==================== network_interface_controller
network_interface_controller/met3.png
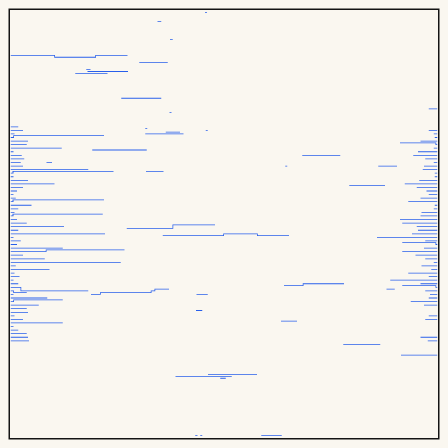
network_interface_controller/pins.png
Pins as bars across the die edge, other pins in grey.
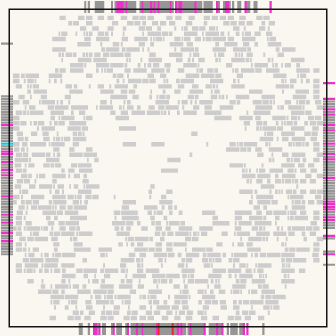
network_interface_controller/final_congestion.png
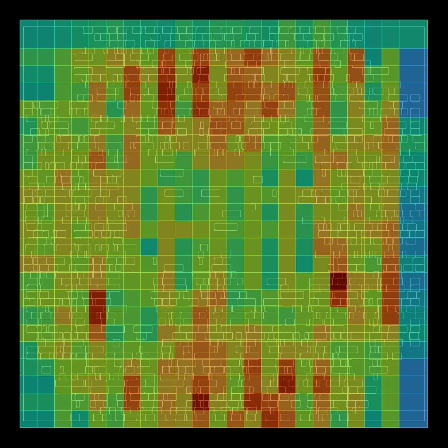
$ cat src/rtl/network_interface_controller.sv
// Single-flit network interface controller between the processor NIC port and one
// mesh router port. The processor sees four 64-bit registers selected by addr:
//   00 input buffer (reading it while full frees the buffer)
//   01 input status  {63'b0, in_full}
//   10 output buffer (writes accepted only while empty)
//   11 output status {63'b0, out_full}
// One packet is held per direction. The outbound virtual channel is out_buf[0] (the MSB
// in [0:63] order), and a packet leaves only in a cycle whose router polarity matches it.
//
// Ports:
//   clk, reset        clock; synchronous active-low reset
//   nicEn, nicWrEn    processor access enable / write enable
//   addr, d_in        register select, processor write data
//   d_out             registered processor read data
//   net_si/net_ri/net_di   inbound send, ready and packet
//   net_so/net_ro/net_do   outbound send, ready and packet
//   net_polarity      router polarity for the current cycle
module network_interface_controller (
  input  logic        clk,
  input  logic        reset,
  input  logic        nicEn,
  input  logic        nicWrEn,
  input  logic [0:1]  addr,
  input  logic [0:63] d_in,
  output logic [0:63] d_out,
  input  logic        net_si,
  output logic        net_ri,
  input  logic [0:63] net_di,
  output logic        net_so,
  input  logic        net_ro,
  output logic [0:63] net_do,
  input  logic        net_polarity
);

  localparam logic [0:1] AddrInBuf     = 2'b00;
  localparam logic [0:1] AddrInStatus  = 2'b01;
  localparam logic [0:1] AddrOutBuf    = 2'b10;
  localparam logic [0:1] AddrOutStatus = 2'b11;

  logic [0:63] in_buf_q, in_buf_d;
  logic        in_full_q, in_full_d;
  logic [0:63] out_buf_q, out_buf_d;
  logic        out_full_q, out_full_d;
  logic [0:63] d_out_q, d_out_d;

  logic rd_en, wr_en;

  assign rd_en = nicEn & ~nicWrEn;
  assign wr_en = nicEn & nicWrEn;

  // Router-facing outputs depend only on registered state plus the router's own inputs.
  assign net_ri = ~in_full_q;
  assign net_so = out_full_q & net_ro & (out_buf_q[0] == net_polarity);
  assign net_do = out_full_q ? out_buf_q : 64'd0;
  assign d_out  = d_out_q;

  always_comb begin
    in_buf_d   = in_buf_q;
    in_full_d  = in_full_q;
    out_buf_d  = out_buf_q;
    out_full_d = out_full_q;
    d_out_d    = d_out_q;

    if (rd_en) begin
      unique case (addr)
        AddrInBuf:     d_out_d = in_buf_q;
        AddrInStatus:  d_out_d = {63'd0, in_full_q};
        AddrOutBuf:    d_out_d = out_buf_q;
        AddrOutStatus: d_out_d = {63'd0, out_full_q};
        default:       d_out_d = d_out_q;
      endcase
    end

    // Freeing and filling the input buffer are exclusive: a free needs in_full=1, an
    // arrival needs in_full=0.
    if (rd_en && (addr == AddrInBuf) && in_full_q) begin
      in_full_d = 1'b0;
    end
    if (net_si && net_ri) begin
      in_buf_d  = net_di;
      in_full_d = 1'b1;
    end

    // A send needs out_full=1 and a write needs out_full=0, so a write in the cycle a
    // send completes is dropped.
    if (net_so) begin
      out_full_d = 1'b0;
    end
    if (wr_en && (addr == AddrOutBuf) && !out_full_q) begin
      out_buf_d  = d_in;
      out_full_d = 1'b1;
    end
  end

  always_ff @(posedge clk) begin
    if (!reset) begin
      in_buf_q   <= 64'd0;
      in_full_q  <= 1'b0;
      out_buf_q  <= 64'd0;
      out_full_q <= 1'b0;
      d_out_q    <= 64'd0;
    end else begin
      in_buf_q   <= in_buf_d;
      in_full_q  <= in_full_d;
      out_buf_q  <= out_buf_d;
      out_full_q <= out_full_d;
      d_out_q    <= d_out_d;
    end
  end

endmodule

$ cat config.mk
export PLATFORM = sky130hd
export DESIGN_NAME = network_interface_controller
export DESIGN_NICKNAME = d
export VERILOG_FILES = /design/src/rtl/network_interface_controller.sv
export SDC_FILE = /design/constraint.sdc
export NUM_CORES = 1
export LEC_CHECK = 0
export CORE_UTILIZATION = 30
export CTS_CLUSTER_SIZE = 25
export DETAILED_ROUTE_END_ITERATION = 8
export RECOVER_POWER = 50
export SYNTH_ARGS = -nofsm -noshare
export SYNTH_HDL_FRONTEND = slang
export SYNTH_SLANG_ARGS = --single-unit
$ cat constraint.sdc
create_clock -name clk -period 3.15 [get_ports clk]
set_clock_uncertainty 0.05 [all_clocks]
set_input_delay 0.945 -clock clk [delete_from_list [all_inputs] [get_ports clk]]
set_output_delay 0.945 -clock clk [all_outputs]
set_load 0.02 [all_outputs]
==> Slide: Implementation Results <==
Run Summary

Run status
  • Status: finished, final reports clean

Final layout
  • MI comb cells: between 500 and 600
  • Logic area: 3560 sq um
  • Diodes inserted: 2
  • Most used logic cell in the final layout: nand2_1
  • CLK BUF: 19
  • Final non-filler cell total: around 1400
  • Design Area, Final: 11400 sq um
  • Number of non-clock buffers in the layout: approximately 290
  • Largest class: registers
  • Fraction of area in registers: ~34%
  • Synthesis-to-finish area growth: 45.7%
  • Layout cells sized above 1: under 10%
  • Inverter count: 2
  • FF+latch area: about 3900 sq um

Logic synthesis
  • Synth Seq Share: between 40% and 50%
  • Seq cells post-synth: approximately 190
  • Synth area leader: dfxtp_1
  • Comb area leader: simple AND/OR/NAND/NOR gates
  • Gate Count Post-Synth: ~870
  • Post-synth cell types: 27
  • Mapped Area: 7790 sq um
  • Floorplan Nets: ~1000
  • Chip area in the Yosys report: approximately 7800 sq um
  • Yosys top cell area share: about 50%
  • Adder Area Share: 0%
  • Aoi share: a little over an eighth
  • Biggest area cells: dfxtp_1 50%, nand2_1 12%, mux2i_1 8.2%, a221o_1 8.1%, and2_1 5.1%

Routing
  • Final ANT Viol Nets: 0
  • Met3 wire length: approximately 1.4 mm
  • DR WL met2: ~12 mm
  • DRT Pass-1 Iters: 4
  • DRC: 0
  • Highest Signal Layer: met4

Clocking
  • Clock sink count: between 150 and 200
  • CTS root buffer: clkbuf_16
  • CTS Buffer Depth: 2
  • Clk ins delay skew pair: 430 ps
  • Hold_buf cts: 0
  • H-tree levels: 4
  • Cts repair resizes: 2
  • Setup Fix Bufs, Post-CTS: 0

Placement
  • GPL Wtd Cong: slightly below 0.8
  • Placed Instances: 1407
  • Post-DP HPWL: ~16 mm

Worst setup path
  • Crit end category: primary output
  • Setup crit start: net_polarity
  • CP Max Fanout: 2

Final timing
  • Final WS setup: about 120 ps
  • Fmax achieved: about 330 MHz
  • Final Hold Violation Tally: 0
  • Crit path time final: about 3000 ps
  • Setup tns final: 0 ps
  • Period utilization: between 90% and 100%
  • Hold WS: 408 ps
  • Max transition margin: approximately a third
  • Worst-margin pin slew: between 900 and 1000 ps

GRT
  • First-pass GRT wire length: roughly 38 mm
  • Initial antenna violation count: 1
  • Total gr overflow: 0
  • Largest net degree at the start of global routing: around 85

Die
  • # Taps: between 300 and 400
  • Chip footprint: between 20000 and 30000 sq um
  • Core ar.: roughly 25000 sq um

Power and ir drop
  • Leak: about 4.5 nW
  • Overall Power: around 5.2 mW
  • Power Density: between 400 and 500 nW/um^2

Job
  • Max-cap viol count: 0

Hold path
  • Hold Path Class: flip-flop to flip-flop
  • Hold Path Depth: 2
Notes on network_interface_controller/met3.png above:
longest straight run: 41.6 um
share of all routed wire: 5.8%
wire length on this layer: 1400 um
nets with wire on the layer: 138
routed via count: 6839
met3 Usage GRT: 4.57%
Post-Route WL: 24.3 mm

Notes on network_interface_controller/pins.png above:
| colour | port | pins | direction | edge |
|---|---|---|---|---|
| red | addr | 2 | input | bottom |
| cyan | net_ro | 1 | input | left |
| magenta | d_out | 64 | output | 19 top, 18 right, 16 bottom, 11 left |
PortBufs: 266
Die Ht: 163 um
die width: 163 um

Notes on network_interface_controller/final_congestion.png above:
M1 GR Usage: 22.6%
M2 GR Usage: 30.9%
Wirelength per Cell: 16.8 um
overall routing resource usage: 18.3%
utilization after layout: 44.8%

-- power by group --
part | total, mW | internal [mW] | switching [mW] | leakage, nW
clock network | 2.11 | 1.09 | 1.03 | 0.281
registers | 2.57 | 2.53 | 0.0465 | 1.58
logic | 0.506 | 0.261 | 0.245 | 2.64
total | 5.19 | 3.87 | 1.32 | 4.50
-- sequential cells by signal (all words and copies together) (netlist names) --
| register | count |
|---|---|
| d_out | 64 |
| out_full_q | 1 |
| out_buf_q | 64 |
| in_buf_q | 64 |
| in_full_q | 1 |
-- critical path: stages --
cell and delay (ps):
clkdlybuf4s50_1 470, xnor2_1 110, and3_1 180, dlygate4sd2_1 340
-- cells in the mapped netlist --
cell type	n
mux2i_1	64
nor2_8	1
nor2b_1	2
inv_1	1
a21boi_0	23
dfxtp_1	194
a31oi_1	1
o221ai_1	1
clkbuf_1	54
a21oi_1	43
clkinv_1	1
nand4b_1	1
xnor2_1	1
nand2_1	258
buf_2	10
and2_1	64
o31ai_1	1
nand2b_1	3
buf_6	6
nor2_1	1
o2bb2ai_1	1
and3_1	64
or4b_4	1
nor3_2	1
buf_1	5
a221o_1	63
a22o_1	1

==================== prog_loader
prog_loader/registers.png
Other sequential cells in the stronger grey, the rest of the logic in the fainter grey.
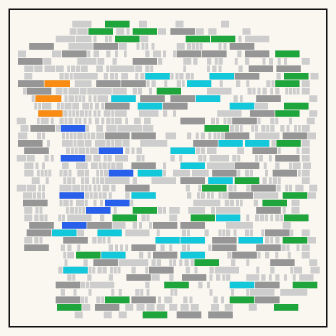
prog_loader/final_congestion.png
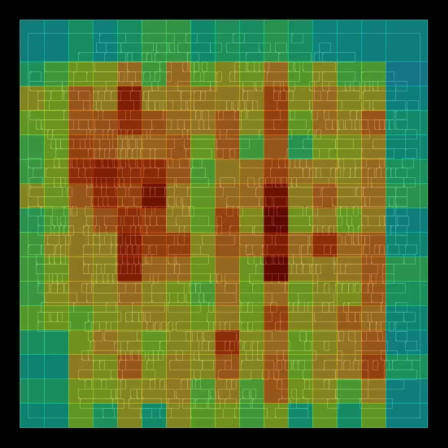
[config.mk]
export PLATFORM = sky130hd
export DESIGN_NAME = prog_loader
export DESIGN_NICKNAME = d
export VERILOG_FILES = /design/src/rtl/prog_loader_pkg.sv /design/src/rtl/prog_loader_byte_assembler.sv /design/src/rtl/prog_loader.sv
export SDC_FILE = /design/constraint.sdc
export NUM_CORES = 1
export LEC_CHECK = 0
export ABC_AREA = 1
export ABC_CLOCK_PERIOD_IN_PS = 1700
export CORE_MARGIN = 2
export CORE_UTILIZATION = 45
export CTS_CLUSTER_DIAMETER = 80
export CTS_CLUSTER_SIZE = 25
export DETAILED_ROUTE_END_ITERATION = 10
export GPL_TIMING_DRIVEN = 0
export PLACE_DENSITY = 0.68
export REMOVE_ABC_BUFFERS = 1
export SLEW_MARGIN = 15
export SYNTH_ARGS = -nofsm -noshare
export SYNTH_HDL_FRONTEND = slang
export SYNTH_SLANG_ARGS = --single-unit
export TNS_END_PERCENT = 20
[constraint.sdc]
create_clock -name clk -period 1.7 [get_ports clk]
set_input_delay 0.17 -clock clk [delete_from_list [all_inputs] [get_ports clk]]
set_output_delay 0.17 -clock clk [all_outputs]
set_load 0.05 [all_outputs]
[src/rtl/prog_loader_pkg.sv]
// prog_loader_pkg: state encoding and stream framing constants for the program loader.
package prog_loader_pkg;
    localparam logic [2:0] S_IDLE  = 3'd0;
    localparam logic [2:0] S_HDR   = 3'd1;
    localparam logic [2:0] S_ADDR  = 3'd2;
    localparam logic [2:0] S_DATA  = 3'd3;
    localparam logic [2:0] S_WRITE = 3'd4;
    localparam logic [2:0] S_DONE  = 3'd5;
    localparam int RECORD_BYTES    = 8;
    localparam int BYTES_PER_FIELD = RECORD_BYTES / 2;
    localparam int COUNT_W         = 8;
endpackage

[src/rtl/prog_loader_byte_assembler.sv]
// byte_assembler: big-endian 4-byte shift register; word is valid in the cycle word_complete pulses.
module byte_assembler
    import prog_loader_pkg::*;
(
    input  logic                         clk,
    input  logic                         rst,
    input  logic                         clr,
    input  logic                         en,
    input  logic [7:0]                   byte_in,
    output logic [8*BYTES_PER_FIELD-1:0] word,
    output logic                         word_complete
);
    logic [8*(BYTES_PER_FIELD-1)-1:0] sh;
    logic [1:0] idx;
    assign word = {sh, byte_in};
    assign word_complete = en && idx == 2'(BYTES_PER_FIELD - 1);
    always_ff @(posedge clk or negedge rst) begin
        if (!rst) begin
            sh  <= '0;
            idx <= '0;
        end else if (clr) begin
            idx <= '0;
        end else if (en) begin
            sh  <= word[8*(BYTES_PER_FIELD-1)-1:0];
            idx <= idx + 2'd1;
        end
    end
endmodule

[src/rtl/prog_loader.sv]
// prog_loader: streams COUNT address/data records into CPU instruction memory,
// holding the CPU in reset until every record has been written.
module prog_loader
    import prog_loader_pkg::*;
#(
    parameter int HOLD_CYCLES = 2,
    parameter int ADDR_W      = 32,
    parameter int DATA_W      = 32
) (
    input  logic              clk,
    input  logic              rst,
    input  logic              start,
    input  logic [7:0]        byte_in,
    input  logic              byte_valid,
    output logic              byte_ready,
    output logic              initialize,
    output logic [ADDR_W-1:0] instruction_initialize_address,
    output logic [DATA_W-1:0] instruction_initialize_data,
    output logic              cpu_rst,
    output logic              done,
    output logic              err
);
    localparam int HC_W = $clog2(HOLD_CYCLES + 1);
    logic [2:0] state, nxt;
    logic [COUNT_W-1:0] count;
    logic [HC_W-1:0] hold_cnt;
    logic [8*BYTES_PER_FIELD-1:0] addr_buf, word;
    logic xfer, in_field, wc, last_rec, hold_end, rec_done, aligned;
    assign xfer     = byte_valid && byte_ready;
    assign in_field = state == S_ADDR || state == S_DATA;
    assign last_rec = count == COUNT_W'(1);
    assign hold_end = hold_cnt == HC_W'(HOLD_CYCLES - 1);
    assign rec_done = state == S_DATA && wc;
    assign aligned  = addr_buf[1:0] == 2'b00;
    byte_assembler u_asm (
        .clk          (clk),
        .rst          (rst),
        .clr          (!in_field),
        .en           (xfer && in_field),
        .byte_in      (byte_in),
        .word         (word),
        .word_complete(wc)
    );
    always_comb begin
        nxt = state;
        case (state)
            S_IDLE, S_DONE: nxt = start ? S_HDR : state;
            S_HDR:          nxt = !xfer ? state : byte_in == 8'd0 ? S_DONE : S_ADDR;
            S_ADDR:         nxt = wc ? S_DATA : state;
            S_DATA:         nxt = !wc ? state : aligned ? S_WRITE : last_rec ? S_DONE : S_ADDR;
            S_WRITE:        nxt = !hold_end ? state : last_rec ? S_DONE : S_ADDR;
            default:        nxt = S_IDLE;
        endcase
    end
    // Outputs are registered from the next state so they change on the same edge as the state.
    always_ff @(posedge clk or negedge rst) begin
        if (!rst) begin
            state                          <= S_IDLE;
            count                          <= '0;
            hold_cnt                       <= '0;
            addr_buf                       <= '0;
            byte_ready                     <= 1'b0;
            initialize                     <= 1'b1;
            cpu_rst                        <= 1'b1;
            done                           <= 1'b0;
            err                            <= 1'b0;
            instruction_initialize_address <= '0;
            instruction_initialize_data    <= '0;
        end else begin
            state      <= nxt;
            byte_ready <= nxt == S_HDR || nxt == S_ADDR || nxt == S_DATA;
            initialize <= nxt != S_DONE;
            cpu_rst    <= nxt != S_DONE;
            done       <= nxt == S_DONE;
            hold_cnt   <= state == S_WRITE ? hold_cnt + HC_W'(1) : '0;
            if (state == S_HDR && xfer)
                count <= byte_in;
            else if ((rec_done && !aligned) || (state == S_WRITE && hold_end))
                count <= count - COUNT_W'(1);
            if (state == S_ADDR && wc)
                addr_buf <= word;
            if (rec_done && aligned) begin
                instruction_initialize_address <= ADDR_W'(addr_buf);
                instruction_initialize_data    <= DATA_W'(word);
            end
            if (rec_done && !aligned)
                err <= 1'b1;
            else if ((state == S_IDLE || state == S_DONE) && start)
                err <= 1'b0;
        end
    end
endmodule

==> Slide: Implementation Results <==
Run Summary

Run status
  • Status: finished, final reports clean

Worst setup path
  • Worst path required time: around 2100 ps
  • Cells along the critical path: inv_1 -> nand3_2 -> nor2_4 -> clkinvlp_4 -> nor2_1 -> nor2_1 -> nand3_1 -> nor2_1 -> nor2_1
  • Crit-path leading delay family: simple AND/OR/NAND/NOR gates
  • Reg2Reg Setup Slack: about 12 ps
  • Worst flop-to-flop path startpoint: state[2]
  • CP Max Fanout: 8

Final timing
  • RSZ-0062 raised after global routing: yes
  • Period utilization: around 99%

Die
  • # Taps: about 170
  • Chip footprint: 13300 sq um
  • Row cnt: ~40

Power and ir drop
  • Sw Share: about a third
  • VDD IR max: roughly 870 uV
  • Leak: between 3 and 4 nW

Clocking
  • Setup Fix Bufs, Post-CTS: 13
  • TritonCTS clock tree: built
  • H-tree levels: 4

Logic synthesis
  • Warnings, synthesis: 0
  • Xor+xnor area frac: less than 1%
  • Comb area leader: simple AND/OR/NAND/NOR gates
  • Asr flop ratio synth: 100%
  • Post-synth EDFFs: 0
  • Adder Area Share: less than 1%
  • Biggest area cells: dfrtp_1 62%, nand2_1 13%, o21ai_0 8.2%, nand3_1 3.9%, inv_1 3.6%
  • Yosys top cell area share: between 60% and 70%

Final layout
  • Logic share of the area: between 20% and 30%
  • Seq_cells: ~140
  • Number of non-clock buffers in the layout: about 110
  • CLK BUF: 23
  • Final non-filler cell total: between 900 and 1000
  • Layout cells sized above 1: a little over an eighth

Routing
  • DRC: 0
  • DRT Pass-1 Iters: 5
  • Final ANT Viol Nets: 0

Placement
  • PortBufs: 80
  • GPL Wtd Cong: 0.849
  • Placed inst area: 6550 sq um
  • Placed Instances: 835

GRT
  • Largest net degree at the start of global routing: roughly 77
About prog_loader/registers.png:
| colour | name in the netlist | placed flops |
|---|---|---|
| blue | count | 8 |
| orange | state | 3 |
| green | instruction_initialize_address | 32 |
| cyan | u_asm.sh | 24 |
fraction of area in registers: 46.1%
Flop+latch power: 4.23 mW
FF+latch area: 3480 sq um

About prog_loader/final_congestion.png:
overall routing resource usage: 24.1%
utilization after layout: 62.6%
met3 Usage GRT: 5.22%
Wirelength per Cell: 17.0 um
M1 GR Usage: 31.9%

-- synthesized netlist by cell type, types with 2 or more instances --
library cell  number
o21ai_1           11
nor2_1            28
nand3_1           43
buf_2              8
clkbuf_1          20
nand2_1          193
nand4_1            2
dfrtp_1          138
o211ai_1           3
nand2_2            3
xor2_1             3
o21ai_0           91
buf_4              2
a21oi_1            4
ha_1               4
inv_1             53
-- flip-flops by register name, summed over array words and instances (netlist names) --
register	flops
err	1
instruction_initialize_data	32
u_asm.sh	24
count	8
u_asm.idx	2
addr_buf	32
hold_cnt	2
instruction_initialize_address	32
byte_ready	1
cpu_rst	1
done	1
state	3
-- worst reg2reg max path: cells and delay by family (launching register included) --
| family | cells | cell delay [ps] |
|---|---|---|
| buffers and inverters | 2 | 350 |
| DFF | 1 | 430 |
| and+or+nand+nor | 7 | 850 |
-- metal layers --
metal / track usage, % / vias to the layer above / wire, um
met5: 0 / - / 0
met4: 10.2 / 0 / 381
met3: 5.22 / 34 / 885
met2: 38.7 / 165 / 7230
met1: 31.9 / 2226 / 6860
li1: - / 2195 / -

==================== muldiv_sequencer_flat
muldiv_sequencer_flat/metal_stack.png
Two of the layers only.
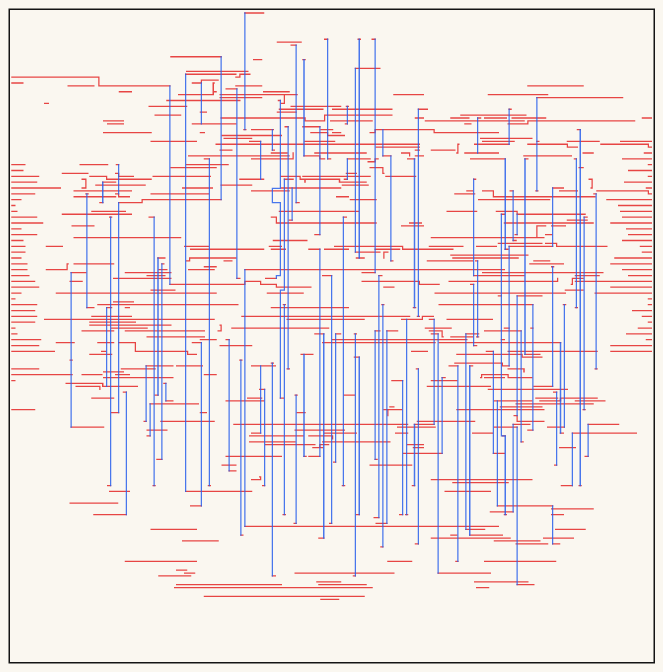
<file path="src/rtl/muldiv_pkg.sv">
// Shared definitions for the iterative multiply/divide sequencer:
// op encodings, FSM state encoding and the default operand width.
package muldiv_pkg;

    localparam int unsigned MULDIV_WIDTH = 32;

    typedef enum logic [2:0] {
        OP_MULTU = 3'b000,
        OP_DIVU  = 3'b001,
        OP_MTHI  = 3'b010,
        OP_MTLO  = 3'b011,
        OP_MULT  = 3'b100,
        OP_DIV   = 3'b101
    } op_e;

    typedef enum logic [1:0] {
        S_IDLE,
        S_MUL,
        S_DIV,
        S_FIX
    } state_e;

endpackage

</file>
<file path="src/rtl/muldiv_sequencer_if.sv">
// Datapath <-> multiply/divide sequencer request/result bundle.
// master = datapath side, slave = sequencer side.
interface muldiv_sequencer_if
    import muldiv_pkg::*;
#(
    parameter int unsigned WIDTH = MULDIV_WIDTH
);
    logic             start;
    logic [2:0]       op;
    logic [WIDTH-1:0] a;
    logic [WIDTH-1:0] b;
    logic             busy;
    logic             done;
    logic [WIDTH-1:0] hi;
    logic [WIDTH-1:0] lo;

    modport master (output start, op, a, b, input busy, done, hi, lo);
    modport slave  (input start, op, a, b, output busy, done, hi, lo);
endinterface

</file>
<file path="src/rtl/muldiv_step.sv">
// One combinational iteration on {acc, shr}:
//   mul: LSB-first shift-add, multiplier in shr, multiplicand in opb.
//   div: restoring trial subtract, dividend in shr, divisor in opb;
//        quotient bits shift into shr, remainder builds up in acc.
module muldiv_step #(
    parameter int unsigned WIDTH = 32
) (
    input  logic             i_div,
    input  logic [WIDTH-1:0] i_acc,
    input  logic [WIDTH-1:0] i_shr,
    input  logic [WIDTH-1:0] i_opb,
    output logic [WIDTH-1:0] o_acc,
    output logic [WIDTH-1:0] o_shr
);
    logic [WIDTH:0] w_sum;
    logic [WIDTH:0] w_shifted;
    logic [WIDTH:0] w_diff;
    logic           w_qbit;

    // Select shift-add or trial-subtract result for this iteration.
    always_comb begin
        w_sum     = {1'b0, i_acc} + (i_shr[0] ? {1'b0, i_opb} : '0);
        w_shifted = {i_acc, i_shr[WIDTH-1]};
        w_diff    = w_shifted - {1'b0, i_opb};
        w_qbit    = ~w_diff[WIDTH];
        if (i_div) begin
            o_acc = w_qbit ? w_diff[WIDTH-1:0] : w_shifted[WIDTH-1:0];
            o_shr = {i_shr[WIDTH-2:0], w_qbit};
        end else begin
            o_acc = w_sum[WIDTH:1];
            o_shr = {w_sum[0], i_shr[WIDTH-1:1]};
        end
    end
endmodule

</file>
<file path="src/rtl/muldiv_sequencer.sv">
// Iterative multiply/divide controller with private HI/LO registers.
// Optional macro MULDIV_SIGNED_EN adds MULT/DIV via magnitude iteration
// followed by a one-cycle sign-fix state.
module muldiv_sequencer
    import muldiv_pkg::*;
#(
    parameter int unsigned WIDTH = MULDIV_WIDTH
) (
    input  logic               clk,
    input  logic               reset,
    muldiv_sequencer_if.slave  bus
);
    localparam int unsigned CNTW = $clog2(WIDTH) + 1;

    state_e           r_state;
    state_e           w_state_nxt;
    logic [CNTW-1:0]  r_cnt;
    logic [WIDTH-1:0] r_acc;
    logic [WIDTH-1:0] r_shr;
    logic [WIDTH-1:0] r_opb;
    logic [WIDTH-1:0] r_hi;
    logic [WIDTH-1:0] r_lo;
    logic             r_done;
    logic             w_mul_op;
    logic             w_div_op;
    logic             w_last;
    logic [WIDTH-1:0] w_a_op;
    logic [WIDTH-1:0] w_b_op;
    logic [WIDTH-1:0] w_acc_nxt;
    logic [WIDTH-1:0] w_shr_nxt;
`ifdef MULDIV_SIGNED_EN
    logic               r_signed;
    logic               r_is_mul;
    logic               r_neg_lo;
    logic               r_neg_hi;
    logic               w_sgn_op;
    logic               w_a_neg;
    logic               w_b_neg;
    logic [2*WIDTH-1:0] w_prod;
    logic [WIDTH-1:0]   w_fix_hi;
    logic [WIDTH-1:0]   w_fix_lo;
`endif

    assign w_last   = (r_cnt == CNTW'(WIDTH - 1));
    assign bus.busy = (r_state != S_IDLE);
    assign bus.done = r_done;
    assign bus.hi   = r_hi;
    assign bus.lo   = r_lo;

    muldiv_step #(.WIDTH(WIDTH)) u_step (
        .i_div (r_state == S_DIV),
        .i_acc (r_acc),
        .i_shr (r_shr),
        .i_opb (r_opb),
        .o_acc (w_acc_nxt),
        .o_shr (w_shr_nxt)
    );

    // Decode the request and form the operands the iteration will see.
    always_comb begin
        w_mul_op = (bus.op == OP_MULTU);
        w_div_op = (bus.op == OP_DIVU);
        w_a_op   = bus.a;
        w_b_op   = bus.b;
`ifdef MULDIV_SIGNED_EN
        w_sgn_op = (bus.op == OP_MULT) || (bus.op == OP_DIV);
        w_mul_op = w_mul_op || (bus.op == OP_MULT);
        w_div_op = w_div_op || (bus.op == OP_DIV);
        w_a_neg  = w_sgn_op & bus.a[WIDTH-1];
        w_b_neg  = w_sgn_op & bus.b[WIDTH-1];
        if (w_a_neg) w_a_op = -bus.a;
        if (w_b_neg) w_b_op = -bus.b;
`endif
    end

`ifdef MULDIV_SIGNED_EN
    // Sign correction of the magnitude result held in {acc, shr}.
    always_comb begin
        w_prod = {r_acc, r_shr};
        if (r_neg_lo) w_prod = -w_prod;
        if (r_is_mul) begin
            {w_fix_hi, w_fix_lo} = w_prod;
        end else begin
            w_fix_hi = r_neg_hi ? -r_acc : r_acc;
            w_fix_lo = r_neg_lo ? -r_shr : r_shr;
        end
    end
`endif

    // State register.
    always_ff @(posedge clk or negedge reset) begin
        if (!reset) r_state <= S_IDLE;
        else        r_state <= w_state_nxt;
    end

    // Next-state logic.
    always_comb begin
        w_state_nxt = r_state;
        case (r_state)
            S_IDLE: begin
                if (bus.start) begin
                    if (w_mul_op)      w_state_nxt = S_MUL;
                    else if (w_div_op) w_state_nxt = S_DIV;
                end
            end
            S_MUL, S_DIV: begin
                if (w_last) begin
`ifdef MULDIV_SIGNED_EN
                    w_state_nxt = r_signed ? S_FIX : S_IDLE;
`else
                    w_state_nxt = S_IDLE;
`endif
                end
            end
            default: w_state_nxt = S_IDLE;
        endcase
    end

    // Operand/iteration registers, HI/LO and the done pulse.
    always_ff @(posedge clk or negedge reset) begin
        if (!reset) begin
            r_cnt  <= '0;
            r_acc  <= '0;
            r_shr  <= '0;
            r_opb  <= '0;
            r_hi   <= '0;
            r_lo   <= '0;
            r_done <= 1'b0;
`ifdef MULDIV_SIGNED_EN
            r_signed <= 1'b0;
            r_is_mul <= 1'b0;
            r_neg_lo <= 1'b0;
            r_neg_hi <= 1'b0;
`endif
        end else begin
            r_done <= 1'b0;
            case (r_state)
                S_IDLE: begin
                    if (bus.start) begin
                        if (w_mul_op || w_div_op) begin
                            r_cnt <= '0;
                            r_acc <= '0;
                            r_shr <= w_mul_op ? w_b_op : w_a_op;
                            r_opb <= w_mul_op ? w_a_op : w_b_op;
`ifdef MULDIV_SIGNED_EN
                            r_signed <= w_sgn_op;
                            r_is_mul <= w_mul_op;
                            r_neg_lo <= w_a_neg ^ w_b_neg;
                            r_neg_hi <= w_a_neg;
`endif
                        end else if (bus.op == OP_MTHI) begin
                            r_hi <= bus.a;
                        end else if (bus.op == OP_MTLO) begin
                            r_lo <= bus.a;
                        end
                    end
                end
                S_MUL, S_DIV: begin
                    r_acc <= w_acc_nxt;
                    r_shr <= w_shr_nxt;
                    r_cnt <= r_cnt + CNTW'(1);
`ifdef MULDIV_SIGNED_EN
                    if (w_last && !r_signed) begin
`else
                    if (w_last) begin
`endif
                        r_hi   <= w_acc_nxt;
                        r_lo   <= w_shr_nxt;
                        r_done <= 1'b1;
                    end
                end
                S_FIX: begin
`ifdef MULDIV_SIGNED_EN
                    r_hi   <= w_fix_hi;
                    r_lo   <= w_fix_lo;
                    r_done <= 1'b1;
`endif
                end
                default: ;
            endcase
        end
    end
endmodule

</file>
<file path="src/flat_wrapper.sv">
// flat-port wrapper written by rule: the top's interface ports become plain ports
module muldiv_sequencer_flat import muldiv_pkg::*;
#(
    parameter int unsigned WIDTH = MULDIV_WIDTH
)
  (clk, reset, bus_start, bus_op, bus_a, bus_b, bus_busy, bus_done, bus_hi, bus_lo);
  muldiv_sequencer_if #(.WIDTH(WIDTH)) bus_i ();
  input  logic clk;
  input  logic reset;
  input wire logic [$bits(bus_i.start)-1:0] bus_start;
  input wire logic [$bits(bus_i.op)-1:0] bus_op;
  input wire logic [$bits(bus_i.a)-1:0] bus_a;
  input wire logic [$bits(bus_i.b)-1:0] bus_b;
  output wire logic [$bits(bus_i.busy)-1:0] bus_busy;
  output wire logic [$bits(bus_i.done)-1:0] bus_done;
  output wire logic [$bits(bus_i.hi)-1:0] bus_hi;
  output wire logic [$bits(bus_i.lo)-1:0] bus_lo;
  assign bus_i.start = bus_start;
  assign bus_i.op = bus_op;
  assign bus_i.a = bus_a;
  assign bus_i.b = bus_b;
  assign bus_busy = bus_i.busy;
  assign bus_done = bus_i.done;
  assign bus_hi = bus_i.hi;
  assign bus_lo = bus_i.lo;
  muldiv_sequencer #(.WIDTH(WIDTH)) u_core (.clk(clk), .reset(reset), .bus(bus_i));
endmodule
</file>
<file path="config.mk">
export PLATFORM = sky130hd
export DESIGN_NAME = muldiv_sequencer_flat
export DESIGN_NICKNAME = d
export VERILOG_FILES = /design/src/rtl/muldiv_pkg.sv /design/src/rtl/muldiv_sequencer_if.sv /design/src/rtl/muldiv_step.sv /design/src/rtl/muldiv_sequencer.sv /design/src/flat_wrapper.sv
export SDC_FILE = /design/constraint.sdc
export NUM_CORES = 1
export LEC_CHECK = 0
export CORE_AREA = 2 2 148 150
export CTS_CLUSTER_DIAMETER = 60
export DETAILED_ROUTE_END_ITERATION = 10
export DIE_AREA = 0 0 150 152
export PLACE_DENSITY = 0.89
export SETUP_SLACK_MARGIN = 0.3
export SYNTH_ARGS = -nofsm -noshare
export SYNTH_HDL_FRONTEND = slang
export SYNTH_SLANG_ARGS = --single-unit
</file>
<file path="constraint.sdc">
create_clock -name clk -period 6.1 [get_ports clk]
set_clock_uncertainty 0.05 [all_clocks]
set_input_delay 1.22 -clock clk [delete_from_list [all_inputs] [get_ports clk]]
set_output_delay 1.22 -clock clk [all_outputs]
set_load 0.01 [all_outputs]
</file>
==> Slide: Implementation Results <==
Run Summary

Logic synthesis
  • Comb area leader: AND-OR/OR-AND gates
  • Post-Synth Simple-Gate Area: around 16%
  • Avg Cell Area, Syn: a little over 8 sq um
  • Yosys top cell area share: about 34%
  • Post-synth cell types: ~75
  • Synth mux share: under 10%
  • Asr flop ratio synth: 100%
  • Chip area in the Yosys report: 12600 sq um
  • Floorplan Nets: ~1700
  • Most common cell in the synthesized netlist: nand2_1
  • Mapped Area: roughly 13000 sq um
  • Synth Seq Share: between 30% and 40%
  • Xor+xnor area frac: 3.69%
  • Biggest area cells: dfrtp_1 34%, o21ai_0 7.9%, ha_1 6.7%, nand2_1 6.2%, a21oi_1 4.4%
  • Post-synth EDFFs: 0
  • Warnings, synthesis: 0

Routing
  • DRT Pass-1 Iters: 6

Final timing
  • Final Hold Violation Tally: 0
  • Crit path time final: around 4400 ps
  • Period utilization: 71.5%
  • RSZ-0062 raised after global routing: no
  • Final Max Tran Viols: 0
  • Fmax achieved: 229 MHz

Power and ir drop
  • Leak: between 6 and 7 nW
  • Overall Power: a little over 9 mW
  • Power Density: 636 nW/um^2

Worst setup path
  • Crit end category: flip-flop
  • Reg2Reg Setup Slack: around 1700 ps
  • Critical Path AT: ~4600 ps
  • Crit path launch type: flip-flop
  • Worst path required time: approximately 6400 ps
  • Setup crit start: u_core.r_opb[0]
  • Cells along the critical path: ha_1 -> fa_1 -> nand2b_1 -> a21oi_1 -> o21ai_1 -> a2111oi_4 -> nor3_2 -> nor2_2 -> buf_4 -> mux2_2 -> a211oi_1 -> o21ai_0
  • Crit-path leading delay family: AND-OR/OR-AND gates
  • Setup CP Type: flip-flop to flip-flop
  • R2R depth: 12

Placement
  • Post-DP HPWL: between 30 and 40 mm
  • Placed Instances: roughly 1900
  • Placed inst area: about 14000 sq um
  • Dpl ws: approximately 2000 ps

Clocking
  • Clock sink count: 169
  • Clock transition at path regs: roughly 70 ps
  • TritonCTS clock tree: built
  • Setup Fix Bufs, Post-CTS: 0
  • CTS Buffer Depth: 2
  • Hold_buf cts: 0
  • H-tree levels: 4
  • Clk ins delay skew pair: 450 ps

Hold path
  • Hold Path Class: flip-flop to flip-flop
  • Hold Path Depth: 2
  • Hold_sp: u_core.bus.lo[30]

Final layout
  • Utilization after layout: about 68%
  • Nets: between 1500 and 2000

GRT
  • Vias in the first global route: approximately 13000
  • First-pass GRT wire length: ~68 mm

Job
  • Stage-log warning count: 27

Die
  • Die width: 150 um

Run status
  • Status: finished, final reports clean
## Picture notes: muldiv_sequencer_flat/metal_stack.png
| colour | layer | wire length |
|---|---|---|
| red | met3 | 3910 um |
| blue | met4 | 3340 um |
overall routing resource usage: 37.8%
Wirelength per Cell: 22.8 um

[layout make-up]
cell class | count | area (sq um)
inverters | 53 | 199
well taps | 280 | 350
fillers | 1662 | 6750
clock inverters | 13 | 131
clock buffers | 19 | 453
flip-flops and latches | 169 | 4230
multi-input cells | 1208 | 7780
repair buffers | 150 | 1470
[sequential cells by signal, summed over array words and instances (netlist names)]
| signal | count |
|---|---|
| u_core.r_state | 2 |
| u_core.bus.done | 1 |
| u_core.r_acc | 32 |
| u_core.bus.hi | 32 |
| u_core.r_cnt | 6 |
| u_core.r_opb | 32 |
| u_core.r_shr | 32 |
| u_core.bus.lo | 32 |
[power breakdown]
group / switching (mW) / total (mW) / internal [mW]
clock network: 0.509 / 1.10 / 0.594
registers: 0.447 / 2.07 / 1.62
logic: 3.76 / 6.12 / 2.36
total: 4.72 / 9.29 / 4.58
[worst register-to-register path: cells and delay by family (launching register included)]
kind            cells  cell delay, ps
compound gates      5            1460
fa+ha+maj           2             660
buf+inv             1             420
flops               1             410
mux                 1             400
simple gates        3             820
[per-layer routing]
metal	up-vias	global-route usage [%]	routed length [um]
met1	6051	47.7	16200
met3	216	6.73	3910
met2	872	59.0	19600
li1	5730	-	-
met4	0	25.8	3340
met5	-	0	0

==================== spi_sclk_gen
spi_sclk_gen/met3.png
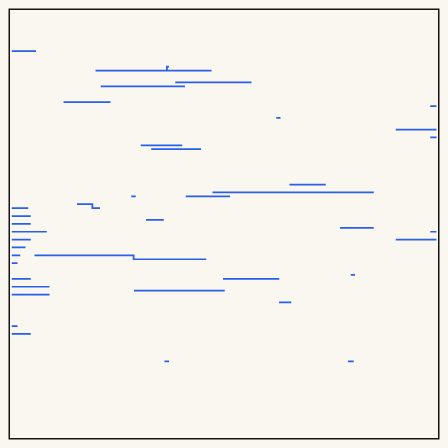
spi_sclk_gen/pins.png
Pins as bars across the die edge, other pins in grey.
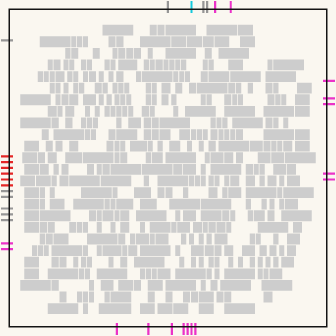
`config.mk`:
```
export PLATFORM = sky130hd
export DESIGN_NAME = spi_sclk_gen
export DESIGN_NICKNAME = d
export VERILOG_FILES = /design/src/rtl/spi_sclk_gen.sv
export SDC_FILE = /design/constraint.sdc
export NUM_CORES = 1
export LEC_CHECK = 0
export ABC_AREA = 1
export CORE_MARGIN = 2
export CORE_UTILIZATION = 55
export CTS_CLUSTER_SIZE = 20
export DETAILED_ROUTE_END_ITERATION = 10
export PLACE_DENSITY = 0.79
export SLEW_MARGIN = 10
export SYNTH_ARGS = -nofsm -noshare
export SYNTH_HDL_FRONTEND = slang
export SYNTH_SLANG_ARGS = --single-unit
export TNS_END_PERCENT = 50
```
`constraint.sdc`:
```
create_clock -name clk -period 1.9 [get_ports clk]
set_input_delay 0.285 -clock clk [delete_from_list [all_inputs] [get_ports clk]]
set_output_delay 0.285 -clock clk [all_outputs]
set_load 0.02 [all_outputs]
```
`src/rtl/spi_sclk_gen.sv`:
```
`default_nettype none
// ============================================================================
// spi_sclk_gen : SPI SCLK, sample/shift strobe and frame-timing generator.
// Optional chip-select framing (cs_n, SETUP/HOLD) under macro SPI_SCLK_CS_EN.
// Revision 1.0
// ============================================================================
module spi_sclk_gen #(
   parameter int DIV_W = 16,
   parameter int BIT_W = 6
) (
   input  logic             clk,
   input  logic             rst_n,
   input  logic             start,
   input  logic [DIV_W-1:0] div,
   input  logic [BIT_W-1:0] nbits,
   input  logic             cpol,
   input  logic             cpha,
   output logic             sclk,
   output logic             sample_en,
   output logic             shift_en,
   output logic             busy,
   output logic             done
`ifdef SPI_SCLK_CS_EN
   ,
   output logic             cs_n
`endif
);

   typedef enum logic [2:0] {
      S_IDLE  = 3'd0,
      S_RUN   = 3'd1,
      S_FIN   = 3'd2
`ifdef SPI_SCLK_CS_EN
      ,
      S_SETUP = 3'd3,
      S_HOLD  = 3'd4
`endif
   } state_t;

   state_t           state_q, state_d;
   logic [DIV_W-1:0] cnt_q, cnt_d;
   logic [BIT_W:0]   edge_q, edge_d;
   logic [DIV_W-1:0] div_q, div_d;
   logic [BIT_W-1:0] nbits_q, nbits_d;
   logic             cpol_q, cpol_d;
   logic             cpha_q, cpha_d;
   logic             sclk_q, sclk_d;
   logic             sample_en_q, sample_en_d;
   logic             shift_en_q, shift_en_d;
   logic             busy_q, busy_d;
   logic             done_q, done_d;
`ifdef SPI_SCLK_CS_EN
   logic             cs_n_q, cs_n_d;
`endif

   logic [BIT_W:0]   w_total;
   logic [BIT_W:0]   w_edge_nxt;
   logic [DIV_W-1:0] w_cnt_inc;
   logic             w_cnt_wrap;

   assign w_total    = {nbits_q, 1'b0};
   assign w_edge_nxt = edge_q + (BIT_W+1)'(1);
   assign w_cnt_inc  = cnt_q + DIV_W'(1);
   assign w_cnt_wrap = (cnt_q == div_q);

   always_comb begin
      state_d     = state_q;
      cnt_d       = cnt_q;
      edge_d      = edge_q;
      div_d       = div_q;
      nbits_d     = nbits_q;
      cpol_d      = cpol_q;
      cpha_d      = cpha_q;
      sclk_d      = sclk_q;
      sample_en_d = 1'b0;
      shift_en_d  = 1'b0;
      busy_d      = busy_q;
      done_d      = 1'b0;
`ifdef SPI_SCLK_CS_EN
      cs_n_d      = cs_n_q;
`endif
      case (state_q)
         S_IDLE: begin
            sclk_d = cpol;
            cnt_d  = '0;
            edge_d = '0;
            busy_d = 1'b0;
            if (start && (nbits != '0)) begin
               div_d   = div;
               nbits_d = nbits;
               cpol_d  = cpol;
               cpha_d  = cpha;
               busy_d  = 1'b1;
`ifdef SPI_SCLK_CS_EN
               cs_n_d  = 1'b0;
               state_d = S_SETUP;
`else
               state_d = S_RUN;
`endif
            end
         end
`ifdef SPI_SCLK_CS_EN
         S_SETUP: begin
            if (w_cnt_wrap) begin
               cnt_d   = '0;
               state_d = S_RUN;
            end else begin
               cnt_d = w_cnt_inc;
            end
         end
         S_HOLD: begin
            if (w_cnt_wrap) begin
               cnt_d   = '0;
               cs_n_d  = 1'b1;
               done_d  = 1'b1;
               state_d = S_FIN;
            end else begin
               cnt_d = w_cnt_inc;
            end
         end
`endif
         S_RUN: begin
            // The cycle showing the final edge is spent here; the exit follows it.
            if (edge_q == w_total) begin
               cnt_d = '0;
`ifdef SPI_SCLK_CS_EN
               state_d = S_HOLD;
`else
               done_d  = 1'b1;
               state_d = S_FIN;
`endif
            end else if (w_cnt_wrap) begin
               cnt_d  = '0;
               sclk_d = ~sclk_q;
               edge_d = w_edge_nxt;
               if (!edge_q[0]) begin
                  sample_en_d = ~cpha_q;
                  shift_en_d  = cpha_q;
               end else begin
                  sample_en_d = cpha_q;
                  shift_en_d  = ~cpha_q & (w_edge_nxt != w_total);
               end
            end else begin
               cnt_d = w_cnt_inc;
            end
         end
         S_FIN: begin
            busy_d  = 1'b0;
            edge_d  = '0;
            state_d = S_IDLE;
         end
         default: begin
            busy_d  = 1'b0;
            state_d = S_IDLE;
         end
      endcase
   end

   always_ff @(posedge clk) begin
      if (!rst_n) begin
         state_q     <= S_IDLE;
         cnt_q       <= '0;
         edge_q      <= '0;
         div_q       <= '0;
         nbits_q     <= '0;
         cpol_q      <= 1'b0;
         cpha_q      <= 1'b0;
         sclk_q      <= 1'b0;
         sample_en_q <= 1'b0;
         shift_en_q  <= 1'b0;
         busy_q      <= 1'b0;
         done_q      <= 1'b0;
`ifdef SPI_SCLK_CS_EN
         cs_n_q      <= 1'b1;
`endif
      end else begin
         state_q     <= state_d;
         cnt_q       <= cnt_d;
         edge_q      <= edge_d;
         div_q       <= div_d;
         nbits_q     <= nbits_d;
         cpol_q      <= cpol_d;
         cpha_q      <= cpha_d;
         sclk_q      <= sclk_d;
         sample_en_q <= sample_en_d;
         shift_en_q  <= shift_en_d;
         busy_q      <= busy_d;
         done_q      <= done_d;
`ifdef SPI_SCLK_CS_EN
         cs_n_q      <= cs_n_d;
`endif
      end
   end

   assign sclk      = sclk_q;
   assign sample_en = sample_en_q;
   assign shift_en  = shift_en_q;
   assign busy      = busy_q;
   assign done      = done_q;
`ifdef SPI_SCLK_CS_EN
   assign cs_n      = cs_n_q;
`endif

endmodule
`default_nettype wire

```
==> Slide: Implementation Results <==
Run Summary

Run status
  • Status: finished, final reports clean

Logic synthesis
  • Post-synth EDFFs: 0
  • Most common cell in the synthesized netlist: nand2_1
  • Warnings, synthesis: 0

Routing
  • Wirelength per Cell: 11.7 um
  • DRC: 0

Power and ir drop
  • Leak: between 1 and 1.5 nW
  • VDD IR max: roughly 440 uV

Die
  • Chip footprint: between 5000 and 6000 sq um

Worst setup path
  • Reg2reg end: cnt_q[4]
  • Worst path max stage delay: about 400 ps
  • Critical path capture point: cnt_q[4]

Hold path
  • Hold Path Class: flip-flop to flip-flop

Clocking
  • H-tree levels: 2
  • Clk ins delay skew pair: between 300 and 400 ps

Final layout
  • Layout cells sized above 1: between 10% and 20%
  • Design Area, Final: around 3200 sq um

Final timing
  • Final Max Tran Viols: 0
About spi_sclk_gen/met3.png:
main direction: horizontal
nets with wire on the layer: 34
wire length on this layer: 243 um
longest straight run: 27.6 um
share of all routed wire: 4.3%
met3 Usage GRT: 4.20%
routed via count: 2460
Post-Route WL: 5.71 mm

About spi_sclk_gen/pins.png:
| colour | port | pins | direction | edge |
|---|---|---|---|---|
| magenta | div | 16 | input | 7 bottom, 5 right, 2 left, 2 top |
| cyan | cpha | 1 | input | top |
| red | nbits | 6 | input | left |
all pins by edge: 14 left, 7 bottom, 6 top, 5 right
Die Ht: 74.1 um
die width: 74.1 um

==> final cells by class <==
cell class                 instances  share of cell area, %
sequential                        53                   33.4
multi-input combinational        280                   44.7
clock buffer                       8                   2.52
inverter                          44                   5.19
timing repair buffer              37                   11.6
tap                               67                   2.63
==> timing repair <==
item                                    CTS  global route
endpoints found under the hold margin     0             0
buffers inserted                          0             0
endpoints found under the setup margin    0             1
gates resized                             0             1
==> power by group <==
part | total (mW) | internal, mW | switching [mW]
registers | 1.22 | 1.17 | 0.0456
clock network | 0.630 | 0.263 | 0.367
logic | 0.443 | 0.188 | 0.255
total | 2.29 | 1.62 | 0.668
==> logic make-up after synthesis <==
family,Yosys count,synth area share [%]
AND-OR/OR-AND,54,10.1
buffers and inverters,53,8.06
XOR/XNOR,23,7.46
flip-flops,53,39.3
adder cells (fa/ha/maj),2,0.926
AND/OR/NAND/NOR,201,34.2
==> layer usage <==
metal	wire length [um]	vias to the layer above	part of all wire [%]
li1	-	1275	-
met1	2600	1117	46
met2	2790	60	49
met3	242	8	4.2
met4	71	0	1.2
met5	0	-	0

==================== obstacle_field_flat
obstacle_field_flat/metal_stack.png
Two of the layers only.
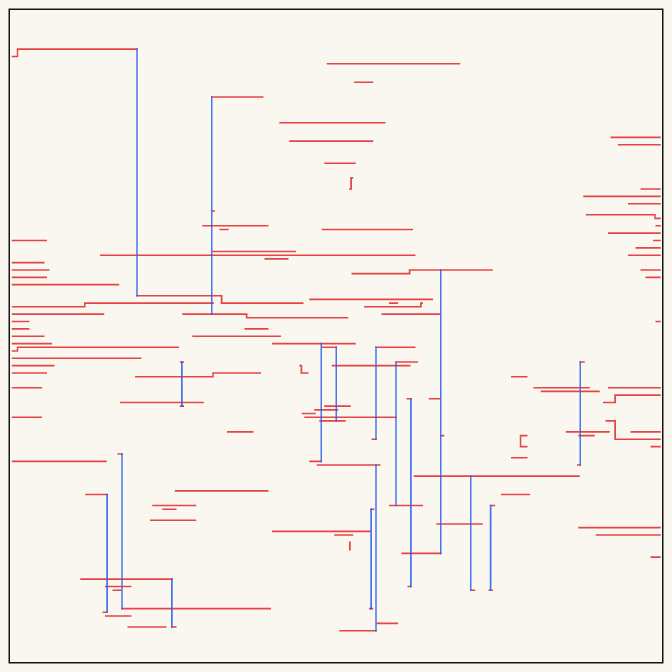
obstacle_field_flat/met3.png
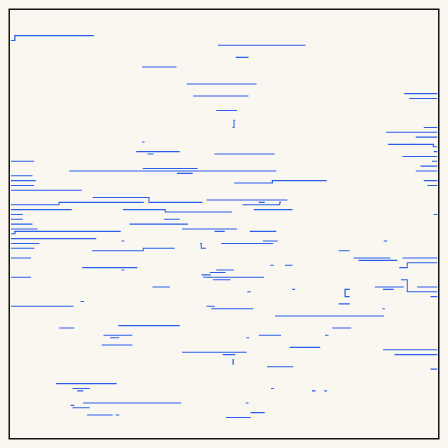
obstacle_field_flat/registers.png
Other sequential cells in the stronger grey, the rest of the logic in the fainter grey.
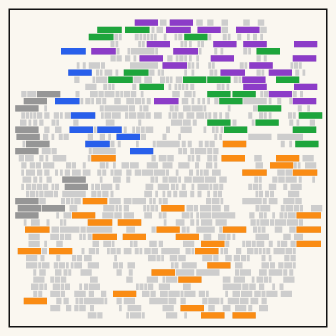
<file path="config.mk">
export PLATFORM = sky130hd
export DESIGN_NAME = obstacle_field_flat
export DESIGN_NICKNAME = d
export VERILOG_FILES = /design/src/rtl/obstacle_field_if.sv /design/src/rtl/obstacle_field.sv /design/src/flat_wrapper.sv
export SDC_FILE = /design/constraint.sdc
export NUM_CORES = 1
export LEC_CHECK = 0
export ABC_CLOCK_PERIOD_IN_PS = 4300
export CAP_MARGIN = 20
export CORE_UTILIZATION = 50
export CTS_CLUSTER_DIAMETER = 100
export CTS_CLUSTER_SIZE = 24
export DETAILED_ROUTE_END_ITERATION = 7
export DONT_BUFFER_PORTS = 1
export GPL_TIMING_DRIVEN = 0
export PLACE_DENSITY_LB_ADDON = 0.3
export SYNTH_ARGS = -nofsm -noshare
export SYNTH_HDL_FRONTEND = slang
export SYNTH_SLANG_ARGS = --single-unit
</file>
<file path="constraint.sdc">
create_clock -name clk -period 4.3 [get_ports clk]
set_clock_uncertainty 0.05 [all_clocks]
set_input_delay 0.86 -clock clk [delete_from_list [all_inputs] [get_ports clk]]
set_output_delay 0.86 -clock clk [all_outputs]
set_load 0.02 [all_outputs]
</file>
<file path="src/rtl/obstacle_field_if.sv">
// Bundle between the frame-tick/game-control side and the obstacle field.
// The game controller side drives the master modport; obstacle_field takes the slave modport.
`timescale 1ns/1ps
interface obstacle_field_if #(
  parameter int NUM_OBS = 3,
  parameter int X_W     = 11,
  parameter int Y_W     = 9
);
  logic                   tick;
  logic                   run;
  logic                   freeze;
  logic [2:0]             speed;
  logic [NUM_OBS*X_W-1:0] obs_x;
  logic [NUM_OBS*Y_W-1:0] obs_gap_top;
  logic [NUM_OBS*Y_W-1:0] obs_gap_bot;
  logic                   active;
  logic                   frozen;
  logic                   pass;
  logic [7:0]             score;

  modport master (
    output tick, run, freeze, speed,
    input  obs_x, obs_gap_top, obs_gap_bot, active, frozen, pass, score
  );

  modport slave (
    input  tick, run, freeze, speed,
    output obs_x, obs_gap_top, obs_gap_bot, active, frozen, pass, score
  );
endinterface

</file>
<file path="src/rtl/obstacle_field.sv">
// Ring of scrolling pipe obstacles with idle/run/frozen game FSM, pass pulse and saturating score.
// All outputs registered, one cycle after tick; no backpressure (tick is a free-running strobe).
`timescale 1ns/1ps
module obstacle_field #(
  parameter int         NUM_OBS  = 3,
  parameter int         X_W      = 11,
  parameter int         Y_W      = 9,
  parameter int         SCREEN_W = 640,
  parameter int         SPACING  = 240,
  parameter int         GAP      = 120,
  parameter int         Y_MIN    = 40,
  parameter int         Y_MAX    = 320,
  parameter int         BIRD_X   = 100,
  parameter logic [8:0] SEED     = 9'h1A5
) (
  input logic             clk,
  input logic             reset,
  obstacle_field_if.slave bus
);

  localparam int         RING  = NUM_OBS * SPACING;
  localparam logic [8:0] RANGE = 9'(Y_MAX - Y_MIN + 1);

  typedef enum logic [1:0] {IDLE, RUN, FROZEN} state_t;

  state_t                          state;
  logic [8:0]                      lfsr;
  logic [NUM_OBS-1:0][X_W-1:0]     x_q;
  logic [NUM_OBS-1:0][Y_W-1:0]     top_q;
  logic [NUM_OBS-1:0][Y_W-1:0]     bot_q;
  logic                            active_q;
  logic                            frozen_q;
  logic                            pass_q;
  logic [7:0]                      score_q;

  logic [X_W-1:0]                  s;
  logic [Y_W-1:0]                  new_top;
  logic [NUM_OBS-1:0][X_W-1:0]     x_next;
  logic [NUM_OBS-1:0]              respawn;
  logic                            crossed;

  assign s       = (bus.speed == 3'd0) ? X_W'(1) : X_W'(bus.speed);
  assign new_top = Y_W'(Y_MIN) + Y_W'(lfsr % RANGE);

  // Every respawning obstacle shares the single LFSR sample of this cycle.
  always_comb begin
    crossed = 1'b0;
    for (int i = 0; i < NUM_OBS; i++) begin
      respawn[i] = (x_q[i] < s);
      x_next[i]  = respawn[i] ? (x_q[i] + X_W'(RING) - s) : (x_q[i] - s);
      if (!respawn[i] && (x_q[i] >= X_W'(BIRD_X)) && (x_next[i] < X_W'(BIRD_X)))
        crossed = 1'b1;
    end
  end

  always_ff @(posedge clk or posedge reset) begin
    if (reset) begin
      state    <= IDLE;
      lfsr     <= SEED;
      active_q <= 1'b0;
      frozen_q <= 1'b0;
      pass_q   <= 1'b0;
      score_q  <= 8'd0;
      for (int i = 0; i < NUM_OBS; i++) begin
        x_q[i]   <= X_W'(SCREEN_W + i * SPACING);
        top_q[i] <= Y_W'(Y_MIN);
        bot_q[i] <= Y_W'(Y_MIN + GAP);
      end
    end else begin
      lfsr   <= (lfsr == 9'd0) ? SEED : {lfsr[7:0], lfsr[8] ^ lfsr[4]};
      pass_q <= 1'b0;
      case (state)
        IDLE: begin
          if (bus.run) begin
            state    <= RUN;
            active_q <= 1'b1;
            score_q  <= 8'd0;
            for (int i = 0; i < NUM_OBS; i++) begin
              x_q[i]   <= X_W'(SCREEN_W + i * SPACING);
              top_q[i] <= Y_W'(Y_MIN);
              bot_q[i] <= Y_W'(Y_MIN + GAP);
            end
          end
        end
        RUN: begin
          if (bus.freeze) begin
            state    <= FROZEN;
            active_q <= 1'b0;
            frozen_q <= 1'b1;
          end else if (!bus.run) begin
            state    <= IDLE;
            active_q <= 1'b0;
          end else if (bus.tick) begin
            for (int i = 0; i < NUM_OBS; i++) begin
              x_q[i] <= x_next[i];
              if (respawn[i]) begin
                top_q[i] <= new_top;
                bot_q[i] <= new_top + Y_W'(GAP);
              end
            end
            if (crossed) begin
              pass_q <= 1'b1;
              if (score_q != 8'hFF) score_q <= score_q + 8'd1;
            end
          end
        end
        FROZEN: begin
          if (!bus.run) begin
            state    <= IDLE;
            frozen_q <= 1'b0;
          end
        end
        default: begin
          state    <= IDLE;
          active_q <= 1'b0;
          frozen_q <= 1'b0;
        end
      endcase
    end
  end

  assign bus.obs_x       = x_q;
  assign bus.obs_gap_top = top_q;
  assign bus.obs_gap_bot = bot_q;
  assign bus.active      = active_q;
  assign bus.frozen      = frozen_q;
  assign bus.pass        = pass_q;
  assign bus.score       = score_q;

endmodule

</file>
<file path="src/flat_wrapper.sv">
// flat-port wrapper written by rule: the top's interface ports become plain ports
module obstacle_field_flat 
#(
  parameter int         NUM_OBS  = 3,
  parameter int         X_W      = 11,
  parameter int         Y_W      = 9,
  parameter int         SCREEN_W = 640,
  parameter int         SPACING  = 240,
  parameter int         GAP      = 120,
  parameter int         Y_MIN    = 40,
  parameter int         Y_MAX    = 320,
  parameter int         BIRD_X   = 100,
  parameter logic [8:0] SEED     = 9'h1A5
)
  (clk, reset, bus_tick, bus_run, bus_freeze, bus_speed, bus_obs_x, bus_obs_gap_top, bus_obs_gap_bot, bus_active, bus_frozen, bus_pass, bus_score);
  obstacle_field_if #(.NUM_OBS(NUM_OBS), .X_W(X_W), .Y_W(Y_W)) bus_i ();
  input logic clk;
  input logic reset;
  input wire logic [$bits(bus_i.tick)-1:0] bus_tick;
  input wire logic [$bits(bus_i.run)-1:0] bus_run;
  input wire logic [$bits(bus_i.freeze)-1:0] bus_freeze;
  input wire logic [$bits(bus_i.speed)-1:0] bus_speed;
  output wire logic [$bits(bus_i.obs_x)-1:0] bus_obs_x;
  output wire logic [$bits(bus_i.obs_gap_top)-1:0] bus_obs_gap_top;
  output wire logic [$bits(bus_i.obs_gap_bot)-1:0] bus_obs_gap_bot;
  output wire logic [$bits(bus_i.active)-1:0] bus_active;
  output wire logic [$bits(bus_i.frozen)-1:0] bus_frozen;
  output wire logic [$bits(bus_i.pass)-1:0] bus_pass;
  output wire logic [$bits(bus_i.score)-1:0] bus_score;
  assign bus_i.tick = bus_tick;
  assign bus_i.run = bus_run;
  assign bus_i.freeze = bus_freeze;
  assign bus_i.speed = bus_speed;
  assign bus_obs_x = bus_i.obs_x;
  assign bus_obs_gap_top = bus_i.obs_gap_top;
  assign bus_obs_gap_bot = bus_i.obs_gap_bot;
  assign bus_active = bus_i.active;
  assign bus_frozen = bus_i.frozen;
  assign bus_pass = bus_i.pass;
  assign bus_score = bus_i.score;
  obstacle_field #(.NUM_OBS(NUM_OBS), .X_W(X_W), .Y_W(Y_W), .SCREEN_W(SCREEN_W), .SPACING(SPACING), .GAP(GAP), .Y_MIN(Y_MIN), .Y_MAX(Y_MAX), .BIRD_X(BIRD_X), .SEED(SEED)) u_core (.clk(clk), .reset(reset), .bus(bus_i));
endmodule
</file>
==> Slide: Implementation Results <==
Run Summary

Logic synthesis
  • Warnings, synthesis: 0
  • Asr flop ratio synth: 100%
  • Top cells by count: 106 x nand2_1, 73 x dfrtp_1, 63 x o21ai_0
  • Gate Count Post-Synth: roughly 800
  • Chip area in the Yosys report: ~7000 sq um
  • Synth area leader: dfrtp_1

Clocking
  • Clock sink count: approximately 100
  • Clock transition at path regs: 80 ps

Final layout
  • Top cells excl fill/tap: 106 x nand2_1, 73 x dfrtp_1, 63 x o21ai_0
  • Fillers: approximately 1200
  • Design Area, Final: between 7000 and 8000 sq um
  • Final non-filler cell total: between 900 and 1000

Final timing
  • Final Hold Violation Tally: 0
  • Setup tns final: 0 ps
  • Max transition margin: 52.5%

Run status
  • Status: finished, final reports clean

GRT
  • Total gr overflow: 0

Die
  • Die Ht: 120 um
  • FP Util: 52.1%
  • Row cnt: approximately 42
  • I/O Pins: between 100 and 150

Placement
  • Placed Instances: approximately 1000
  • Placed inst area: around 7300 sq um

Worst setup path
  • Setup CP Type: input port to flip-flop
  • Worst path max stage delay: 520 ps
  • CP Max Fanout: 8
  • Crit end category: flip-flop
  • Critical path capture point: u_core.bus.score[2]
  • Worst flop-to-flop path startpoint: u_core.bus.obs_x[12]

Routing
  • Wirelength per Cell: between 15 and 20 um
  • DRT Pass-1 Iters: 5

Hold path
  • Hold Path Class: input port to async pin

Job
  • Stage-log warning count: around 60
About obstacle_field_flat/metal_stack.png:
| colour | layer | wire length |
|---|---|---|
| blue | met4 | 424 um |
| red | met3 | 1110 um |
Post-Route WL: 18.9 mm
overall routing resource usage: 27.1%

About obstacle_field_flat/met3.png:
main direction: horizontal
longest straight run: 58.0 um
routed via count: 6077
met3 Usage GRT: 5.90%

About obstacle_field_flat/registers.png:
| colour | name in the netlist | placed flops |
|---|---|---|
| orange | u_core.bus.obs_x | 33 |
| blue | u_core.lfsr | 9 |
| purple | u_core.bus.obs_gap_top | 24 |
| green | u_core.bus.obs_gap_bot | 21 |
utilization after layout: 56.6%
fraction of area in registers: 33.3%
FF+latch area: 2540 sq um
Flop+latch power: 1.31 mW

## area by class of cell
class / count / area, sq um / area share (%)
inverters: 47 / 183 / 2.40
well taps: 176 / 220 / 2.89
multi-input cells: 607 / 4110 / 53.9
repair buffers: 3 / 42.5 / 0.558
plain buffers: 45 / 214 / 2.81
clock inverters: 7 / 91.3 / 1.20
flip-flops and latches: 100 / 2540 / 33.3
clock buffers: 9 / 225 / 2.96
## power by group
part,switching [mW],total (mW),internal (mW)
logic,0.416,0.663,0.247
clock network,0.407,0.875,0.468
registers,0.247,1.31,1.07
## per-layer routing
| layer | part of all wire, % | GRT usage [%] | vias to the layer above |
|---|---|---|---|
| met5 | 0 | 0 | - |
| met4 | 2.2 | 9.72 | 0 |
| met3 | 5.9 | 5.90 | 37 |
| met2 | 46 | 41.3 | 194 |
| met1 | 46 | 37.9 | 2987 |
| li1 | - | - | 2859 |
## cell families after synthesis
group                    share of synthesized area [%]
multiplexers                                      1.61
flip-flops                                        36.2
AND-OR/OR-AND                                     20.3
buffers and inverters                             5.57
AND/OR/NAND/NOR                                   20.2
XOR/XNOR                                          3.87
adder cells (fa/ha/maj)                           12.3

==================== bbg_burst_ctrl
**config.mk**
```make
export PLATFORM = sky130hd
export DESIGN_NAME = bbg_burst_ctrl
export DESIGN_NICKNAME = d
export VERILOG_FILES = /design/src/rtl/bbg_burst_ctrl.sv
export SDC_FILE = /design/constraint.sdc
export NUM_CORES = 1
export LEC_CHECK = 0
export CORE_MARGIN = 2
export CORE_UTILIZATION = 35
export DETAILED_ROUTE_END_ITERATION = 10
export PLACE_DENSITY_LB_ADDON = 0.3
export RECOVER_POWER = 50
export SYNTH_ARGS = -nofsm -noshare
export SYNTH_HDL_FRONTEND = slang
export SYNTH_SLANG_ARGS = --single-unit
```
**constraint.sdc**
```tcl
create_clock -name clk -period 9.6 [get_ports clk]
set_input_delay 1.44 -clock clk [delete_from_list [all_inputs] [get_ports clk]]
set_output_delay 1.44 -clock clk [all_outputs]
set_load 0.005 [all_outputs]
```
**src/rtl/bbg_burst_ctrl.sv**
```systemverilog
// Burst scheduler for the baseband chain: sequences PRE/PAY/FLUSH/GUARD phases in
// symbol strobes, gates the RC filter input, re-seeds the PRBS and ramps the mixer gain.
module bbg_burst_ctrl #(
    parameter int CNT_W     = 16,
    parameter int RAMP_STEP = 2048,
    parameter int GAIN_MAX  = 32767
) (
    input  logic             clk,
    input  logic             rst,
    input  logic             sym_tick,
    input  logic             start,
    input  logic             abort,
    input  logic             cont,
    input  logic [CNT_W-1:0] pre_len,
    input  logic [CNT_W-1:0] pay_len,
    input  logic [CNT_W-1:0] flush_len,
    input  logic [CNT_W-1:0] guard_len,
    output logic             den_gate,
    output logic             pre_sel,
    output logic             pn_rst,
    output logic             tx_en,
    output logic [15:0]      gain,
    output logic             busy,
    output logic             done,
    output logic [15:0]      burst_cnt
);

    typedef enum logic [2:0] {IDLE, PRE, PAY, FLUSH, GUARD} state_t;

    localparam logic [16:0]      RAMP17 = 17'(RAMP_STEP);
    localparam logic [16:0]      GMAX17 = 17'(GAIN_MAX);
    localparam logic [CNT_W-1:0] ONE    = CNT_W'(1);

    state_t           state_q, state_d;
    logic [CNT_W-1:0] cnt_q, cnt_d;
    logic [CNT_W-1:0] pre_q, pre_d, pay_q, pay_d, flush_q, flush_d, guard_q, guard_d;
    logic             aborted_q, aborted_d;
    logic             pn_rst_q, pn_rst_d;
    logic             done_q, done_d;
    logic [15:0]      gain_q, gain_d;
    logic [15:0]      burst_cnt_q, burst_cnt_d;

    state_t           nxt, succ;
    logic             enter, finish, ab_now;
    logic [16:0]      sum17;

    // First phase at or after 'from' whose length is nonzero; IDLE if none remains.
    function automatic state_t first_nz(input state_t from, input logic [CNT_W-1:0] p,
                                        input logic [CNT_W-1:0] y, input logic [CNT_W-1:0] f,
                                        input logic [CNT_W-1:0] g);
        first_nz = IDLE;
        if (from == PRE && p != '0)                      first_nz = PRE;
        else if ((from == PRE || from == PAY) && y != '0) first_nz = PAY;
        else if (from != GUARD && f != '0)                first_nz = FLUSH;
        else if (g != '0)                                 first_nz = GUARD;
    endfunction

    function automatic logic [CNT_W-1:0] len_of(input state_t s, input logic [CNT_W-1:0] p,
                                                 input logic [CNT_W-1:0] y, input logic [CNT_W-1:0] f,
                                                 input logic [CNT_W-1:0] g);
        case (s)
            PRE:     len_of = p;
            PAY:     len_of = y;
            FLUSH:   len_of = f;
            GUARD:   len_of = g;
            default: len_of = '0;
        endcase
    endfunction

    always_comb begin
        state_d     = state_q;
        cnt_d       = cnt_q;
        pre_d       = pre_q;
        pay_d       = pay_q;
        flush_d     = flush_q;
        guard_d     = guard_q;
        aborted_d   = aborted_q;
        pn_rst_d    = 1'b0;
        done_d      = 1'b0;
        burst_cnt_d = burst_cnt_q;
        gain_d      = gain_q;
        nxt         = IDLE;
        succ        = IDLE;
        enter       = 1'b0;
        finish      = 1'b0;
        ab_now      = aborted_q;
        sum17       = {1'b0, gain_q} + RAMP17;

        if (sym_tick) begin
            if (state_q == PRE || state_q == PAY)
                gain_d = (sum17 > GMAX17) ? GMAX17[15:0] : sum17[15:0];
            else
                gain_d = ({1'b0, gain_q} < RAMP17) ? '0 : gain_q - RAMP17[15:0];
        end

        case (state_q)
            PRE:     succ = PAY;
            PAY:     succ = FLUSH;
            FLUSH:   succ = GUARD;
            default: succ = IDLE;
        endcase

        if (state_q == IDLE) begin
            if (start && !abort) begin
                pre_d     = pre_len;
                pay_d     = pay_len;
                flush_d   = flush_len;
                guard_d   = guard_len;
                aborted_d = 1'b0;
                nxt       = first_nz(PRE, pre_len, pay_len, flush_len, guard_len);
                enter     = (nxt != IDLE);
                finish    = (nxt == IDLE);
            end
        end else begin
            if (abort) ab_now = 1'b1;
            aborted_d = ab_now;
            if (abort && (state_q == PRE || state_q == PAY)) begin
                nxt    = first_nz(FLUSH, pre_q, pay_q, flush_q, guard_q);
                enter  = (nxt != IDLE);
                finish = (nxt == IDLE);
            end else if (sym_tick) begin
                if (cnt_q == '0) begin
                    if (succ != IDLE) nxt = first_nz(succ, pre_q, pay_q, flush_q, guard_q);
                    enter  = (nxt != IDLE);
                    finish = (nxt == IDLE);
                end else begin
                    cnt_d = cnt_q - ONE;
                end
            end
        end

        // Burst end may immediately restart in continuous mode with freshly latched lengths.
        if (finish) begin
            done_d    = 1'b1;
            aborted_d = 1'b0;
            if (!ab_now) burst_cnt_d = burst_cnt_q + 16'd1;
            if (cont && !ab_now) begin
                pre_d   = pre_len;
                pay_d   = pay_len;
                flush_d = flush_len;
                guard_d = guard_len;
                nxt     = first_nz(PRE, pre_len, pay_len, flush_len, guard_len);
                enter   = (nxt != IDLE);
            end
            if (!enter) state_d = IDLE;
        end

        if (enter) begin
            state_d  = nxt;
            cnt_d    = len_of(nxt, pre_d, pay_d, flush_d, guard_d) - ONE;
            pn_rst_d = (nxt == PAY);
        end
    end

    always_ff @(posedge clk) begin
        if (rst) begin
            state_q     <= IDLE;
            cnt_q       <= '0;
            pre_q       <= '0;
            pay_q       <= '0;
            flush_q     <= '0;
            guard_q     <= '0;
            aborted_q   <= 1'b0;
            pn_rst_q    <= 1'b0;
            done_q      <= 1'b0;
            gain_q      <= '0;
            burst_cnt_q <= '0;
        end else begin
            state_q     <= state_d;
            cnt_q       <= cnt_d;
            pre_q       <= pre_d;
            pay_q       <= pay_d;
            flush_q     <= flush_d;
            guard_q     <= guard_d;
            aborted_q   <= aborted_d;
            pn_rst_q    <= pn_rst_d;
            done_q      <= done_d;
            gain_q      <= gain_d;
            burst_cnt_q <= burst_cnt_d;
        end
    end

    assign den_gate  = (state_q == PRE) || (state_q == PAY);
    assign pre_sel   = (state_q == PRE);
    assign tx_en     = (state_q == PRE) || (state_q == PAY) || (state_q == FLUSH);
    assign busy      = (state_q != IDLE);
    assign pn_rst    = pn_rst_q;
    assign done      = done_q;
    assign gain      = gain_q;
    assign burst_cnt = burst_cnt_q;

endmodule

```
bbg_burst_ctrl/registers.png
Other sequential cells in the stronger grey, the rest of the logic in the fainter grey.
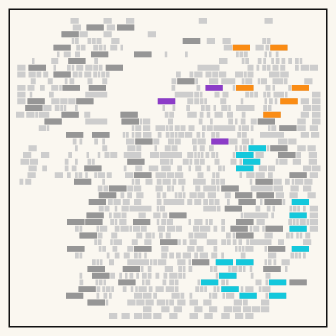
| colour | name in the netlist | placed flops |
|---|---|---|
| orange | gain | 6 |
| purple | state_q | 3 |
| cyan | pay_q | 16 |
utilization after layout: 45.0%
fraction of area in registers: 27.0%

==> Slide: Implementation Results <==
Run Summary

Run status
  • Status: complete, but fails checks
  • Failing checks: capacitance limit, slew limit

Final layout
  • Synthesis-to-finish area growth: 26.4%
  • Diodes inserted: 0
  • Design Area, Final: between 6000 and 7000 sq um
  • Layout cells sized above 1: under 10%

Logic synthesis
  • Biggest area cells: dfxtp_1 34%, nand2_1 6.9%, a21oi_1 6.6%, nor2_1 4.5%, mux2i_1 4.5%
  • Top cells by count: 99 x nand2_1, 92 x dfxtp_1, 71 x a21oi_1
  • Synth Flop Type: dfxtp_1
  • Most common cell in the synthesized netlist: nand2_1
  • Gate Count Post-Synth: slightly below 700
  • Chip area in the Yosys report: between 5000 and 6000 sq um
  • Post-synth cell types: 68
  • Adder Area Share: under 10%
  • Yosys top cell area share: about a third
  • Yosys Instances: 687
  • Comb area leader: simple AND/OR/NAND/NOR gates
  • Mapped Area: around 5400 sq um
  • Synth mux share: between 4 and 5%
  • Floorplan Nets: 762
  • Synth area leader: dfxtp_1
  • Xor+xnor area frac: about 3.2%
  • Seq cells post-synth: ~92

Power and ir drop
  • Comb power frac: 53.3%
  • Flop+latch power: a little over 500 uW
  • Leak: between 2 and 3 nW
  • Pint: approximately 1 mW
  • P_comb: ~1000 uW
  • Top power group: combinational cells
  • Power Density: roughly 270 nW/um^2

Hold path
  • Hold_sp: guard_q[5]
  • Hold Path Class: flip-flop to flip-flop

Placement
  • Dpl ws: about 3600 ps
  • Placed inst area: between 6000 and 7000 sq um

Routing
  • Met3 wire length: ~1.3 mm
  • Vias per inst: around 5.8
  • Metal-1 WL: 8.19 mm
  • Initial drt markers: about 440
  • Post-Route WL: 17.5 mm
  • DRC: 0
  • Final ANT Viol Nets: 0

Final timing
  • Max transition margin: -111%
  • Period utilization: about 75%
  • Final Hold Violation Tally: 0
  • Setup Skew: a little under 9 ps
  • Final Max Tran Viols: a little over 60
  • Fmax achieved: 138 MHz
  • RSZ-0062 raised after global routing: no
  • Worst-margin pin slew: roughly 3200 ps
  • Setup tns final: 0 ps
  • Hold WS: between 400 and 500 ps

Worst setup path
  • Setup crit start: abort
  • Worst path required time: roughly 10000 ps
  • Reg2Reg Setup Slack: between 2000 and 3000 ps
  • Critical Path AT: roughly 7500 ps
  • Worst flop-to-flop path startpoint: state_q[0]

Die
  • Chip footprint: approximately 16000 sq um
  • Core ar.: approximately 15000 sq um
  • I/O Pins: approximately 110

Clocking
  • Clock transition at path regs: approximately 70 ps
  • TritonCTS clock tree: built
  • Clock sink count: ~92
  • Cts repair resizes: 0
  • Hold_buf cts: 0

Job
  • Max-cap viol count: 1
  • Stage-log warning count: 28

GRT
  • M1 GR Usage: between 20% and 30%
  • Vias in the first global route: between 4000 and 5000
  • Largest net degree at the start of global routing: between 90 and 100
bbg_burst_ctrl/pins.png
Pins as bars across the die edge, other pins in grey.
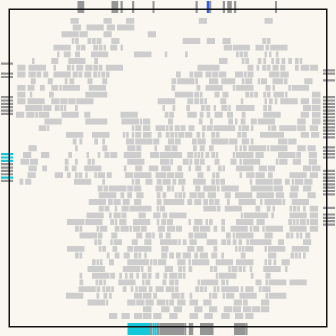
| colour | port | pins | direction | edge |
|---|---|---|---|---|
| cyan | guard_len | 16 | input | 12 bottom, 4 left |
| blue | pn_rst | 1 | output | top |
all pins by edge: 40 bottom, 33 right, 18 left, 17 top
Die Ht: 128 um
die width: 128 um
PortBufs: 107

==> cells in the final DEF (no fill, tap or decap), types with 7 or more instances in the layout <==
master,n
mux2i_1,24
xnor2_1,8
nand2_1,99
clkbuf_16,9
nand3_1,23
xor2_1,12
and2_1,7
dlygate4sd3_1,37
a21oi_1,71
clkdlybuf4s50_1,69
nor3_1,8
dfxtp_1,92
a211oi_1,11
nand2b_1,8
nand4_1,12
inv_1,17
nor2_1,65
and3_1,10
o21ai_0,19
nor4_1,29
==> final cells by class <==
cell class	instances	area [sq um]
Fill cell	1514	8330
Multi-Input combinational cell	529	3270
Sequential cell	92	1840
Timing Repair Buffer	114	1110
Tap cell	188	235
Clock buffer	10	229
Inverter	19	71.3
Clock inverter	6	60.1
==> worst max-delay path, stage by stage <==
cell and delay (ps):
dlygate4sd3_1 660, nor2_1 60, nand3_1 290, o31a_2 200
clkbuf_1 2220, o21ai_0 650, a2111oi_2 680, nand3_1 330
nor4b_4 470, a211oi_1 140, a311o_1 290
==> per-stage QoR <==
step / cells / total power [mW]
after floorplan: 687 / 1.21
after global placement: 942 / 1.50
after detailed placement: 942 / 1.50
after CTS: 958 / 1.85
after global routing: 958 / 1.98
final: 958 / 1.87

==================== alu_issue_ctrl
[src/rtl/alu_issue_ctrl.sv]
// ---------------------------------------------------------------------------
// alu_issue_ctrl
//
// Sequencing front-end for a 3-bit-opcode combinational ALU. It holds a small
// operand register file and accepts register-addressed commands on a
// valid/ready handshake. It presents the operands to the ALU and captures the
// result and flags one cycle later. It then writes the result back and returns
// a response on a second valid/ready handshake.
//
// Optional feature: define ALU_STICKY_OF_EN to enable the sticky overflow
// flag. If it is undefined, sticky_of is tied low and clr_sticky is ignored.
//
// Ports:
//   clk, rst            rising-edge clock, asynchronous active-high reset
//   ld_en/addr/data     direct register load, honoured in any state
//   cmd_valid/ready     command handshake (ready only while idle)
//   cmd_op/ra/rb/rd     opcode, source registers, destination register
//   A, B, ALU_OP        operands and opcode driven to the ALU
//   F, ZF, OF           ALU result and flags
//   res_valid/ready     response handshake (valid only while responding)
//   res_data/zf/of/rd   captured result, flags and destination
//   sticky_of           overflow seen since last clear (optional)
//   clr_sticky          clears sticky_of
// ---------------------------------------------------------------------------
module alu_issue_ctrl #(
   parameter int WIDTH = 32,
   parameter int RAW   = 3
) (
   input  logic             clk,
   input  logic             rst,
   input  logic             ld_en,
   input  logic [RAW-1:0]   ld_addr,
   input  logic [WIDTH-1:0] ld_data,
   input  logic             cmd_valid,
   output logic             cmd_ready,
   input  logic [2:0]       cmd_op,
   input  logic [RAW-1:0]   cmd_ra,
   input  logic [RAW-1:0]   cmd_rb,
   input  logic [RAW-1:0]   cmd_rd,
   output logic [WIDTH-1:0] A,
   output logic [WIDTH-1:0] B,
   output logic [2:0]       ALU_OP,
   input  logic [WIDTH-1:0] F,
   input  logic             ZF,
   input  logic             OF,
   output logic             res_valid,
   input  logic             res_ready,
   output logic [WIDTH-1:0] res_data,
   output logic             res_zf,
   output logic             res_of,
   output logic [RAW-1:0]   res_rd,
   output logic             sticky_of,
   input  logic             clr_sticky
);

   localparam int NREG = 2 ** RAW;

   typedef enum logic [1:0] {
      S_IDLE,
      S_EXEC,
      S_RESP
   } state_t;

   state_t           state_q, state_d;
   logic [WIDTH-1:0] rf_q [NREG];
   logic [WIDTH-1:0] rf_d [NREG];
   logic [WIDTH-1:0] a_q, a_d;
   logic [WIDTH-1:0] b_q, b_d;
   logic [2:0]       op_q, op_d;
   logic [RAW-1:0]   rd_q, rd_d;
   logic [WIDTH-1:0] res_data_q, res_data_d;
   logic             res_zf_q, res_zf_d;
   logic             res_of_q, res_of_d;
   logic [RAW-1:0]   res_rd_q, res_rd_d;
   logic             sticky_q, sticky_d;

   // r0 is never written, so it stays at its reset value of zero. Reads of r0
   // therefore need no special case.
   always_comb begin
      // NOTE: every signal gets a default before any branch. Otherwise a path
      // that skips the assignment infers a latch.
      state_d    = state_q;
      rf_d       = rf_q;
      a_d        = a_q;
      b_d        = b_q;
      op_d       = op_q;
      rd_d       = rd_q;
      res_data_d = res_data_q;
      res_zf_d   = res_zf_q;
      res_of_d   = res_of_q;
      res_rd_d   = res_rd_q;

      if (ld_en && (ld_addr != '0)) begin
         rf_d[ld_addr] = ld_data;
      end

      unique case (state_q)
         S_IDLE: begin
            if (cmd_valid) begin
               // Sources are read from rf_q, the pre-edge contents. A load
               // on the same edge is not seen by this command.
               a_d     = rf_q[cmd_ra];
               b_d     = rf_q[cmd_rb];
               op_d    = cmd_op;
               rd_d    = cmd_rd;
               state_d = S_EXEC;
            end
         end
         S_EXEC: begin
            res_data_d = F;
            res_zf_d   = ZF;
            res_of_d   = OF;
            res_rd_d   = rd_q;
            // This write comes after the ld_en write, so writeback wins on
            // an address collision.
            if (rd_q != '0) begin
               rf_d[rd_q] = F;
            end
            state_d = S_RESP;
         end
         S_RESP: begin
            if (res_ready) begin
               state_d = S_IDLE;
            end
         end
         default: state_d = S_IDLE;
      endcase
   end

`ifdef ALU_STICKY_OF_EN
   // Set is applied after clear, so set wins when both happen on one edge.
   always_comb begin
      sticky_d = sticky_q;
      if (clr_sticky) begin
         sticky_d = 1'b0;
      end
      if ((state_q == S_EXEC) && OF) begin
         sticky_d = 1'b1;
      end
   end
`else
   logic unused_clr_sticky;
   assign unused_clr_sticky = clr_sticky;
   assign sticky_d          = 1'b0;
`endif

   // NOTE: sequential state uses non-blocking assignments only. All flops
   // then update together and never race each other.
   always_ff @(posedge clk or posedge rst) begin
      if (rst) begin
         state_q    <= S_IDLE;
         a_q        <= '0;
         b_q        <= '0;
         op_q       <= '0;
         rd_q       <= '0;
         res_data_q <= '0;
         res_zf_q   <= 1'b0;
         res_of_q   <= 1'b0;
         res_rd_q   <= '0;
         sticky_q   <= 1'b0;
         // NOTE: the register file is reset as well. Software expects
         // zeroed operands, and r0 depends on it to read as zero.
         for (int i = 0; i < NREG; i++) begin
            rf_q[i] <= '0;
         end
      end else begin
         state_q    <= state_d;
         a_q        <= a_d;
         b_q        <= b_d;
         op_q       <= op_d;
         rd_q       <= rd_d;
         res_data_q <= res_data_d;
         res_zf_q   <= res_zf_d;
         res_of_q   <= res_of_d;
         res_rd_q   <= res_rd_d;
         sticky_q   <= sticky_d;
         rf_q       <= rf_d;
      end
   end

   assign cmd_ready = (state_q == S_IDLE);
   assign res_valid = (state_q == S_RESP);
   assign A         = a_q;
   assign B         = b_q;
   assign ALU_OP    = op_q;
   assign res_data  = res_data_q;
   assign res_zf    = res_zf_q;
   assign res_of    = res_of_q;
   assign res_rd    = res_rd_q;
   assign sticky_of = sticky_q;

endmodule

[config.mk]
export PLATFORM = sky130hd
export DESIGN_NAME = alu_issue_ctrl
export DESIGN_NICKNAME = d
export VERILOG_FILES = /design/src/rtl/alu_issue_ctrl.sv
export SDC_FILE = /design/constraint.sdc
export NUM_CORES = 1
export LEC_CHECK = 0
export CAP_MARGIN = 20
export CORE_UTILIZATION = 30
export CTS_CLUSTER_SIZE = 14
export DETAILED_ROUTE_END_ITERATION = 7
export PLACE_DENSITY = 0.57
export SYNTH_ARGS = -nofsm -noshare
export SYNTH_HDL_FRONTEND = slang
export SYNTH_SLANG_ARGS = --single-unit
[constraint.sdc]
create_clock -name clk -period 15.8 [get_ports clk]
set_input_delay 3.16 -clock clk [delete_from_list [all_inputs] [get_ports clk]]
set_output_delay 3.16 -clock clk [all_outputs]
set_load 0.05 [all_outputs]
alu_issue_ctrl/met3.png
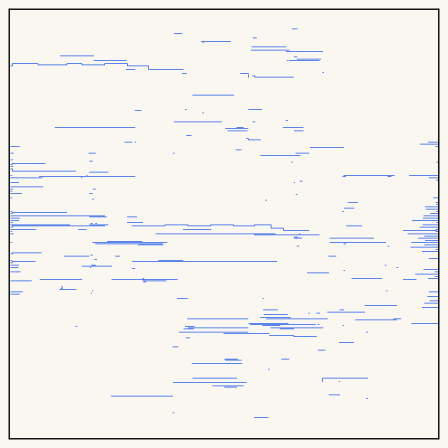
nets with wire on the layer: 130
wire length on this layer: 2920 um
share of all routed wire: 4.6%
longest straight run: 87.9 um
main direction: horizontal
met3 Usage GRT: 2.80%
Post-Route WL: 64.3 mm
routed via count: 13800

==> Slide: Implementation Results <==
Run Summary

Run status
  • Status: finished, final reports clean

Clocking
  • Hold_buf cts: 0
  • TritonCTS clock tree: built
  • CTS Buffer Depth: 3
  • CTS root buffer: clkbuf_16
  • Clk ins delay skew pair: 570 ps
  • H-tree levels: 2

Final layout
  • Logic area: between 10000 and 15000 sq um
  • Logic share of the area: 42.5%
  • MI comb cells: around 1100
  • Inverter count: 3
  • Largest class: combinational gates
  • Design Area, Final: approximately 24000 sq um
  • Number of non-clock buffers in the layout: 221
  • Fraction of area in registers: between 30 and 40%
  • Non-clk buf share: about 9%
  • Fillers: 6398
  • Top cells excl fill/tap: 560 x mux2_2, 365 x dfrtp_1, 189 x clkdlybuf4s50_1
  • Seq_cells: approximately 370
  • Diodes inserted: 0

Placement
  • GPL Wtd Cong: 0.715

Power and ir drop
  • Overall Power: about 4.8 mW
  • Power Density: about 200 nW/um^2
  • Leak: around 10 nW
  • VDD IR max: between 90 and 100 uV

Logic synthesis
  • Warnings, synthesis: 0
  • Mapped Area: 20000 sq um
  • Synth area leader: dfrtp_1
  • Top cells by count: 560 x mux2_2, 365 x dfrtp_1, 178 x nand2_1
  • Most common cell in the synthesized netlist: mux2_2
  • Avg Cell Area, Syn: between 10 and 15 sq um

Routing
  • Vias per inst: roughly 5.2
  • Wirelength per Cell: about 24 um
  • Initial drt markers: 828
  • Final ANT Viol Nets: 0

Worst setup path
  • CP Max Fanout: ~70
  • Crit path launch type: input port
  • Critical Path AT: ~5600 ps
  • Critical path capture point: B[7]
  • Setup crit start: cmd_rb[0]
  • Worst flop-to-flop path startpoint: state_q[1]
  • Setup CP Type: input port to flip-flop
  • Cells along the critical path: buf_6 -> buf_4 -> mux2_2 -> o22ai_1 -> o31ai_1
  • Worst path depth: 5
  • Bufs and invs on worst path: 2

Job
  • Max-cap viol count: 0

Final timing
  • Period utilization: roughly a third
  • Crit path time final: around 5200 ps
  • Setup tns final: 0 ps
  • Max transition margin: approximately 22%
  • Final Setup Violations: 0

GRT
  • First-pass GRT wire length: approximately 96 mm
  • Total gr overflow: 0

Die
  • I/O Pins: 194
  • Die Ht: ~260 um
  • # Taps: ~860

Hold path
  • Hold_sp: rf_q[232]
  • Hold Path Depth: 0
  • Hold Path Class: flip-flop to flip-flop
alu_issue_ctrl/final_congestion.png
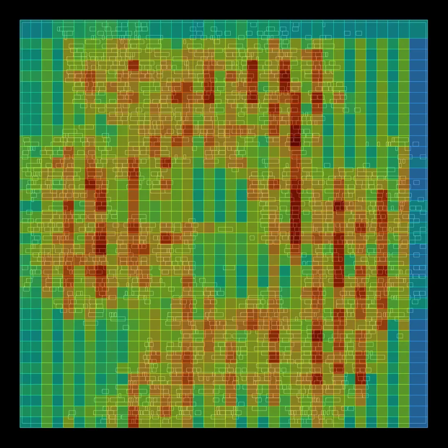
M2 GR Usage: 31.1%
utilization after layout: 36.6%
M1 GR Usage: 25.8%
overall routing resource usage: 19.0%
Top Usage Layer GRT: met2

-- power breakdown --
part           internal (mW)  switching, mW  total [mW]  leakage, nW
clock network          0.605          0.412        1.02        0.719
logic                   1.00           1.08        2.08         5.08
registers               1.37          0.300        1.67         4.39
total                   2.98           1.79        4.77         10.2
-- cell families (layout without fill, tap and decap cells) --
group                  after synthesis  after routing  share of synthesized area (%)
other                                1              1                         0.0188
AND/OR/NAND/NOR                    205            205                           4.26
AND-OR/OR-AND                      193            193                           7.24
buffers and inverters              160            307                           3.56
flip-flops                         365            365                           45.7
multiplexers                       710            710                           39.2
-- worst register-to-register path: cells and delay by family (launching register included) --
family	cells	cell delay, ps
buffers and inverters	2	860
and+or+nand+nor	2	800
DFF	1	440
muxes	1	420
-- layer usage --
metal  up-vias  wire (um)  global-route usage, %
met5         -         61                      0
met4        10       1770                   5.99
met3       115       2920                   2.80
met2       323      29900                   31.1
met1      7134      29700                   25.8
li1       6242          -                      -
-- flip-flops by register name (all words and copies together), names as in the netlist --
register / flops
res_of: 1
res_zf: 1
A: 32
rd_q: 3
ALU_OP: 3
rf_q: 256
res_rd: 3
state_q: 2
res_data: 32
B: 32

==================== seg_display_arbiter
[config.mk]
export PLATFORM = sky130hd
export DESIGN_NAME = seg_display_arbiter
export DESIGN_NICKNAME = d
export VERILOG_FILES = /design/src/rtl/car_disp_pkg.sv /design/src/rtl/disp_down_timer.sv /design/src/rtl/seg_display_arbiter.sv
export SDC_FILE = /design/constraint.sdc
export NUM_CORES = 1
export LEC_CHECK = 0
export CAP_MARGIN = 40
export CORE_ASPECT_RATIO = 1.1
export CORE_MARGIN = 1.5
export CORE_UTILIZATION = 54
export DETAILED_ROUTE_END_ITERATION = 6
export MAX_ROUTING_LAYER = met4
export PLACE_DENSITY_LB_ADDON = 0.1
export SLEW_MARGIN = 20
export SYNTH_ARGS = -nofsm -noshare
export SYNTH_HDL_FRONTEND = slang
export SYNTH_SLANG_ARGS = --single-unit
export TNS_END_PERCENT = 10
[constraint.sdc]
create_clock -name clk -period 4.9 [get_ports clk]
set_input_delay 0.98 -clock clk [delete_from_list [all_inputs] [get_ports clk]]
set_output_delay 0.98 -clock clk [all_outputs]
set_load 0.01 [all_outputs]
[src/rtl/car_disp_pkg.sv]
// Shared encodings for the car display slice.
// Source selects, car modes and default tick counts.
package car_disp_pkg;

  localparam logic [1:0] SRC_NORMAL = 2'd0;
  localparam logic [1:0] SRC_BANNER = 2'd1;
  localparam logic [1:0] SRC_ALERT  = 2'd2;
  localparam logic [1:0] SRC_OFF    = 2'd3;

  localparam logic [1:0] MODE_OFF  = 2'b00;
  localparam logic [1:0] MODE_MAN  = 2'b01;
  localparam logic [1:0] MODE_SEMI = 2'b10;
  localparam logic [1:0] MODE_AUTO = 2'b11;

  localparam int BANNER_TICKS_DEF    = 1000;
  localparam int BLINK_TICKS_DEF     = 125;
  localparam int ALERT_MIN_TICKS_DEF = 500;
  localparam int TW_DEF              = 11;

  typedef enum logic [1:0] {
    ST_NORMAL = 2'd0,
    ST_BANNER = 2'd1,
    ST_ALERT  = 2'd2,
    ST_OFF    = 2'd3
  } disp_state_e;

endpackage

[src/rtl/disp_down_timer.sv]
// Loadable down-counter that saturates at zero.
// Load wins over decrement; zero flag is combinational.
module disp_down_timer #(
  parameter int TW = 11
) (
  input  logic          clk,
  input  logic          reset,
  input  logic          load,
  input  logic [TW-1:0] load_val,
  input  logic          dec,
  output logic          zero
);

  logic [TW-1:0] cnt_q;
  logic [TW-1:0] cnt_d;

  // next count: load, else saturating decrement
  always_comb begin
    cnt_d = cnt_q;
    if (load) begin
      cnt_d = load_val;
    end else if (dec && (cnt_q != '0)) begin
      cnt_d = cnt_q - 1'b1;
    end
  end

  // count register
  always_ff @(posedge clk) begin
    if (reset) begin
      cnt_q <= '0;
    end else begin
      cnt_q <= cnt_d;
    end
  end

  assign zero = (cnt_q == '0);

endmodule

[src/rtl/seg_display_arbiter.sv]
// Chooses which source owns the 8-digit display.
// OFF beats ALERT beats BANNER beats NORMAL.
module seg_display_arbiter
  import car_disp_pkg::*;
#(
  parameter int BANNER_TICKS    = BANNER_TICKS_DEF,
  parameter int BLINK_TICKS     = BLINK_TICKS_DEF,
  parameter int ALERT_MIN_TICKS = ALERT_MIN_TICKS_DEF,
  parameter int TW              = TW_DEF
) (
  input  logic        clk,
  input  logic        reset,
  input  logic [1:0]  mode,
  input  logic [15:0] mile,
  input  logic        alert_req,
  input  logic [1:0]  alert_code,
  output logic [1:0]  src,
  output logic [1:0]  shown_mode,
  output logic [15:0] shown_mile,
  output logic [1:0]  shown_alert,
  output logic        blank,
  output logic [7:0]  seg_en_mask
);

  localparam logic [TW-1:0] BANNER_LD = TW'(BANNER_TICKS - 1);
  localparam logic [TW-1:0] ALERT_LD  = TW'(ALERT_MIN_TICKS - 1);
  localparam logic [TW-1:0] BLINK_LD  = TW'(BLINK_TICKS - 1);

  disp_state_e   state_q, state_d;
  logic [1:0]    prev_mode_q;
  logic [1:0]    shown_mode_q, shown_mode_d;
  logic [15:0]   shown_mile_q, shown_mile_d;
  logic [1:0]    shown_alert_q, shown_alert_d;
  logic          blank_q, blank_d;
  logic [7:0]    mask_q, mask_d;

  logic          mode_chg;
  logic          tmr_load, tmr_dec, tmr_zero;
  logic [TW-1:0] tmr_val;
  logic          blk_load, blk_dec, blk_zero;
  logic          in_alert, entering;

  assign mode_chg = (mode != prev_mode_q);

  disp_down_timer #(.TW(TW)) u_main_tmr (
    .clk      (clk),
    .reset    (reset),
    .load     (tmr_load),
    .load_val (tmr_val),
    .dec      (tmr_dec),
    .zero     (tmr_zero)
  );

  disp_down_timer #(.TW(TW)) u_blink_tmr (
    .clk      (clk),
    .reset    (reset),
    .load     (blk_load),
    .load_val (BLINK_LD),
    .dec      (blk_dec),
    .zero     (blk_zero)
  );

  // next owner and banner/hold timer control
  always_comb begin
    state_d       = state_q;
    tmr_load      = 1'b0;
    tmr_val       = ALERT_LD;
    tmr_dec       = 1'b0;
    shown_alert_d = shown_alert_q;
    if (mode == MODE_OFF) begin
      state_d = ST_OFF;
    end else if (alert_req) begin
      state_d       = ST_ALERT;
      tmr_load      = 1'b1;
      tmr_val       = ALERT_LD;
      shown_alert_d = alert_code;
    end else if (state_q == ST_ALERT) begin
      if (tmr_zero) state_d = ST_NORMAL;
      else          tmr_dec = 1'b1;
    end else if (mode_chg) begin
      state_d  = ST_BANNER;
      tmr_load = 1'b1;
      tmr_val  = BANNER_LD;
    end else if (state_q == ST_BANNER) begin
      if (tmr_zero) state_d = ST_NORMAL;
      else          tmr_dec = 1'b1;
    end
  end

  // blink phase, operand latching and digit mask
  always_comb begin
    in_alert = (state_d == ST_ALERT);
    entering = in_alert && (state_q != ST_ALERT);
    blk_load = entering || (in_alert && !entering && blk_zero);
    blk_dec  = in_alert && !entering && !blk_zero;
    blank_d  = 1'b0;
    if (in_alert && !entering) begin
      blank_d = blk_zero ? ~blank_q : blank_q;
    end
    shown_mode_d = mode;
    shown_mile_d = in_alert ? shown_mile_q : mile;
    unique case (1'b1)
      (state_d == ST_OFF): mask_d = 8'hF0;
      in_alert:            mask_d = blank_d ? 8'h00 : 8'hFF;
      default:             mask_d = 8'hFF;
    endcase
  end

  // state and output registers
  always_ff @(posedge clk) begin
    if (reset) begin
      state_q       <= ST_OFF;
      prev_mode_q   <= MODE_OFF;
      shown_mode_q  <= 2'b00;
      shown_mile_q  <= 16'h0000;
      shown_alert_q <= 2'b00;
      blank_q       <= 1'b0;
      mask_q        <= 8'hF0;
    end else begin
      state_q       <= state_d;
      prev_mode_q   <= mode;
      shown_mode_q  <= shown_mode_d;
      shown_mile_q  <= shown_mile_d;
      shown_alert_q <= shown_alert_d;
      blank_q       <= blank_d;
      mask_q        <= mask_d;
    end
  end

  assign src         = state_q;
  assign shown_mode  = shown_mode_q;
  assign shown_mile  = shown_mile_q;
  assign shown_alert = shown_alert_q;
  assign blank       = blank_q;
  assign seg_en_mask = mask_q;

endmodule
seg_display_arbiter/metal_stack.png
Two of the layers only.
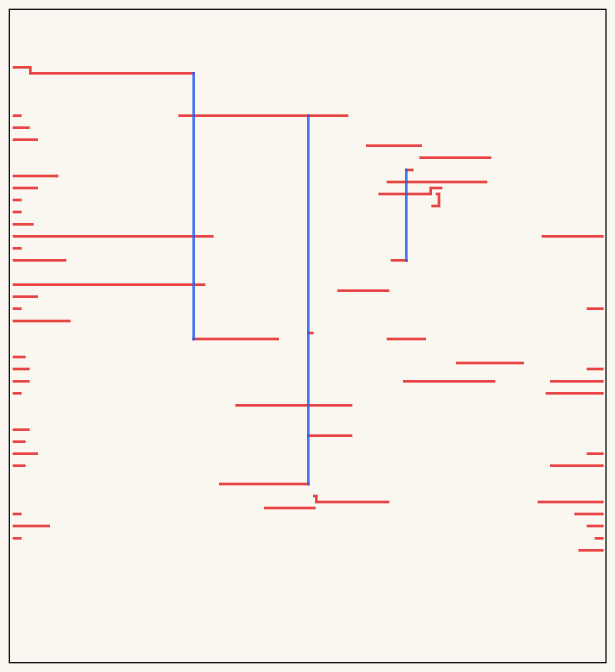
| colour | layer | wire length |
|---|---|---|
| blue | met4 | 81.6 um |
| red | met3 | 292 um |
routed via count: 2073
Wirelength per Cell: 13.7 um

seg_display_arbiter/registers.png
Other sequential cells in the stronger grey, the rest of the logic in the fainter grey.
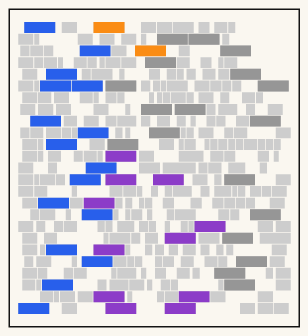
| colour | name in the netlist | placed flops |
|---|---|---|
| orange | shown_alert | 2 |
| blue | shown_mile | 16 |
| purple | u_blink_tmr.cnt_q | 11 |
utilization after layout: 69.0%
fraction of area in registers: 31.6%
Flop+latch power: 434 uW
FF+latch area: 941 sq um

==> Slide: Implementation Results <==
Run Summary

Run status
  • Status: finished, final reports clean

Worst setup path
  • Cells along the critical path: clkdlybuf4s50_1 -> xnor2_1 -> a31oi_1 -> nor3_2 -> a211oi_1 -> a311oi_1
  • Bufs and invs on worst path: 1
  • CP max-delay cell: clkdlybuf4s50_1
  • Worst path depth: 6
  • Setup CP Type: input port to flip-flop
  • Reg2Reg Setup Slack: around 2500 ps
  • Worst flop-to-flop path startpoint: u_main_tmr.cnt_q[3]

Power and ir drop
  • Leak: approximately 1.1 nW
  • Pint: 637 uW
  • Clock power share: ~28%
  • P_sw: between 200 and 300 uW
  • Comb power frac: a little under a quarter

Routing
  • Initial drt markers: 134
  • Met3 wire length: between 200 and 300 um
  • Post-Route WL: 4.98 mm
  • Vias per inst: roughly 5.7
  • DR WL met2: between 2 and 2.5 mm
  • Final ANT Viol Nets: 0

Die
  • Core ar.: 4320 sq um
  • I/O Pins: approximately 54
  • Row cnt: 25
  • Chip footprint: about 4900 sq um
  • Die Ht: 73.4 um
  • # Taps: ~54

Final layout
  • Layout cells sized above 1: around a fifth
  • Logic share of the area: a little over two fifths
  • Final non-filler cell total: roughly 360
  • Synthesis-to-finish area growth: 22.4%
  • Logic area: between 1000 and 1500 sq um
  • Non-clk buf share: about a fifth
  • Top cells excl fill/tap: 52 x clkdlybuf4s50_1, 47 x dfxtp_1, 20 x nand2_1

Job
  • Max-cap viol count: 0
  • Stage-log warning count: 26

Clocking
  • Setup Fix Bufs, Post-CTS: 0
  • Clock sink count: 47
  • Cts repair resizes: 0
  • CTS buffer count: 5
  • Hold_buf cts: 0

Final timing
  • Setup Skew: slightly above 2 ps
  • Worst-margin pin slew: approximately 830 ps
  • Fmax achieved: between 300 and 400 MHz
  • RSZ-0062 raised after global routing: no
  • Final Max Tran Viols: 0

GRT
  • Met3 Usage GRT: under 10%
  • Vias in the first global route: between 1500 and 2000
  • Total gr overflow: 0
  • Overall routing resource usage: between 20% and 30%
  • M2 GR Usage: around 34%

Logic synthesis
  • Post-Synth Simple-Gate Area: between 20% and 30%
  • Comb area leader: simple AND/OR/NAND/NOR gates
  • Synth Flop Type: dfxtp_1
  • Seq cells post-synth: approximately 47
  • Aoi share: 20.7%
  • Yosys Instances: 267
  • Mapped Area: about 2400 sq um
  • Biggest area cells: dfxtp_1 39%, a21oi_2 6.1%, nand2_2 4.1%, nand2_1 3.1%, a21oi_1 2.9%
  • Avg Cell Area, Syn: between 9 and 10 sq um
  • Post-synth cell types: roughly 58

Hold path
  • Hold Path Sink: u_main_tmr.cnt_q[10]
  • Hold Path Class: flip-flop to flip-flop

Placement
  • GPL Wtd Cong: a little over 0.8
  • Placed Instances: around 360
worst max path at each step:
stage,start,to
after global routing,mode[1],u_main_tmr.cnt_q[5]
final,mode[0],u_main_tmr.cnt_q[5]
after global placement,mode[0],u_main_tmr.cnt_q[7]
after floorplan,mode[1],u_main_tmr.cnt_q[7]
after detailed placement,mode[1],u_main_tmr.cnt_q[7]
after CTS,mode[0],u_main_tmr.cnt_q[5]
power by group through the flow:
stage	logic, mW	clock network, mW	registers (mW)
floorplan	0.145	0	0.443
global placement	0.205	0	0.441
detailed placement	0.209	0	0.442
CTS	0.210	0.260	0.433
global route	0.230	0.277	0.439
finish	0.209	0.252	0.434
metrics by stage:
stage	setup slack (ps)	total power, mW	cell area [sq um]
floorplan	2330	0.588	2430
detailed placement	1670	0.651	2880
CTS	1980	0.904	2980
finish	1940	0.895	2980
global placement	1720	0.646	2860
global route	1790	0.946	2980
state kept, by name, indices dropped and copies added, names as in the netlist:
signal,flops
seg_en_mask,2
shown_mile,16
u_blink_tmr.cnt_q,11
shown_mode,2
u_main_tmr.cnt_q,11
blank,1
shown_alert,2
src,2

==================== wb_ram_arbiter
--- config.mk ---
export PLATFORM = sky130hd
export DESIGN_NAME = wb_ram_arbiter
export DESIGN_NICKNAME = d
export VERILOG_FILES = /design/src/rtl/wb_ram_arbiter_pkg.sv /design/src/rtl/wb_watchdog.sv /design/src/rtl/wb_ram_arbiter.sv
export SDC_FILE = /design/constraint.sdc
export NUM_CORES = 1
export LEC_CHECK = 0
export CAP_MARGIN = 20
export CORE_AREA = 2 2 122 124
export DETAILED_ROUTE_END_ITERATION = 6
export DIE_AREA = 0 0 124 126
export GPL_TIMING_DRIVEN = 0
export PLACE_DENSITY = 0.53
export SETUP_SLACK_MARGIN = 0.1
export SYNTH_ARGS = -nofsm -noshare
export SYNTH_HDL_FRONTEND = slang
export SYNTH_SLANG_ARGS = --single-unit
--- constraint.sdc ---
create_clock -name clk_i -period 2.5 [get_ports clk_i]
set_input_delay 0.5 -clock clk_i [delete_from_list [all_inputs] [get_ports clk_i]]
set_output_delay 0.5 -clock clk_i [all_outputs]
set_load 0.01 [all_outputs]
--- src/rtl/wb_ram_arbiter_pkg.sv ---
// -----------------------------------------------------------------------------
// wb_ram_arbiter_pkg
//   Shared types for the two-master Wishbone RAM arbiter: grant-FSM state
//   encodings, master identifiers and a bundled Wishbone request struct used
//   to mux the granted master onto the RAM port.
// -----------------------------------------------------------------------------
package wb_ram_arbiter_pkg;

  // Grant FSM state encodings.
  typedef enum logic [1:0] {
    ARB_IDLE  = 2'd0,
    ARB_GNT_I = 2'd1,
    ARB_GNT_D = 2'd2
  } arb_state_e;

  // Master identifiers, used for the round-robin "last granted" memory.
  typedef enum logic {
    ARB_M_I = 1'b0,
    ARB_M_D = 1'b1
  } arb_master_e;

  // Master-to-slave half of a Wishbone bus.
  typedef struct packed {
    logic [31:0] addr;
    logic [31:0] dat;
    logic [3:0]  sel;
    logic        cyc;
    logic        stb;
    logic        we;
  } wb_req_t;

endpackage : wb_ram_arbiter_pkg

--- src/rtl/wb_watchdog.sv ---
// -----------------------------------------------------------------------------
// wb_watchdog
//   Bus watchdog for one granted Wishbone transfer. Counts cycles in which the
//   strobe is up and the slave has not acknowledged; when the count reaches
//   TIMEOUT-1 without an ack, err_o pulses for that single cycle and the count
//   restarts. TIMEOUT=0 disables the error output. CNT_W must satisfy
//   2**CNT_W > TIMEOUT.
//
// Ports
//   clk_i     in  1  clock
//   rst_i     in  1  asynchronous active-high reset
//   clr_i     in  1  clear the count (grant is changing)
//   run_i     in  1  granted master has cyc & stb up this cycle
//   ack_i     in  1  slave ack this cycle (wins over a simultaneous timeout)
//   err_o     out 1  timeout error to the granted master (one-cycle pulse)
//   expire_o  out 1  limit reached this cycle, independent of ack; used to
//                    suppress the slave strobe without a loop through ack
// -----------------------------------------------------------------------------
module wb_watchdog #(
  parameter int unsigned TIMEOUT = 16,
  parameter int unsigned CNT_W   = 8
) (
  input  logic clk_i,
  input  logic rst_i,
  input  logic clr_i,
  input  logic run_i,
  input  logic ack_i,
  output logic err_o,
  output logic expire_o
);

  localparam int unsigned LIMIT = (TIMEOUT > 0) ? TIMEOUT - 1 : 0;

  logic [CNT_W-1:0] r_cnt;
  logic             w_at_limit;

  assign w_at_limit = (r_cnt == CNT_W'(LIMIT));
  assign expire_o   = (TIMEOUT != 0) && run_i && w_at_limit;
  assign err_o      = expire_o && !ack_i;

  // NOTE: sequential state uses non-blocking assignments so every flop samples
  // pre-edge values, independent of the order the simulator runs processes in.
  always_ff @(posedge clk_i or posedge rst_i) begin
    if (rst_i) begin
      r_cnt <= '0;
    end else if (clr_i || !run_i || ack_i || expire_o) begin
      r_cnt <= '0;
    end else if (r_cnt != '1) begin
      // Saturate rather than wrap so a huge TIMEOUT can never alias to zero.
      r_cnt <= r_cnt + CNT_W'(1);
    end
  end

endmodule : wb_watchdog

--- src/rtl/wb_ram_arbiter.sv ---
// -----------------------------------------------------------------------------
// wb_ram_arbiter
//   Shares one single-port Wishbone RAM between the core's instruction (I) and
//   data (D) masters. A grant is held for the whole bus cycle (while the owner
//   keeps cyc high, even with stb low), ties from IDLE go to the master that
//   was not granted last, and a master releasing cyc hands the bus straight to
//   a waiting master without an IDLE cycle. A watchdog ends stalled transfers
//   with err.
//
// Ports
//   clk_i, rst_i               clock, asynchronous active-high reset
//   iwbs_*_i / dwbs_*_i        I / D master requests (addr, dat, sel, cyc, stb, we)
//   iwbs_*_o / dwbs_*_o        I / D master responses (dat, ack, err); zero
//                              unless that master holds the grant
//   wbm_*_o                    request to the RAM (granted master's inputs)
//   wbm_dat_i, wbm_ack_i       RAM response; ack may be combinational
// -----------------------------------------------------------------------------
module wb_ram_arbiter
  import wb_ram_arbiter_pkg::*;
#(
  parameter int unsigned TIMEOUT = 16,
  parameter int unsigned CNT_W   = 8
) (
  input  logic        clk_i,
  input  logic        rst_i,
  // I master
  input  logic [31:0] iwbs_addr_i,
  input  logic [31:0] iwbs_dat_i,
  input  logic [3:0]  iwbs_sel_i,
  input  logic        iwbs_cyc_i,
  input  logic        iwbs_stb_i,
  input  logic        iwbs_we_i,
  output logic [31:0] iwbs_dat_o,
  output logic        iwbs_ack_o,
  output logic        iwbs_err_o,
  // D master
  input  logic [31:0] dwbs_addr_i,
  input  logic [31:0] dwbs_dat_i,
  input  logic [3:0]  dwbs_sel_i,
  input  logic        dwbs_cyc_i,
  input  logic        dwbs_stb_i,
  input  logic        dwbs_we_i,
  output logic [31:0] dwbs_dat_o,
  output logic        dwbs_ack_o,
  output logic        dwbs_err_o,
  // RAM
  output logic [31:0] wbm_addr_o,
  output logic [31:0] wbm_dat_o,
  output logic [3:0]  wbm_sel_o,
  output logic        wbm_cyc_o,
  output logic        wbm_stb_o,
  output logic        wbm_we_o,
  input  logic [31:0] wbm_dat_i,
  input  logic        wbm_ack_i
);

  arb_state_e  r_state, w_next_state;
  arb_master_e r_last_gnt, w_next_last_gnt;

  wb_req_t w_req_i, w_req_d, w_req_g;
  logic    w_want_i, w_want_d;
  logic    w_wd_err, w_wd_expire;

  assign w_req_i = '{addr: iwbs_addr_i, dat: iwbs_dat_i, sel: iwbs_sel_i,
                     cyc: iwbs_cyc_i, stb: iwbs_stb_i, we: iwbs_we_i};
  assign w_req_d = '{addr: dwbs_addr_i, dat: dwbs_dat_i, sel: dwbs_sel_i,
                     cyc: dwbs_cyc_i, stb: dwbs_stb_i, we: dwbs_we_i};

  assign w_want_i = iwbs_cyc_i && iwbs_stb_i;
  assign w_want_d = dwbs_cyc_i && dwbs_stb_i;

  // Granted request, all-zero in IDLE. Kept outside the output process so the
  // watchdog inputs never depend on a block that also reads its outputs.
  assign w_req_g = (r_state == ARB_GNT_I) ? w_req_i :
                   (r_state == ARB_GNT_D) ? w_req_d : '0;

  // State register.
  always_ff @(posedge clk_i or posedge rst_i) begin
    if (rst_i) begin
      r_state    <= ARB_IDLE;
      r_last_gnt <= ARB_M_D;  // first tie after reset goes to I
    end else begin
      r_state    <= w_next_state;
      r_last_gnt <= w_next_last_gnt;
    end
  end

  // Next-state logic.
  // NOTE: every signal assigned in an always_comb gets a default first, so no
  // path leaves it unassigned and no latch is inferred.
  always_comb begin
    w_next_state    = r_state;
    w_next_last_gnt = r_last_gnt;
    case (r_state)
      ARB_IDLE: begin
        if (w_want_i && w_want_d) begin
          w_next_state = (r_last_gnt == ARB_M_D) ? ARB_GNT_I : ARB_GNT_D;
        end else if (w_want_i) begin
          w_next_state = ARB_GNT_I;
        end else if (w_want_d) begin
          w_next_state = ARB_GNT_D;
        end
      end
      ARB_GNT_I: begin
        if (!iwbs_cyc_i) begin
          w_next_last_gnt = ARB_M_I;
          w_next_state    = w_want_d ? ARB_GNT_D : ARB_IDLE;
        end
      end
      ARB_GNT_D: begin
        if (!dwbs_cyc_i) begin
          w_next_last_gnt = ARB_M_D;
          w_next_state    = w_want_i ? ARB_GNT_I : ARB_IDLE;
        end
      end
      default: w_next_state = ARB_IDLE;
    endcase
  end

  wb_watchdog #(
    .TIMEOUT (TIMEOUT),
    .CNT_W   (CNT_W)
  ) u_watchdog (
    .clk_i    (clk_i),
    .rst_i    (rst_i),
    .clr_i    (r_state != w_next_state),
    .run_i    (w_req_g.cyc && w_req_g.stb),
    .ack_i    (wbm_ack_i),
    .err_o    (w_wd_err),
    .expire_o (w_wd_expire)
  );

  // Output logic: slave-side mux plus response routing to the grant owner.
  always_comb begin
    wbm_addr_o = w_req_g.addr;
    wbm_dat_o  = w_req_g.dat;
    wbm_sel_o  = w_req_g.sel;
    wbm_cyc_o  = w_req_g.cyc;
    wbm_we_o   = w_req_g.we;
    // The strobe is withdrawn in the timeout cycle so the RAM cannot complete
    // a transfer that the master is simultaneously told has failed.
    wbm_stb_o  = w_req_g.stb && !w_wd_expire;

    iwbs_dat_o = '0;
    iwbs_ack_o = 1'b0;
    iwbs_err_o = 1'b0;
    dwbs_dat_o = '0;
    dwbs_ack_o = 1'b0;
    dwbs_err_o = 1'b0;
    case (r_state)
      ARB_GNT_I: begin
        iwbs_dat_o = wbm_dat_i;
        iwbs_ack_o = wbm_ack_i;
        iwbs_err_o = w_wd_err;
      end
      ARB_GNT_D: begin
        dwbs_dat_o = wbm_dat_i;
        dwbs_ack_o = wbm_ack_i;
        dwbs_err_o = w_wd_err;
      end
      default: ;
    endcase
  end

endmodule : wb_ram_arbiter

wb_ram_arbiter/registers.png
Other sequential cells in the stronger grey, the rest of the logic in the fainter grey.
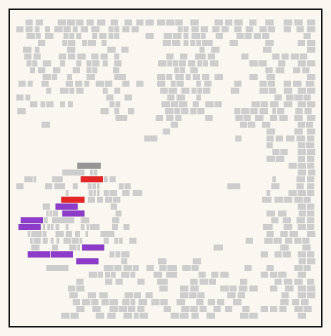
| colour | name in the netlist | placed flops |
|---|---|---|
| purple | u_watchdog.r_cnt | 8 |
| red | r_state | 2 |
not coloured: 1
utilization after layout: 36.7%
Flop+latch power: 195 uW

wb_ram_arbiter/final_congestion.png
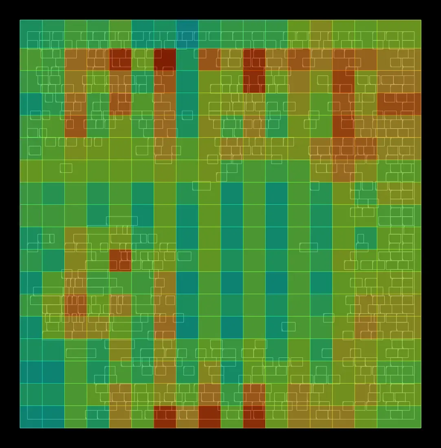
met3 Usage GRT: 5.57%
overall routing resource usage: 15.6%
Top Usage Layer GRT: met2
M1 GR Usage: 18.0%
M2 GR Usage: 27.9%

[synth_stat cells, drive strengths merged (2+ instances only)]
| cell | n | share of area (%) |
|---|---|---|
| nand3 | 3 | 1.1 |
| and2 | 66 | 23 |
| nand2 | 3 | 0.62 |
| o21ai | 4 | 1.7 |
| nor2b | 3 | 1.0 |
| clkbuf | 6 | 1.5 |
| and3 | 3 | 1.0 |
| nor2 | 16 | 3.6 |
| buf | 19 | 6.1 |
| a22o | 70 | 34 |
| xor2 | 3 | 1.5 |
| inv | 2 | 0.42 |
| a21oi | 5 | 1.6 |
| nand4b | 2 | 0.97 |
| dfrtp | 10 | 14 |
[power groups by stage]
stage                     Combinational (mW)  Clock, mW  Sequential (mW)
after floorplan                        0.424          0            0.195
after global placement                  1.22          0            0.196
after detailed placement                1.22          0            0.196
after CTS                               1.13      0.295            0.194
after global routing                    1.20      0.307            0.196
final                                   1.11      0.287            0.195
[worst max-delay path, cell delays in order (launching register included)]
cell	delay, ps
dfrtp_1	350
buf_4	150
nor2b_2	150
buf_6	130
buf_8	140
buf_4	160
a22o_1	220
dlygate4sd2_1	280
[registers in the layout (all words and copies together) (netlist names)]
name	cells
u_watchdog.r_cnt	8
r_state	2
r_last_gnt	1
==> Slide: Implementation Results <==
Run Summary

Worst setup path
  • Crit path launch type: flip-flop
  • Crit end category: primary output
  • Critical Path AT: roughly 1800 ps

Final layout
  • Design Area, Final: between 5000 and 6000 sq um
  • Largest class: buffers
  • Non-clk buf share: between 60 and 70%
  • Logic share of the area: between 20% and 30%

Run status
  • Status: finished, final reports clean

Routing
  • DR WL met2: around 6.7 mm

Clocking
  • Hold_buf cts: 0
  • CTS root buffer: clkbuf_16
  • CTS Buffer Depth: 2

Final timing
  • Final WS setup: roughly 170 ps

Logic synthesis
  • Avg Cell Area, Syn: roughly 8 sq um
  • Adder Area Share: less than 1%
  • Xor+xnor area frac: roughly 1.5%

Power and ir drop
  • Power Density: approximately 300 nW/um^2
  • Clock power share: between 10% and 20%

Placement
  • Dpl ws: -195 ps

Die
  • Row cnt: between 40 and 50

==================== mem_access_ctrl
mem_access_ctrl/registers.png
Other sequential cells in the stronger grey, the rest of the logic in the fainter grey.
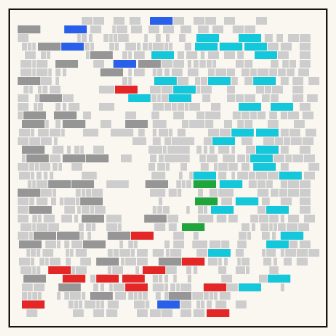
mem_access_ctrl/final_congestion.png
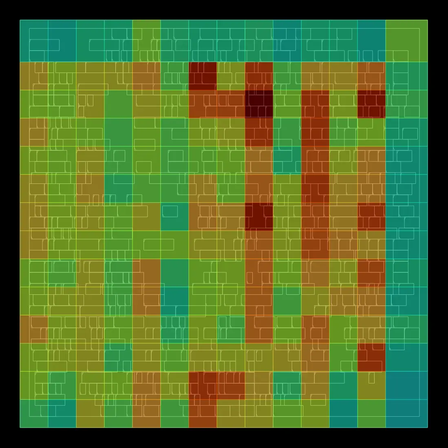
mem_access_ctrl/metal_stack.png
Two of the layers only.
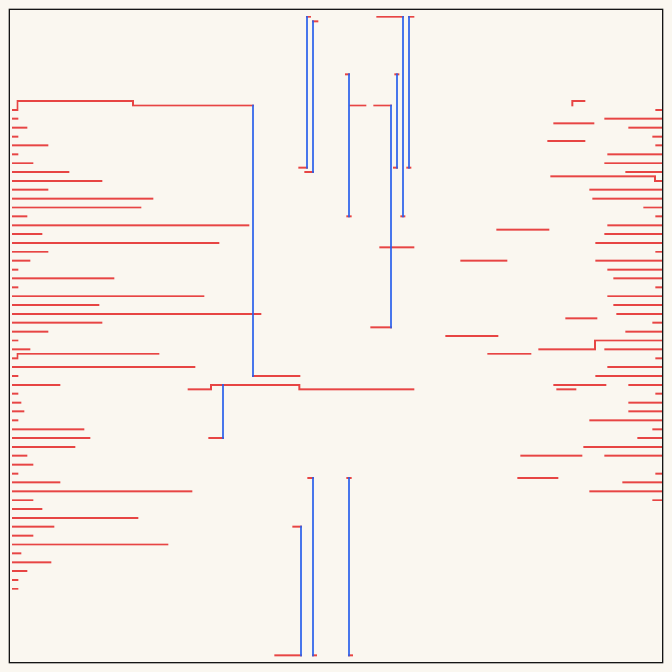
`src/rtl/mem_access_ctrl_pkg.sv`:
```
// rtl/mem_access_ctrl_pkg.sv - shared constants, encodings and state type for mem_access_ctrl
// Optional feature macro used by the controller: MISALIGN_TRAP_EN
package mem_access_ctrl_pkg;

   localparam int AWIDTH_DEF = 12;
   localparam int DWIDTH_DEF = 32;

   localparam logic [2:0] F3_B       = 3'b000;
   localparam logic [2:0] F3_H       = 3'b001;
   localparam logic [2:0] F3_W       = 3'b010;
   localparam logic [2:0] F3_D       = 3'b011;
   localparam logic [2:0] F3_BU      = 3'b100;
   localparam logic [2:0] F3_HU      = 3'b101;
   localparam logic [2:0] F3_WU      = 3'b110;
   localparam logic [2:0] F3_ILLEGAL = 3'b111;

   localparam logic [1:0] SIZE_BYTE   = 2'b00;
   localparam logic [1:0] SIZE_HALF   = 2'b01;
   localparam logic [1:0] SIZE_WORD   = 2'b10;
   localparam logic [1:0] SIZE_DOUBLE = 2'b11;

   typedef enum logic [1:0] {
      S_IDLE    = 2'd0,
      S_ISSUE   = 2'd1,
      S_CAPTURE = 2'd2,
      S_RESP    = 2'd3
   } state_e;

   // True when the low address bits are not a multiple of the access size.
   function automatic logic misaligned(input logic [1:0] size, input logic [2:0] lo);
      logic m;
      m = 1'b0;
      case (size)
         SIZE_BYTE:   m = 1'b0;
         SIZE_HALF:   m = lo[0];
         SIZE_WORD:   m = (lo[1:0] != 2'b00);
         SIZE_DOUBLE: m = (lo != 3'b000);
         default:     m = 1'b0;
      endcase
      return m;
   endfunction

endpackage

```
`src/rtl/mem_access_ctrl_load_extend.sv`:
```
// rtl/mem_access_ctrl_load_extend.sv - combinational sign/zero extension of RAM read data by funct3
module load_extend
   import mem_access_ctrl_pkg::*;
#(
   parameter int DWIDTH = DWIDTH_DEF
) (
   input  logic [2:0]        funct3,
   input  logic [DWIDTH-1:0] raw,
   output logic [DWIDTH-1:0] ext
);

   always_comb begin
      ext = '0;
      case (funct3)
         F3_B:    ext = DWIDTH'($signed(raw[7:0]));
         F3_H:    ext = DWIDTH'($signed(raw[15:0]));
         F3_W:    ext = DWIDTH'($signed(raw[31:0]));
         F3_D:    ext = raw;
         F3_BU:   ext = DWIDTH'(raw[7:0]);
         F3_HU:   ext = DWIDTH'(raw[15:0]);
         F3_WU:   ext = DWIDTH'(raw[31:0]);
         default: ext = '0;
      endcase
   end

endmodule

```
`src/rtl/mem_access_ctrl.sv`:
```
// rtl/mem_access_ctrl.sv - one-at-a-time load/store controller in front of a registered-read data RAM
// Define MISALIGN_TRAP_EN to reject accesses not aligned to their size.
module mem_access_ctrl
   import mem_access_ctrl_pkg::*;
#(
   parameter int AWIDTH = AWIDTH_DEF,
   parameter int DWIDTH = DWIDTH_DEF
) (
   input  logic              clk,
   input  logic              rst_n,
   input  logic              req_valid,
   output logic              req_ready,
   input  logic              req_store,
   input  logic [2:0]        req_funct3,
   input  logic [AWIDTH-1:0] req_addr,
   input  logic [DWIDTH-1:0] req_wdata,
   input  logic [4:0]        req_rd,
   output logic              rsp_valid,
   input  logic              rsp_ready,
   output logic [DWIDTH-1:0] rsp_rdata,
   output logic [4:0]        rsp_rd,
   output logic              rsp_fault,
   output logic [AWIDTH-1:0] ram_addr,
   output logic [DWIDTH-1:0] ram_qin,
   output logic [2:0]        ram_we,
   input  logic [DWIDTH-1:0] ram_qout
);

   state_e            state_q, state_d;
   logic              store_q, store_d;
   logic [2:0]        funct3_q, funct3_d;
   logic [AWIDTH-1:0] addr_q, addr_d;
   logic [DWIDTH-1:0] wdata_q, wdata_d;
   logic [4:0]        rd_q, rd_d;
   logic [DWIDTH-1:0] rsp_rdata_q, rsp_rdata_d;
   logic              rsp_fault_q, rsp_fault_d;
   logic [DWIDTH-1:0] ext_data;
   logic              reject;

   load_extend #(.DWIDTH(DWIDTH)) u_load_extend (
      .funct3 (funct3_q),
      .raw    (ram_qout),
      .ext    (ext_data)
   );

   always_comb begin
      reject = 1'b0;
      if (!req_store && req_funct3 == F3_ILLEGAL) reject = 1'b1;
      if (DWIDTH == 32 && req_funct3[1:0] == SIZE_DOUBLE) reject = 1'b1;
      if (DWIDTH == 32 && !req_store && req_funct3 == F3_WU) reject = 1'b1;
`ifdef MISALIGN_TRAP_EN
      if (misaligned(req_funct3[1:0], req_addr[2:0])) reject = 1'b1;
`endif
   end

   always_comb begin
      state_d     = state_q;
      store_d     = store_q;
      funct3_d    = funct3_q;
      addr_d      = addr_q;
      wdata_d     = wdata_q;
      rd_d        = rd_q;
      rsp_rdata_d = rsp_rdata_q;
      rsp_fault_d = rsp_fault_q;
      case (state_q)
         S_IDLE: begin
            if (req_valid) begin
               store_d     = req_store;
               funct3_d    = req_funct3;
               addr_d      = req_addr;
               wdata_d     = req_wdata;
               rd_d        = req_rd;
               rsp_rdata_d = '0;
               rsp_fault_d = reject;
               state_d     = reject ? S_RESP : S_ISSUE;
            end
         end
         S_ISSUE:   state_d = store_q ? S_RESP : S_CAPTURE;
         S_CAPTURE: begin
            rsp_rdata_d = ext_data;
            state_d     = S_RESP;
         end
         S_RESP:    if (rsp_ready) state_d = S_IDLE;
         default:   state_d = S_IDLE;
      endcase
   end

   always_ff @(posedge clk) begin
      if (!rst_n) begin
         state_q     <= S_IDLE;
         store_q     <= 1'b0;
         funct3_q    <= 3'b000;
         addr_q      <= '0;
         wdata_q     <= '0;
         rd_q        <= 5'd0;
         rsp_rdata_q <= '0;
         rsp_fault_q <= 1'b0;
      end else begin
         state_q     <= state_d;
         store_q     <= store_d;
         funct3_q    <= funct3_d;
         addr_q      <= addr_d;
         wdata_q     <= wdata_d;
         rd_q        <= rd_d;
         rsp_rdata_q <= rsp_rdata_d;
         rsp_fault_q <= rsp_fault_d;
      end
   end

   assign req_ready = (state_q == S_IDLE);
   assign rsp_valid = (state_q == S_RESP);
   assign rsp_rdata = rsp_rdata_q;
   assign rsp_rd    = rd_q;
   assign rsp_fault = rsp_fault_q;
   assign ram_addr  = addr_q;
   assign ram_qin   = wdata_q;
   // Gated by rst_n directly so a reset edge landing on ISSUE cannot write the RAM.
   assign ram_we    = (rst_n && state_q == S_ISSUE && store_q) ? {1'b1, funct3_q[1:0]} : 3'b000;

endmodule
```
`config.mk`:
```
export PLATFORM = sky130hd
export DESIGN_NAME = mem_access_ctrl
export DESIGN_NICKNAME = d
export VERILOG_FILES = /design/src/rtl/mem_access_ctrl_pkg.sv /design/src/rtl/mem_access_ctrl_load_extend.sv /design/src/rtl/mem_access_ctrl.sv
export SDC_FILE = /design/constraint.sdc
export NUM_CORES = 1
export LEC_CHECK = 0
export CORE_MARGIN = 2
export CORE_UTILIZATION = 41
export DETAILED_ROUTE_END_ITERATION = 10
export GPL_ROUTABILITY_DRIVEN = 0
export PLACE_DENSITY = 0.8
export SYNTH_ARGS = -nofsm -noshare
export SYNTH_HDL_FRONTEND = slang
export SYNTH_SLANG_ARGS = --single-unit
```
`constraint.sdc`:
```
create_clock -name clk -period 2.3 [get_ports clk]
set_input_delay 0.23 -clock clk [delete_from_list [all_inputs] [get_ports clk]]
set_output_delay 0.23 -clock clk [all_outputs]
set_load 0.02 [all_outputs]
```
==> Slide: Implementation Results <==
Run Summary

Worst setup path
  • Crit end category: primary output
  • Worst path depth: 3
  • Cells along the critical path: inv_1 -> ha_1 -> clkdlybuf4s50_1
  • R2R depth: 6
  • Worst path required time: ~2100 ps

Final layout
  • Logic share of the area: a little over 30%
  • Fillers: 784
  • MI comb cells: between 300 and 400
  • Logic area: 1800 sq um
  • Design Area, Final: 5800 sq um

GRT
  • Vias in the first global route: roughly 3800
  • Initial antenna violation count: 0
  • Met3 Usage GRT: ~6.6%

Logic synthesis
  • Synth mux share: 0.265%
  • Adder Area Share: ~1.3%
  • Mapped Area: 3780 sq um

Clocking
  • CTS buffer count: 9
  • Clock sink count: 88
  • Clock transition at path regs: 90 ps
  • Hold_buf cts: 0
  • CTS root buffer: clkbuf_8

Power and ir drop
  • P_comb: 2.41 mW
  • Reg power frac: 36.8%
  • Sw Share: between 30% and 40%
  • Overall Power: approximately 5.3 mW
  • Leak: just over 2 nW
  • Top power group: combinational cells
  • Clk pwr: 962 uW

Final timing
  • Period utilization: between 90% and 100%
  • Max transition margin: around half
  • Final Setup Violations: 0
  • Final Hold Violation Tally: 0
  • Final Max Tran Viols: 0

Die
  • Chip footprint: around 10000 sq um
  • Row cnt: 35

Job
  • Stage-log warning count: 29

Run status
  • Status: finished, final reports clean

Routing
  • Highest Signal Layer: met4
  • Metal-1 WL: approximately 4.6 mm
  • Final ANT Viol Nets: 0

Placement
  • Placed inst area: between 5000 and 6000 sq um
  • Dpl ws: ~290 ps
Notes on mem_access_ctrl/registers.png above:
| colour | name in the netlist | placed flops |
|---|---|---|
| red | ram_addr | 12 |
| green | funct3_q | 3 |
| cyan | rsp_rdata | 32 |
| blue | rsp_rd | 5 |
FF+latch area: 1760 sq um
Flop+latch power: 1.96 mW
fraction of area in registers: 30.4%

Notes on mem_access_ctrl/final_congestion.png above:
utilization after layout: 63.7%
M1 GR Usage: 27.3%

Notes on mem_access_ctrl/metal_stack.png above:
| colour | layer | wire length |
|---|---|---|
| red | met3 | 949 um |
| blue | met4 | 294 um |
overall routing resource usage: 22.2%
Wirelength per Cell: 15.4 um
routed via count: 3891
Post-Route WL: 11.2 mm

## Yosys cell counts (all sizes together), types with 5 or more instances
cell type | count | area, sq um
nand3b | 31 | 233
a21oi | 63 | 315
buf | 14 | 104
a22oi | 7 | 52.6
a21o | 7 | 52.6
nand2 | 133 | 499
inv | 5 | 18.8
a221oi | 7 | 61.3
clkbuf | 30 | 113
dfxtp | 88 | 1760
nand4 | 23 | 144
a32o | 17 | 170
## worst paths after layout
check	slack (ps)	endpoint	from
setup / recovery	140	req_ready	state_q[0]
hold / removal	430	ram_addr[6]	req_addr[6]
setup reg to reg	340	rsp_rdata[8]	state_q[0]
hold reg to reg	460	ram_qin[7]	ram_qin[7]
## layout by cell type, fill, tap and decap left out, types with 2 or more instances in the layout
master,count
nand2b_1,3
a22oi_1,7
ha_1,4
inv_1,4
nand2_1,132
clkbuf_8,10
buf_12,4
and2_1,2
nand4_1,23
clkinv_2,2
a32o_1,17
clkinvlp_4,3
a21o_1,7
dfxtp_1,88
a21oi_1,63
o211ai_1,3
nand3b_1,31
a221oi_1,7
buf_4,10
clkdlybuf4s50_1,175


==> notes/layouts.md <==
Pictures saved along the way, in no particular order.

Routing congestion.
(a)
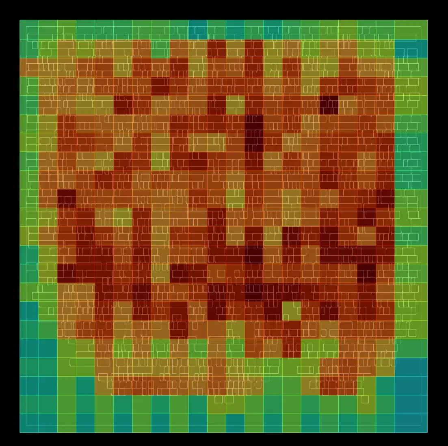
(b)
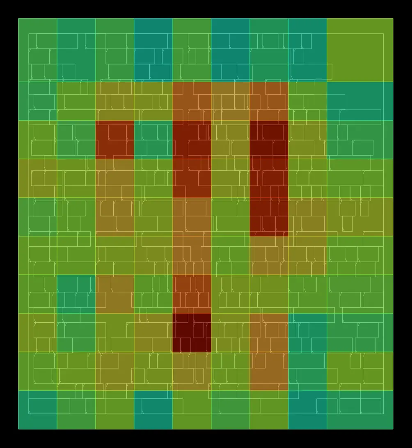
(c)
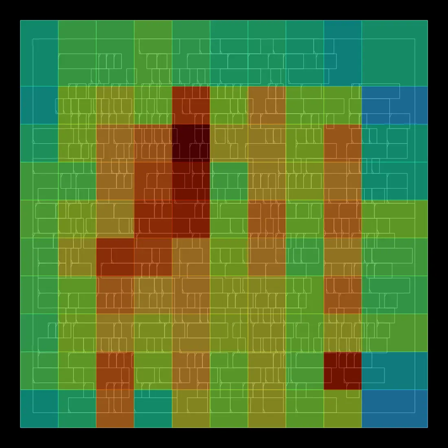
(d)
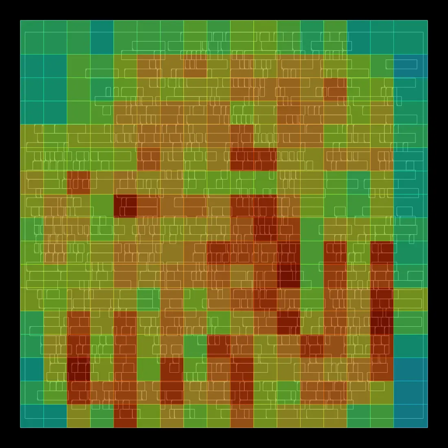
(e)
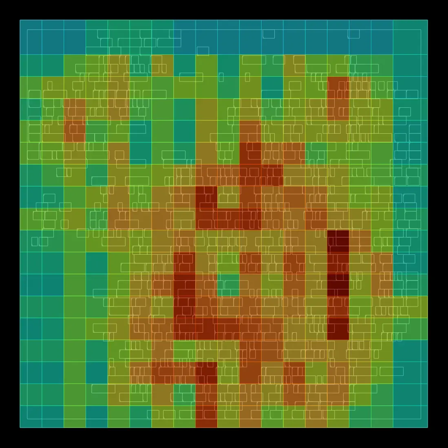
- muldiv_sequencer_flat = (a)
- spi_sclk_gen = (c)
- seg_display_arbiter = (b)
- bbg_burst_ctrl = (e)
- obstacle_field_flat = (d)
Of these, most wire per cell: (a)


==> notes/layouts.md <==
Pictures saved along the way, in no particular order.

Pin map.
Pins as bars across the die edge, other pins in grey.
panel A
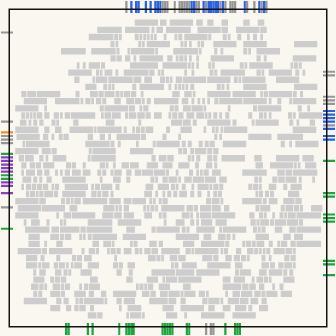
panel B
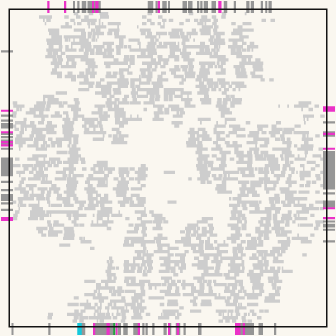
panel C
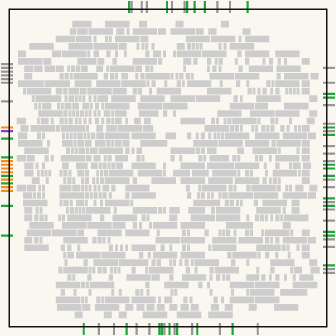
panel D
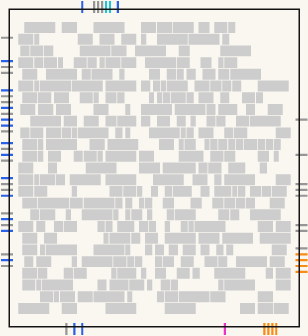
panel E
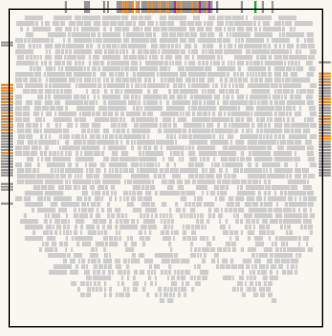
panel F
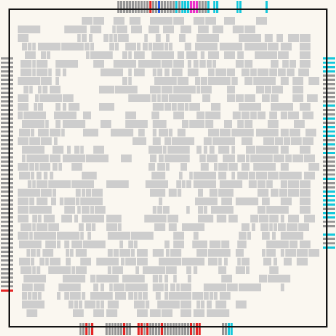
Of these, fewest pins: panel D
Panel C comes from prog_loader.
Panel A comes from obstacle_field_flat.
Panel B comes from alu_issue_ctrl.
Panel E comes from muldiv_sequencer_flat.
Panel F comes from mem_access_ctrl.
Panel D comes from seg_display_arbiter.

Power is estimated from default activity; no workload was simulated.
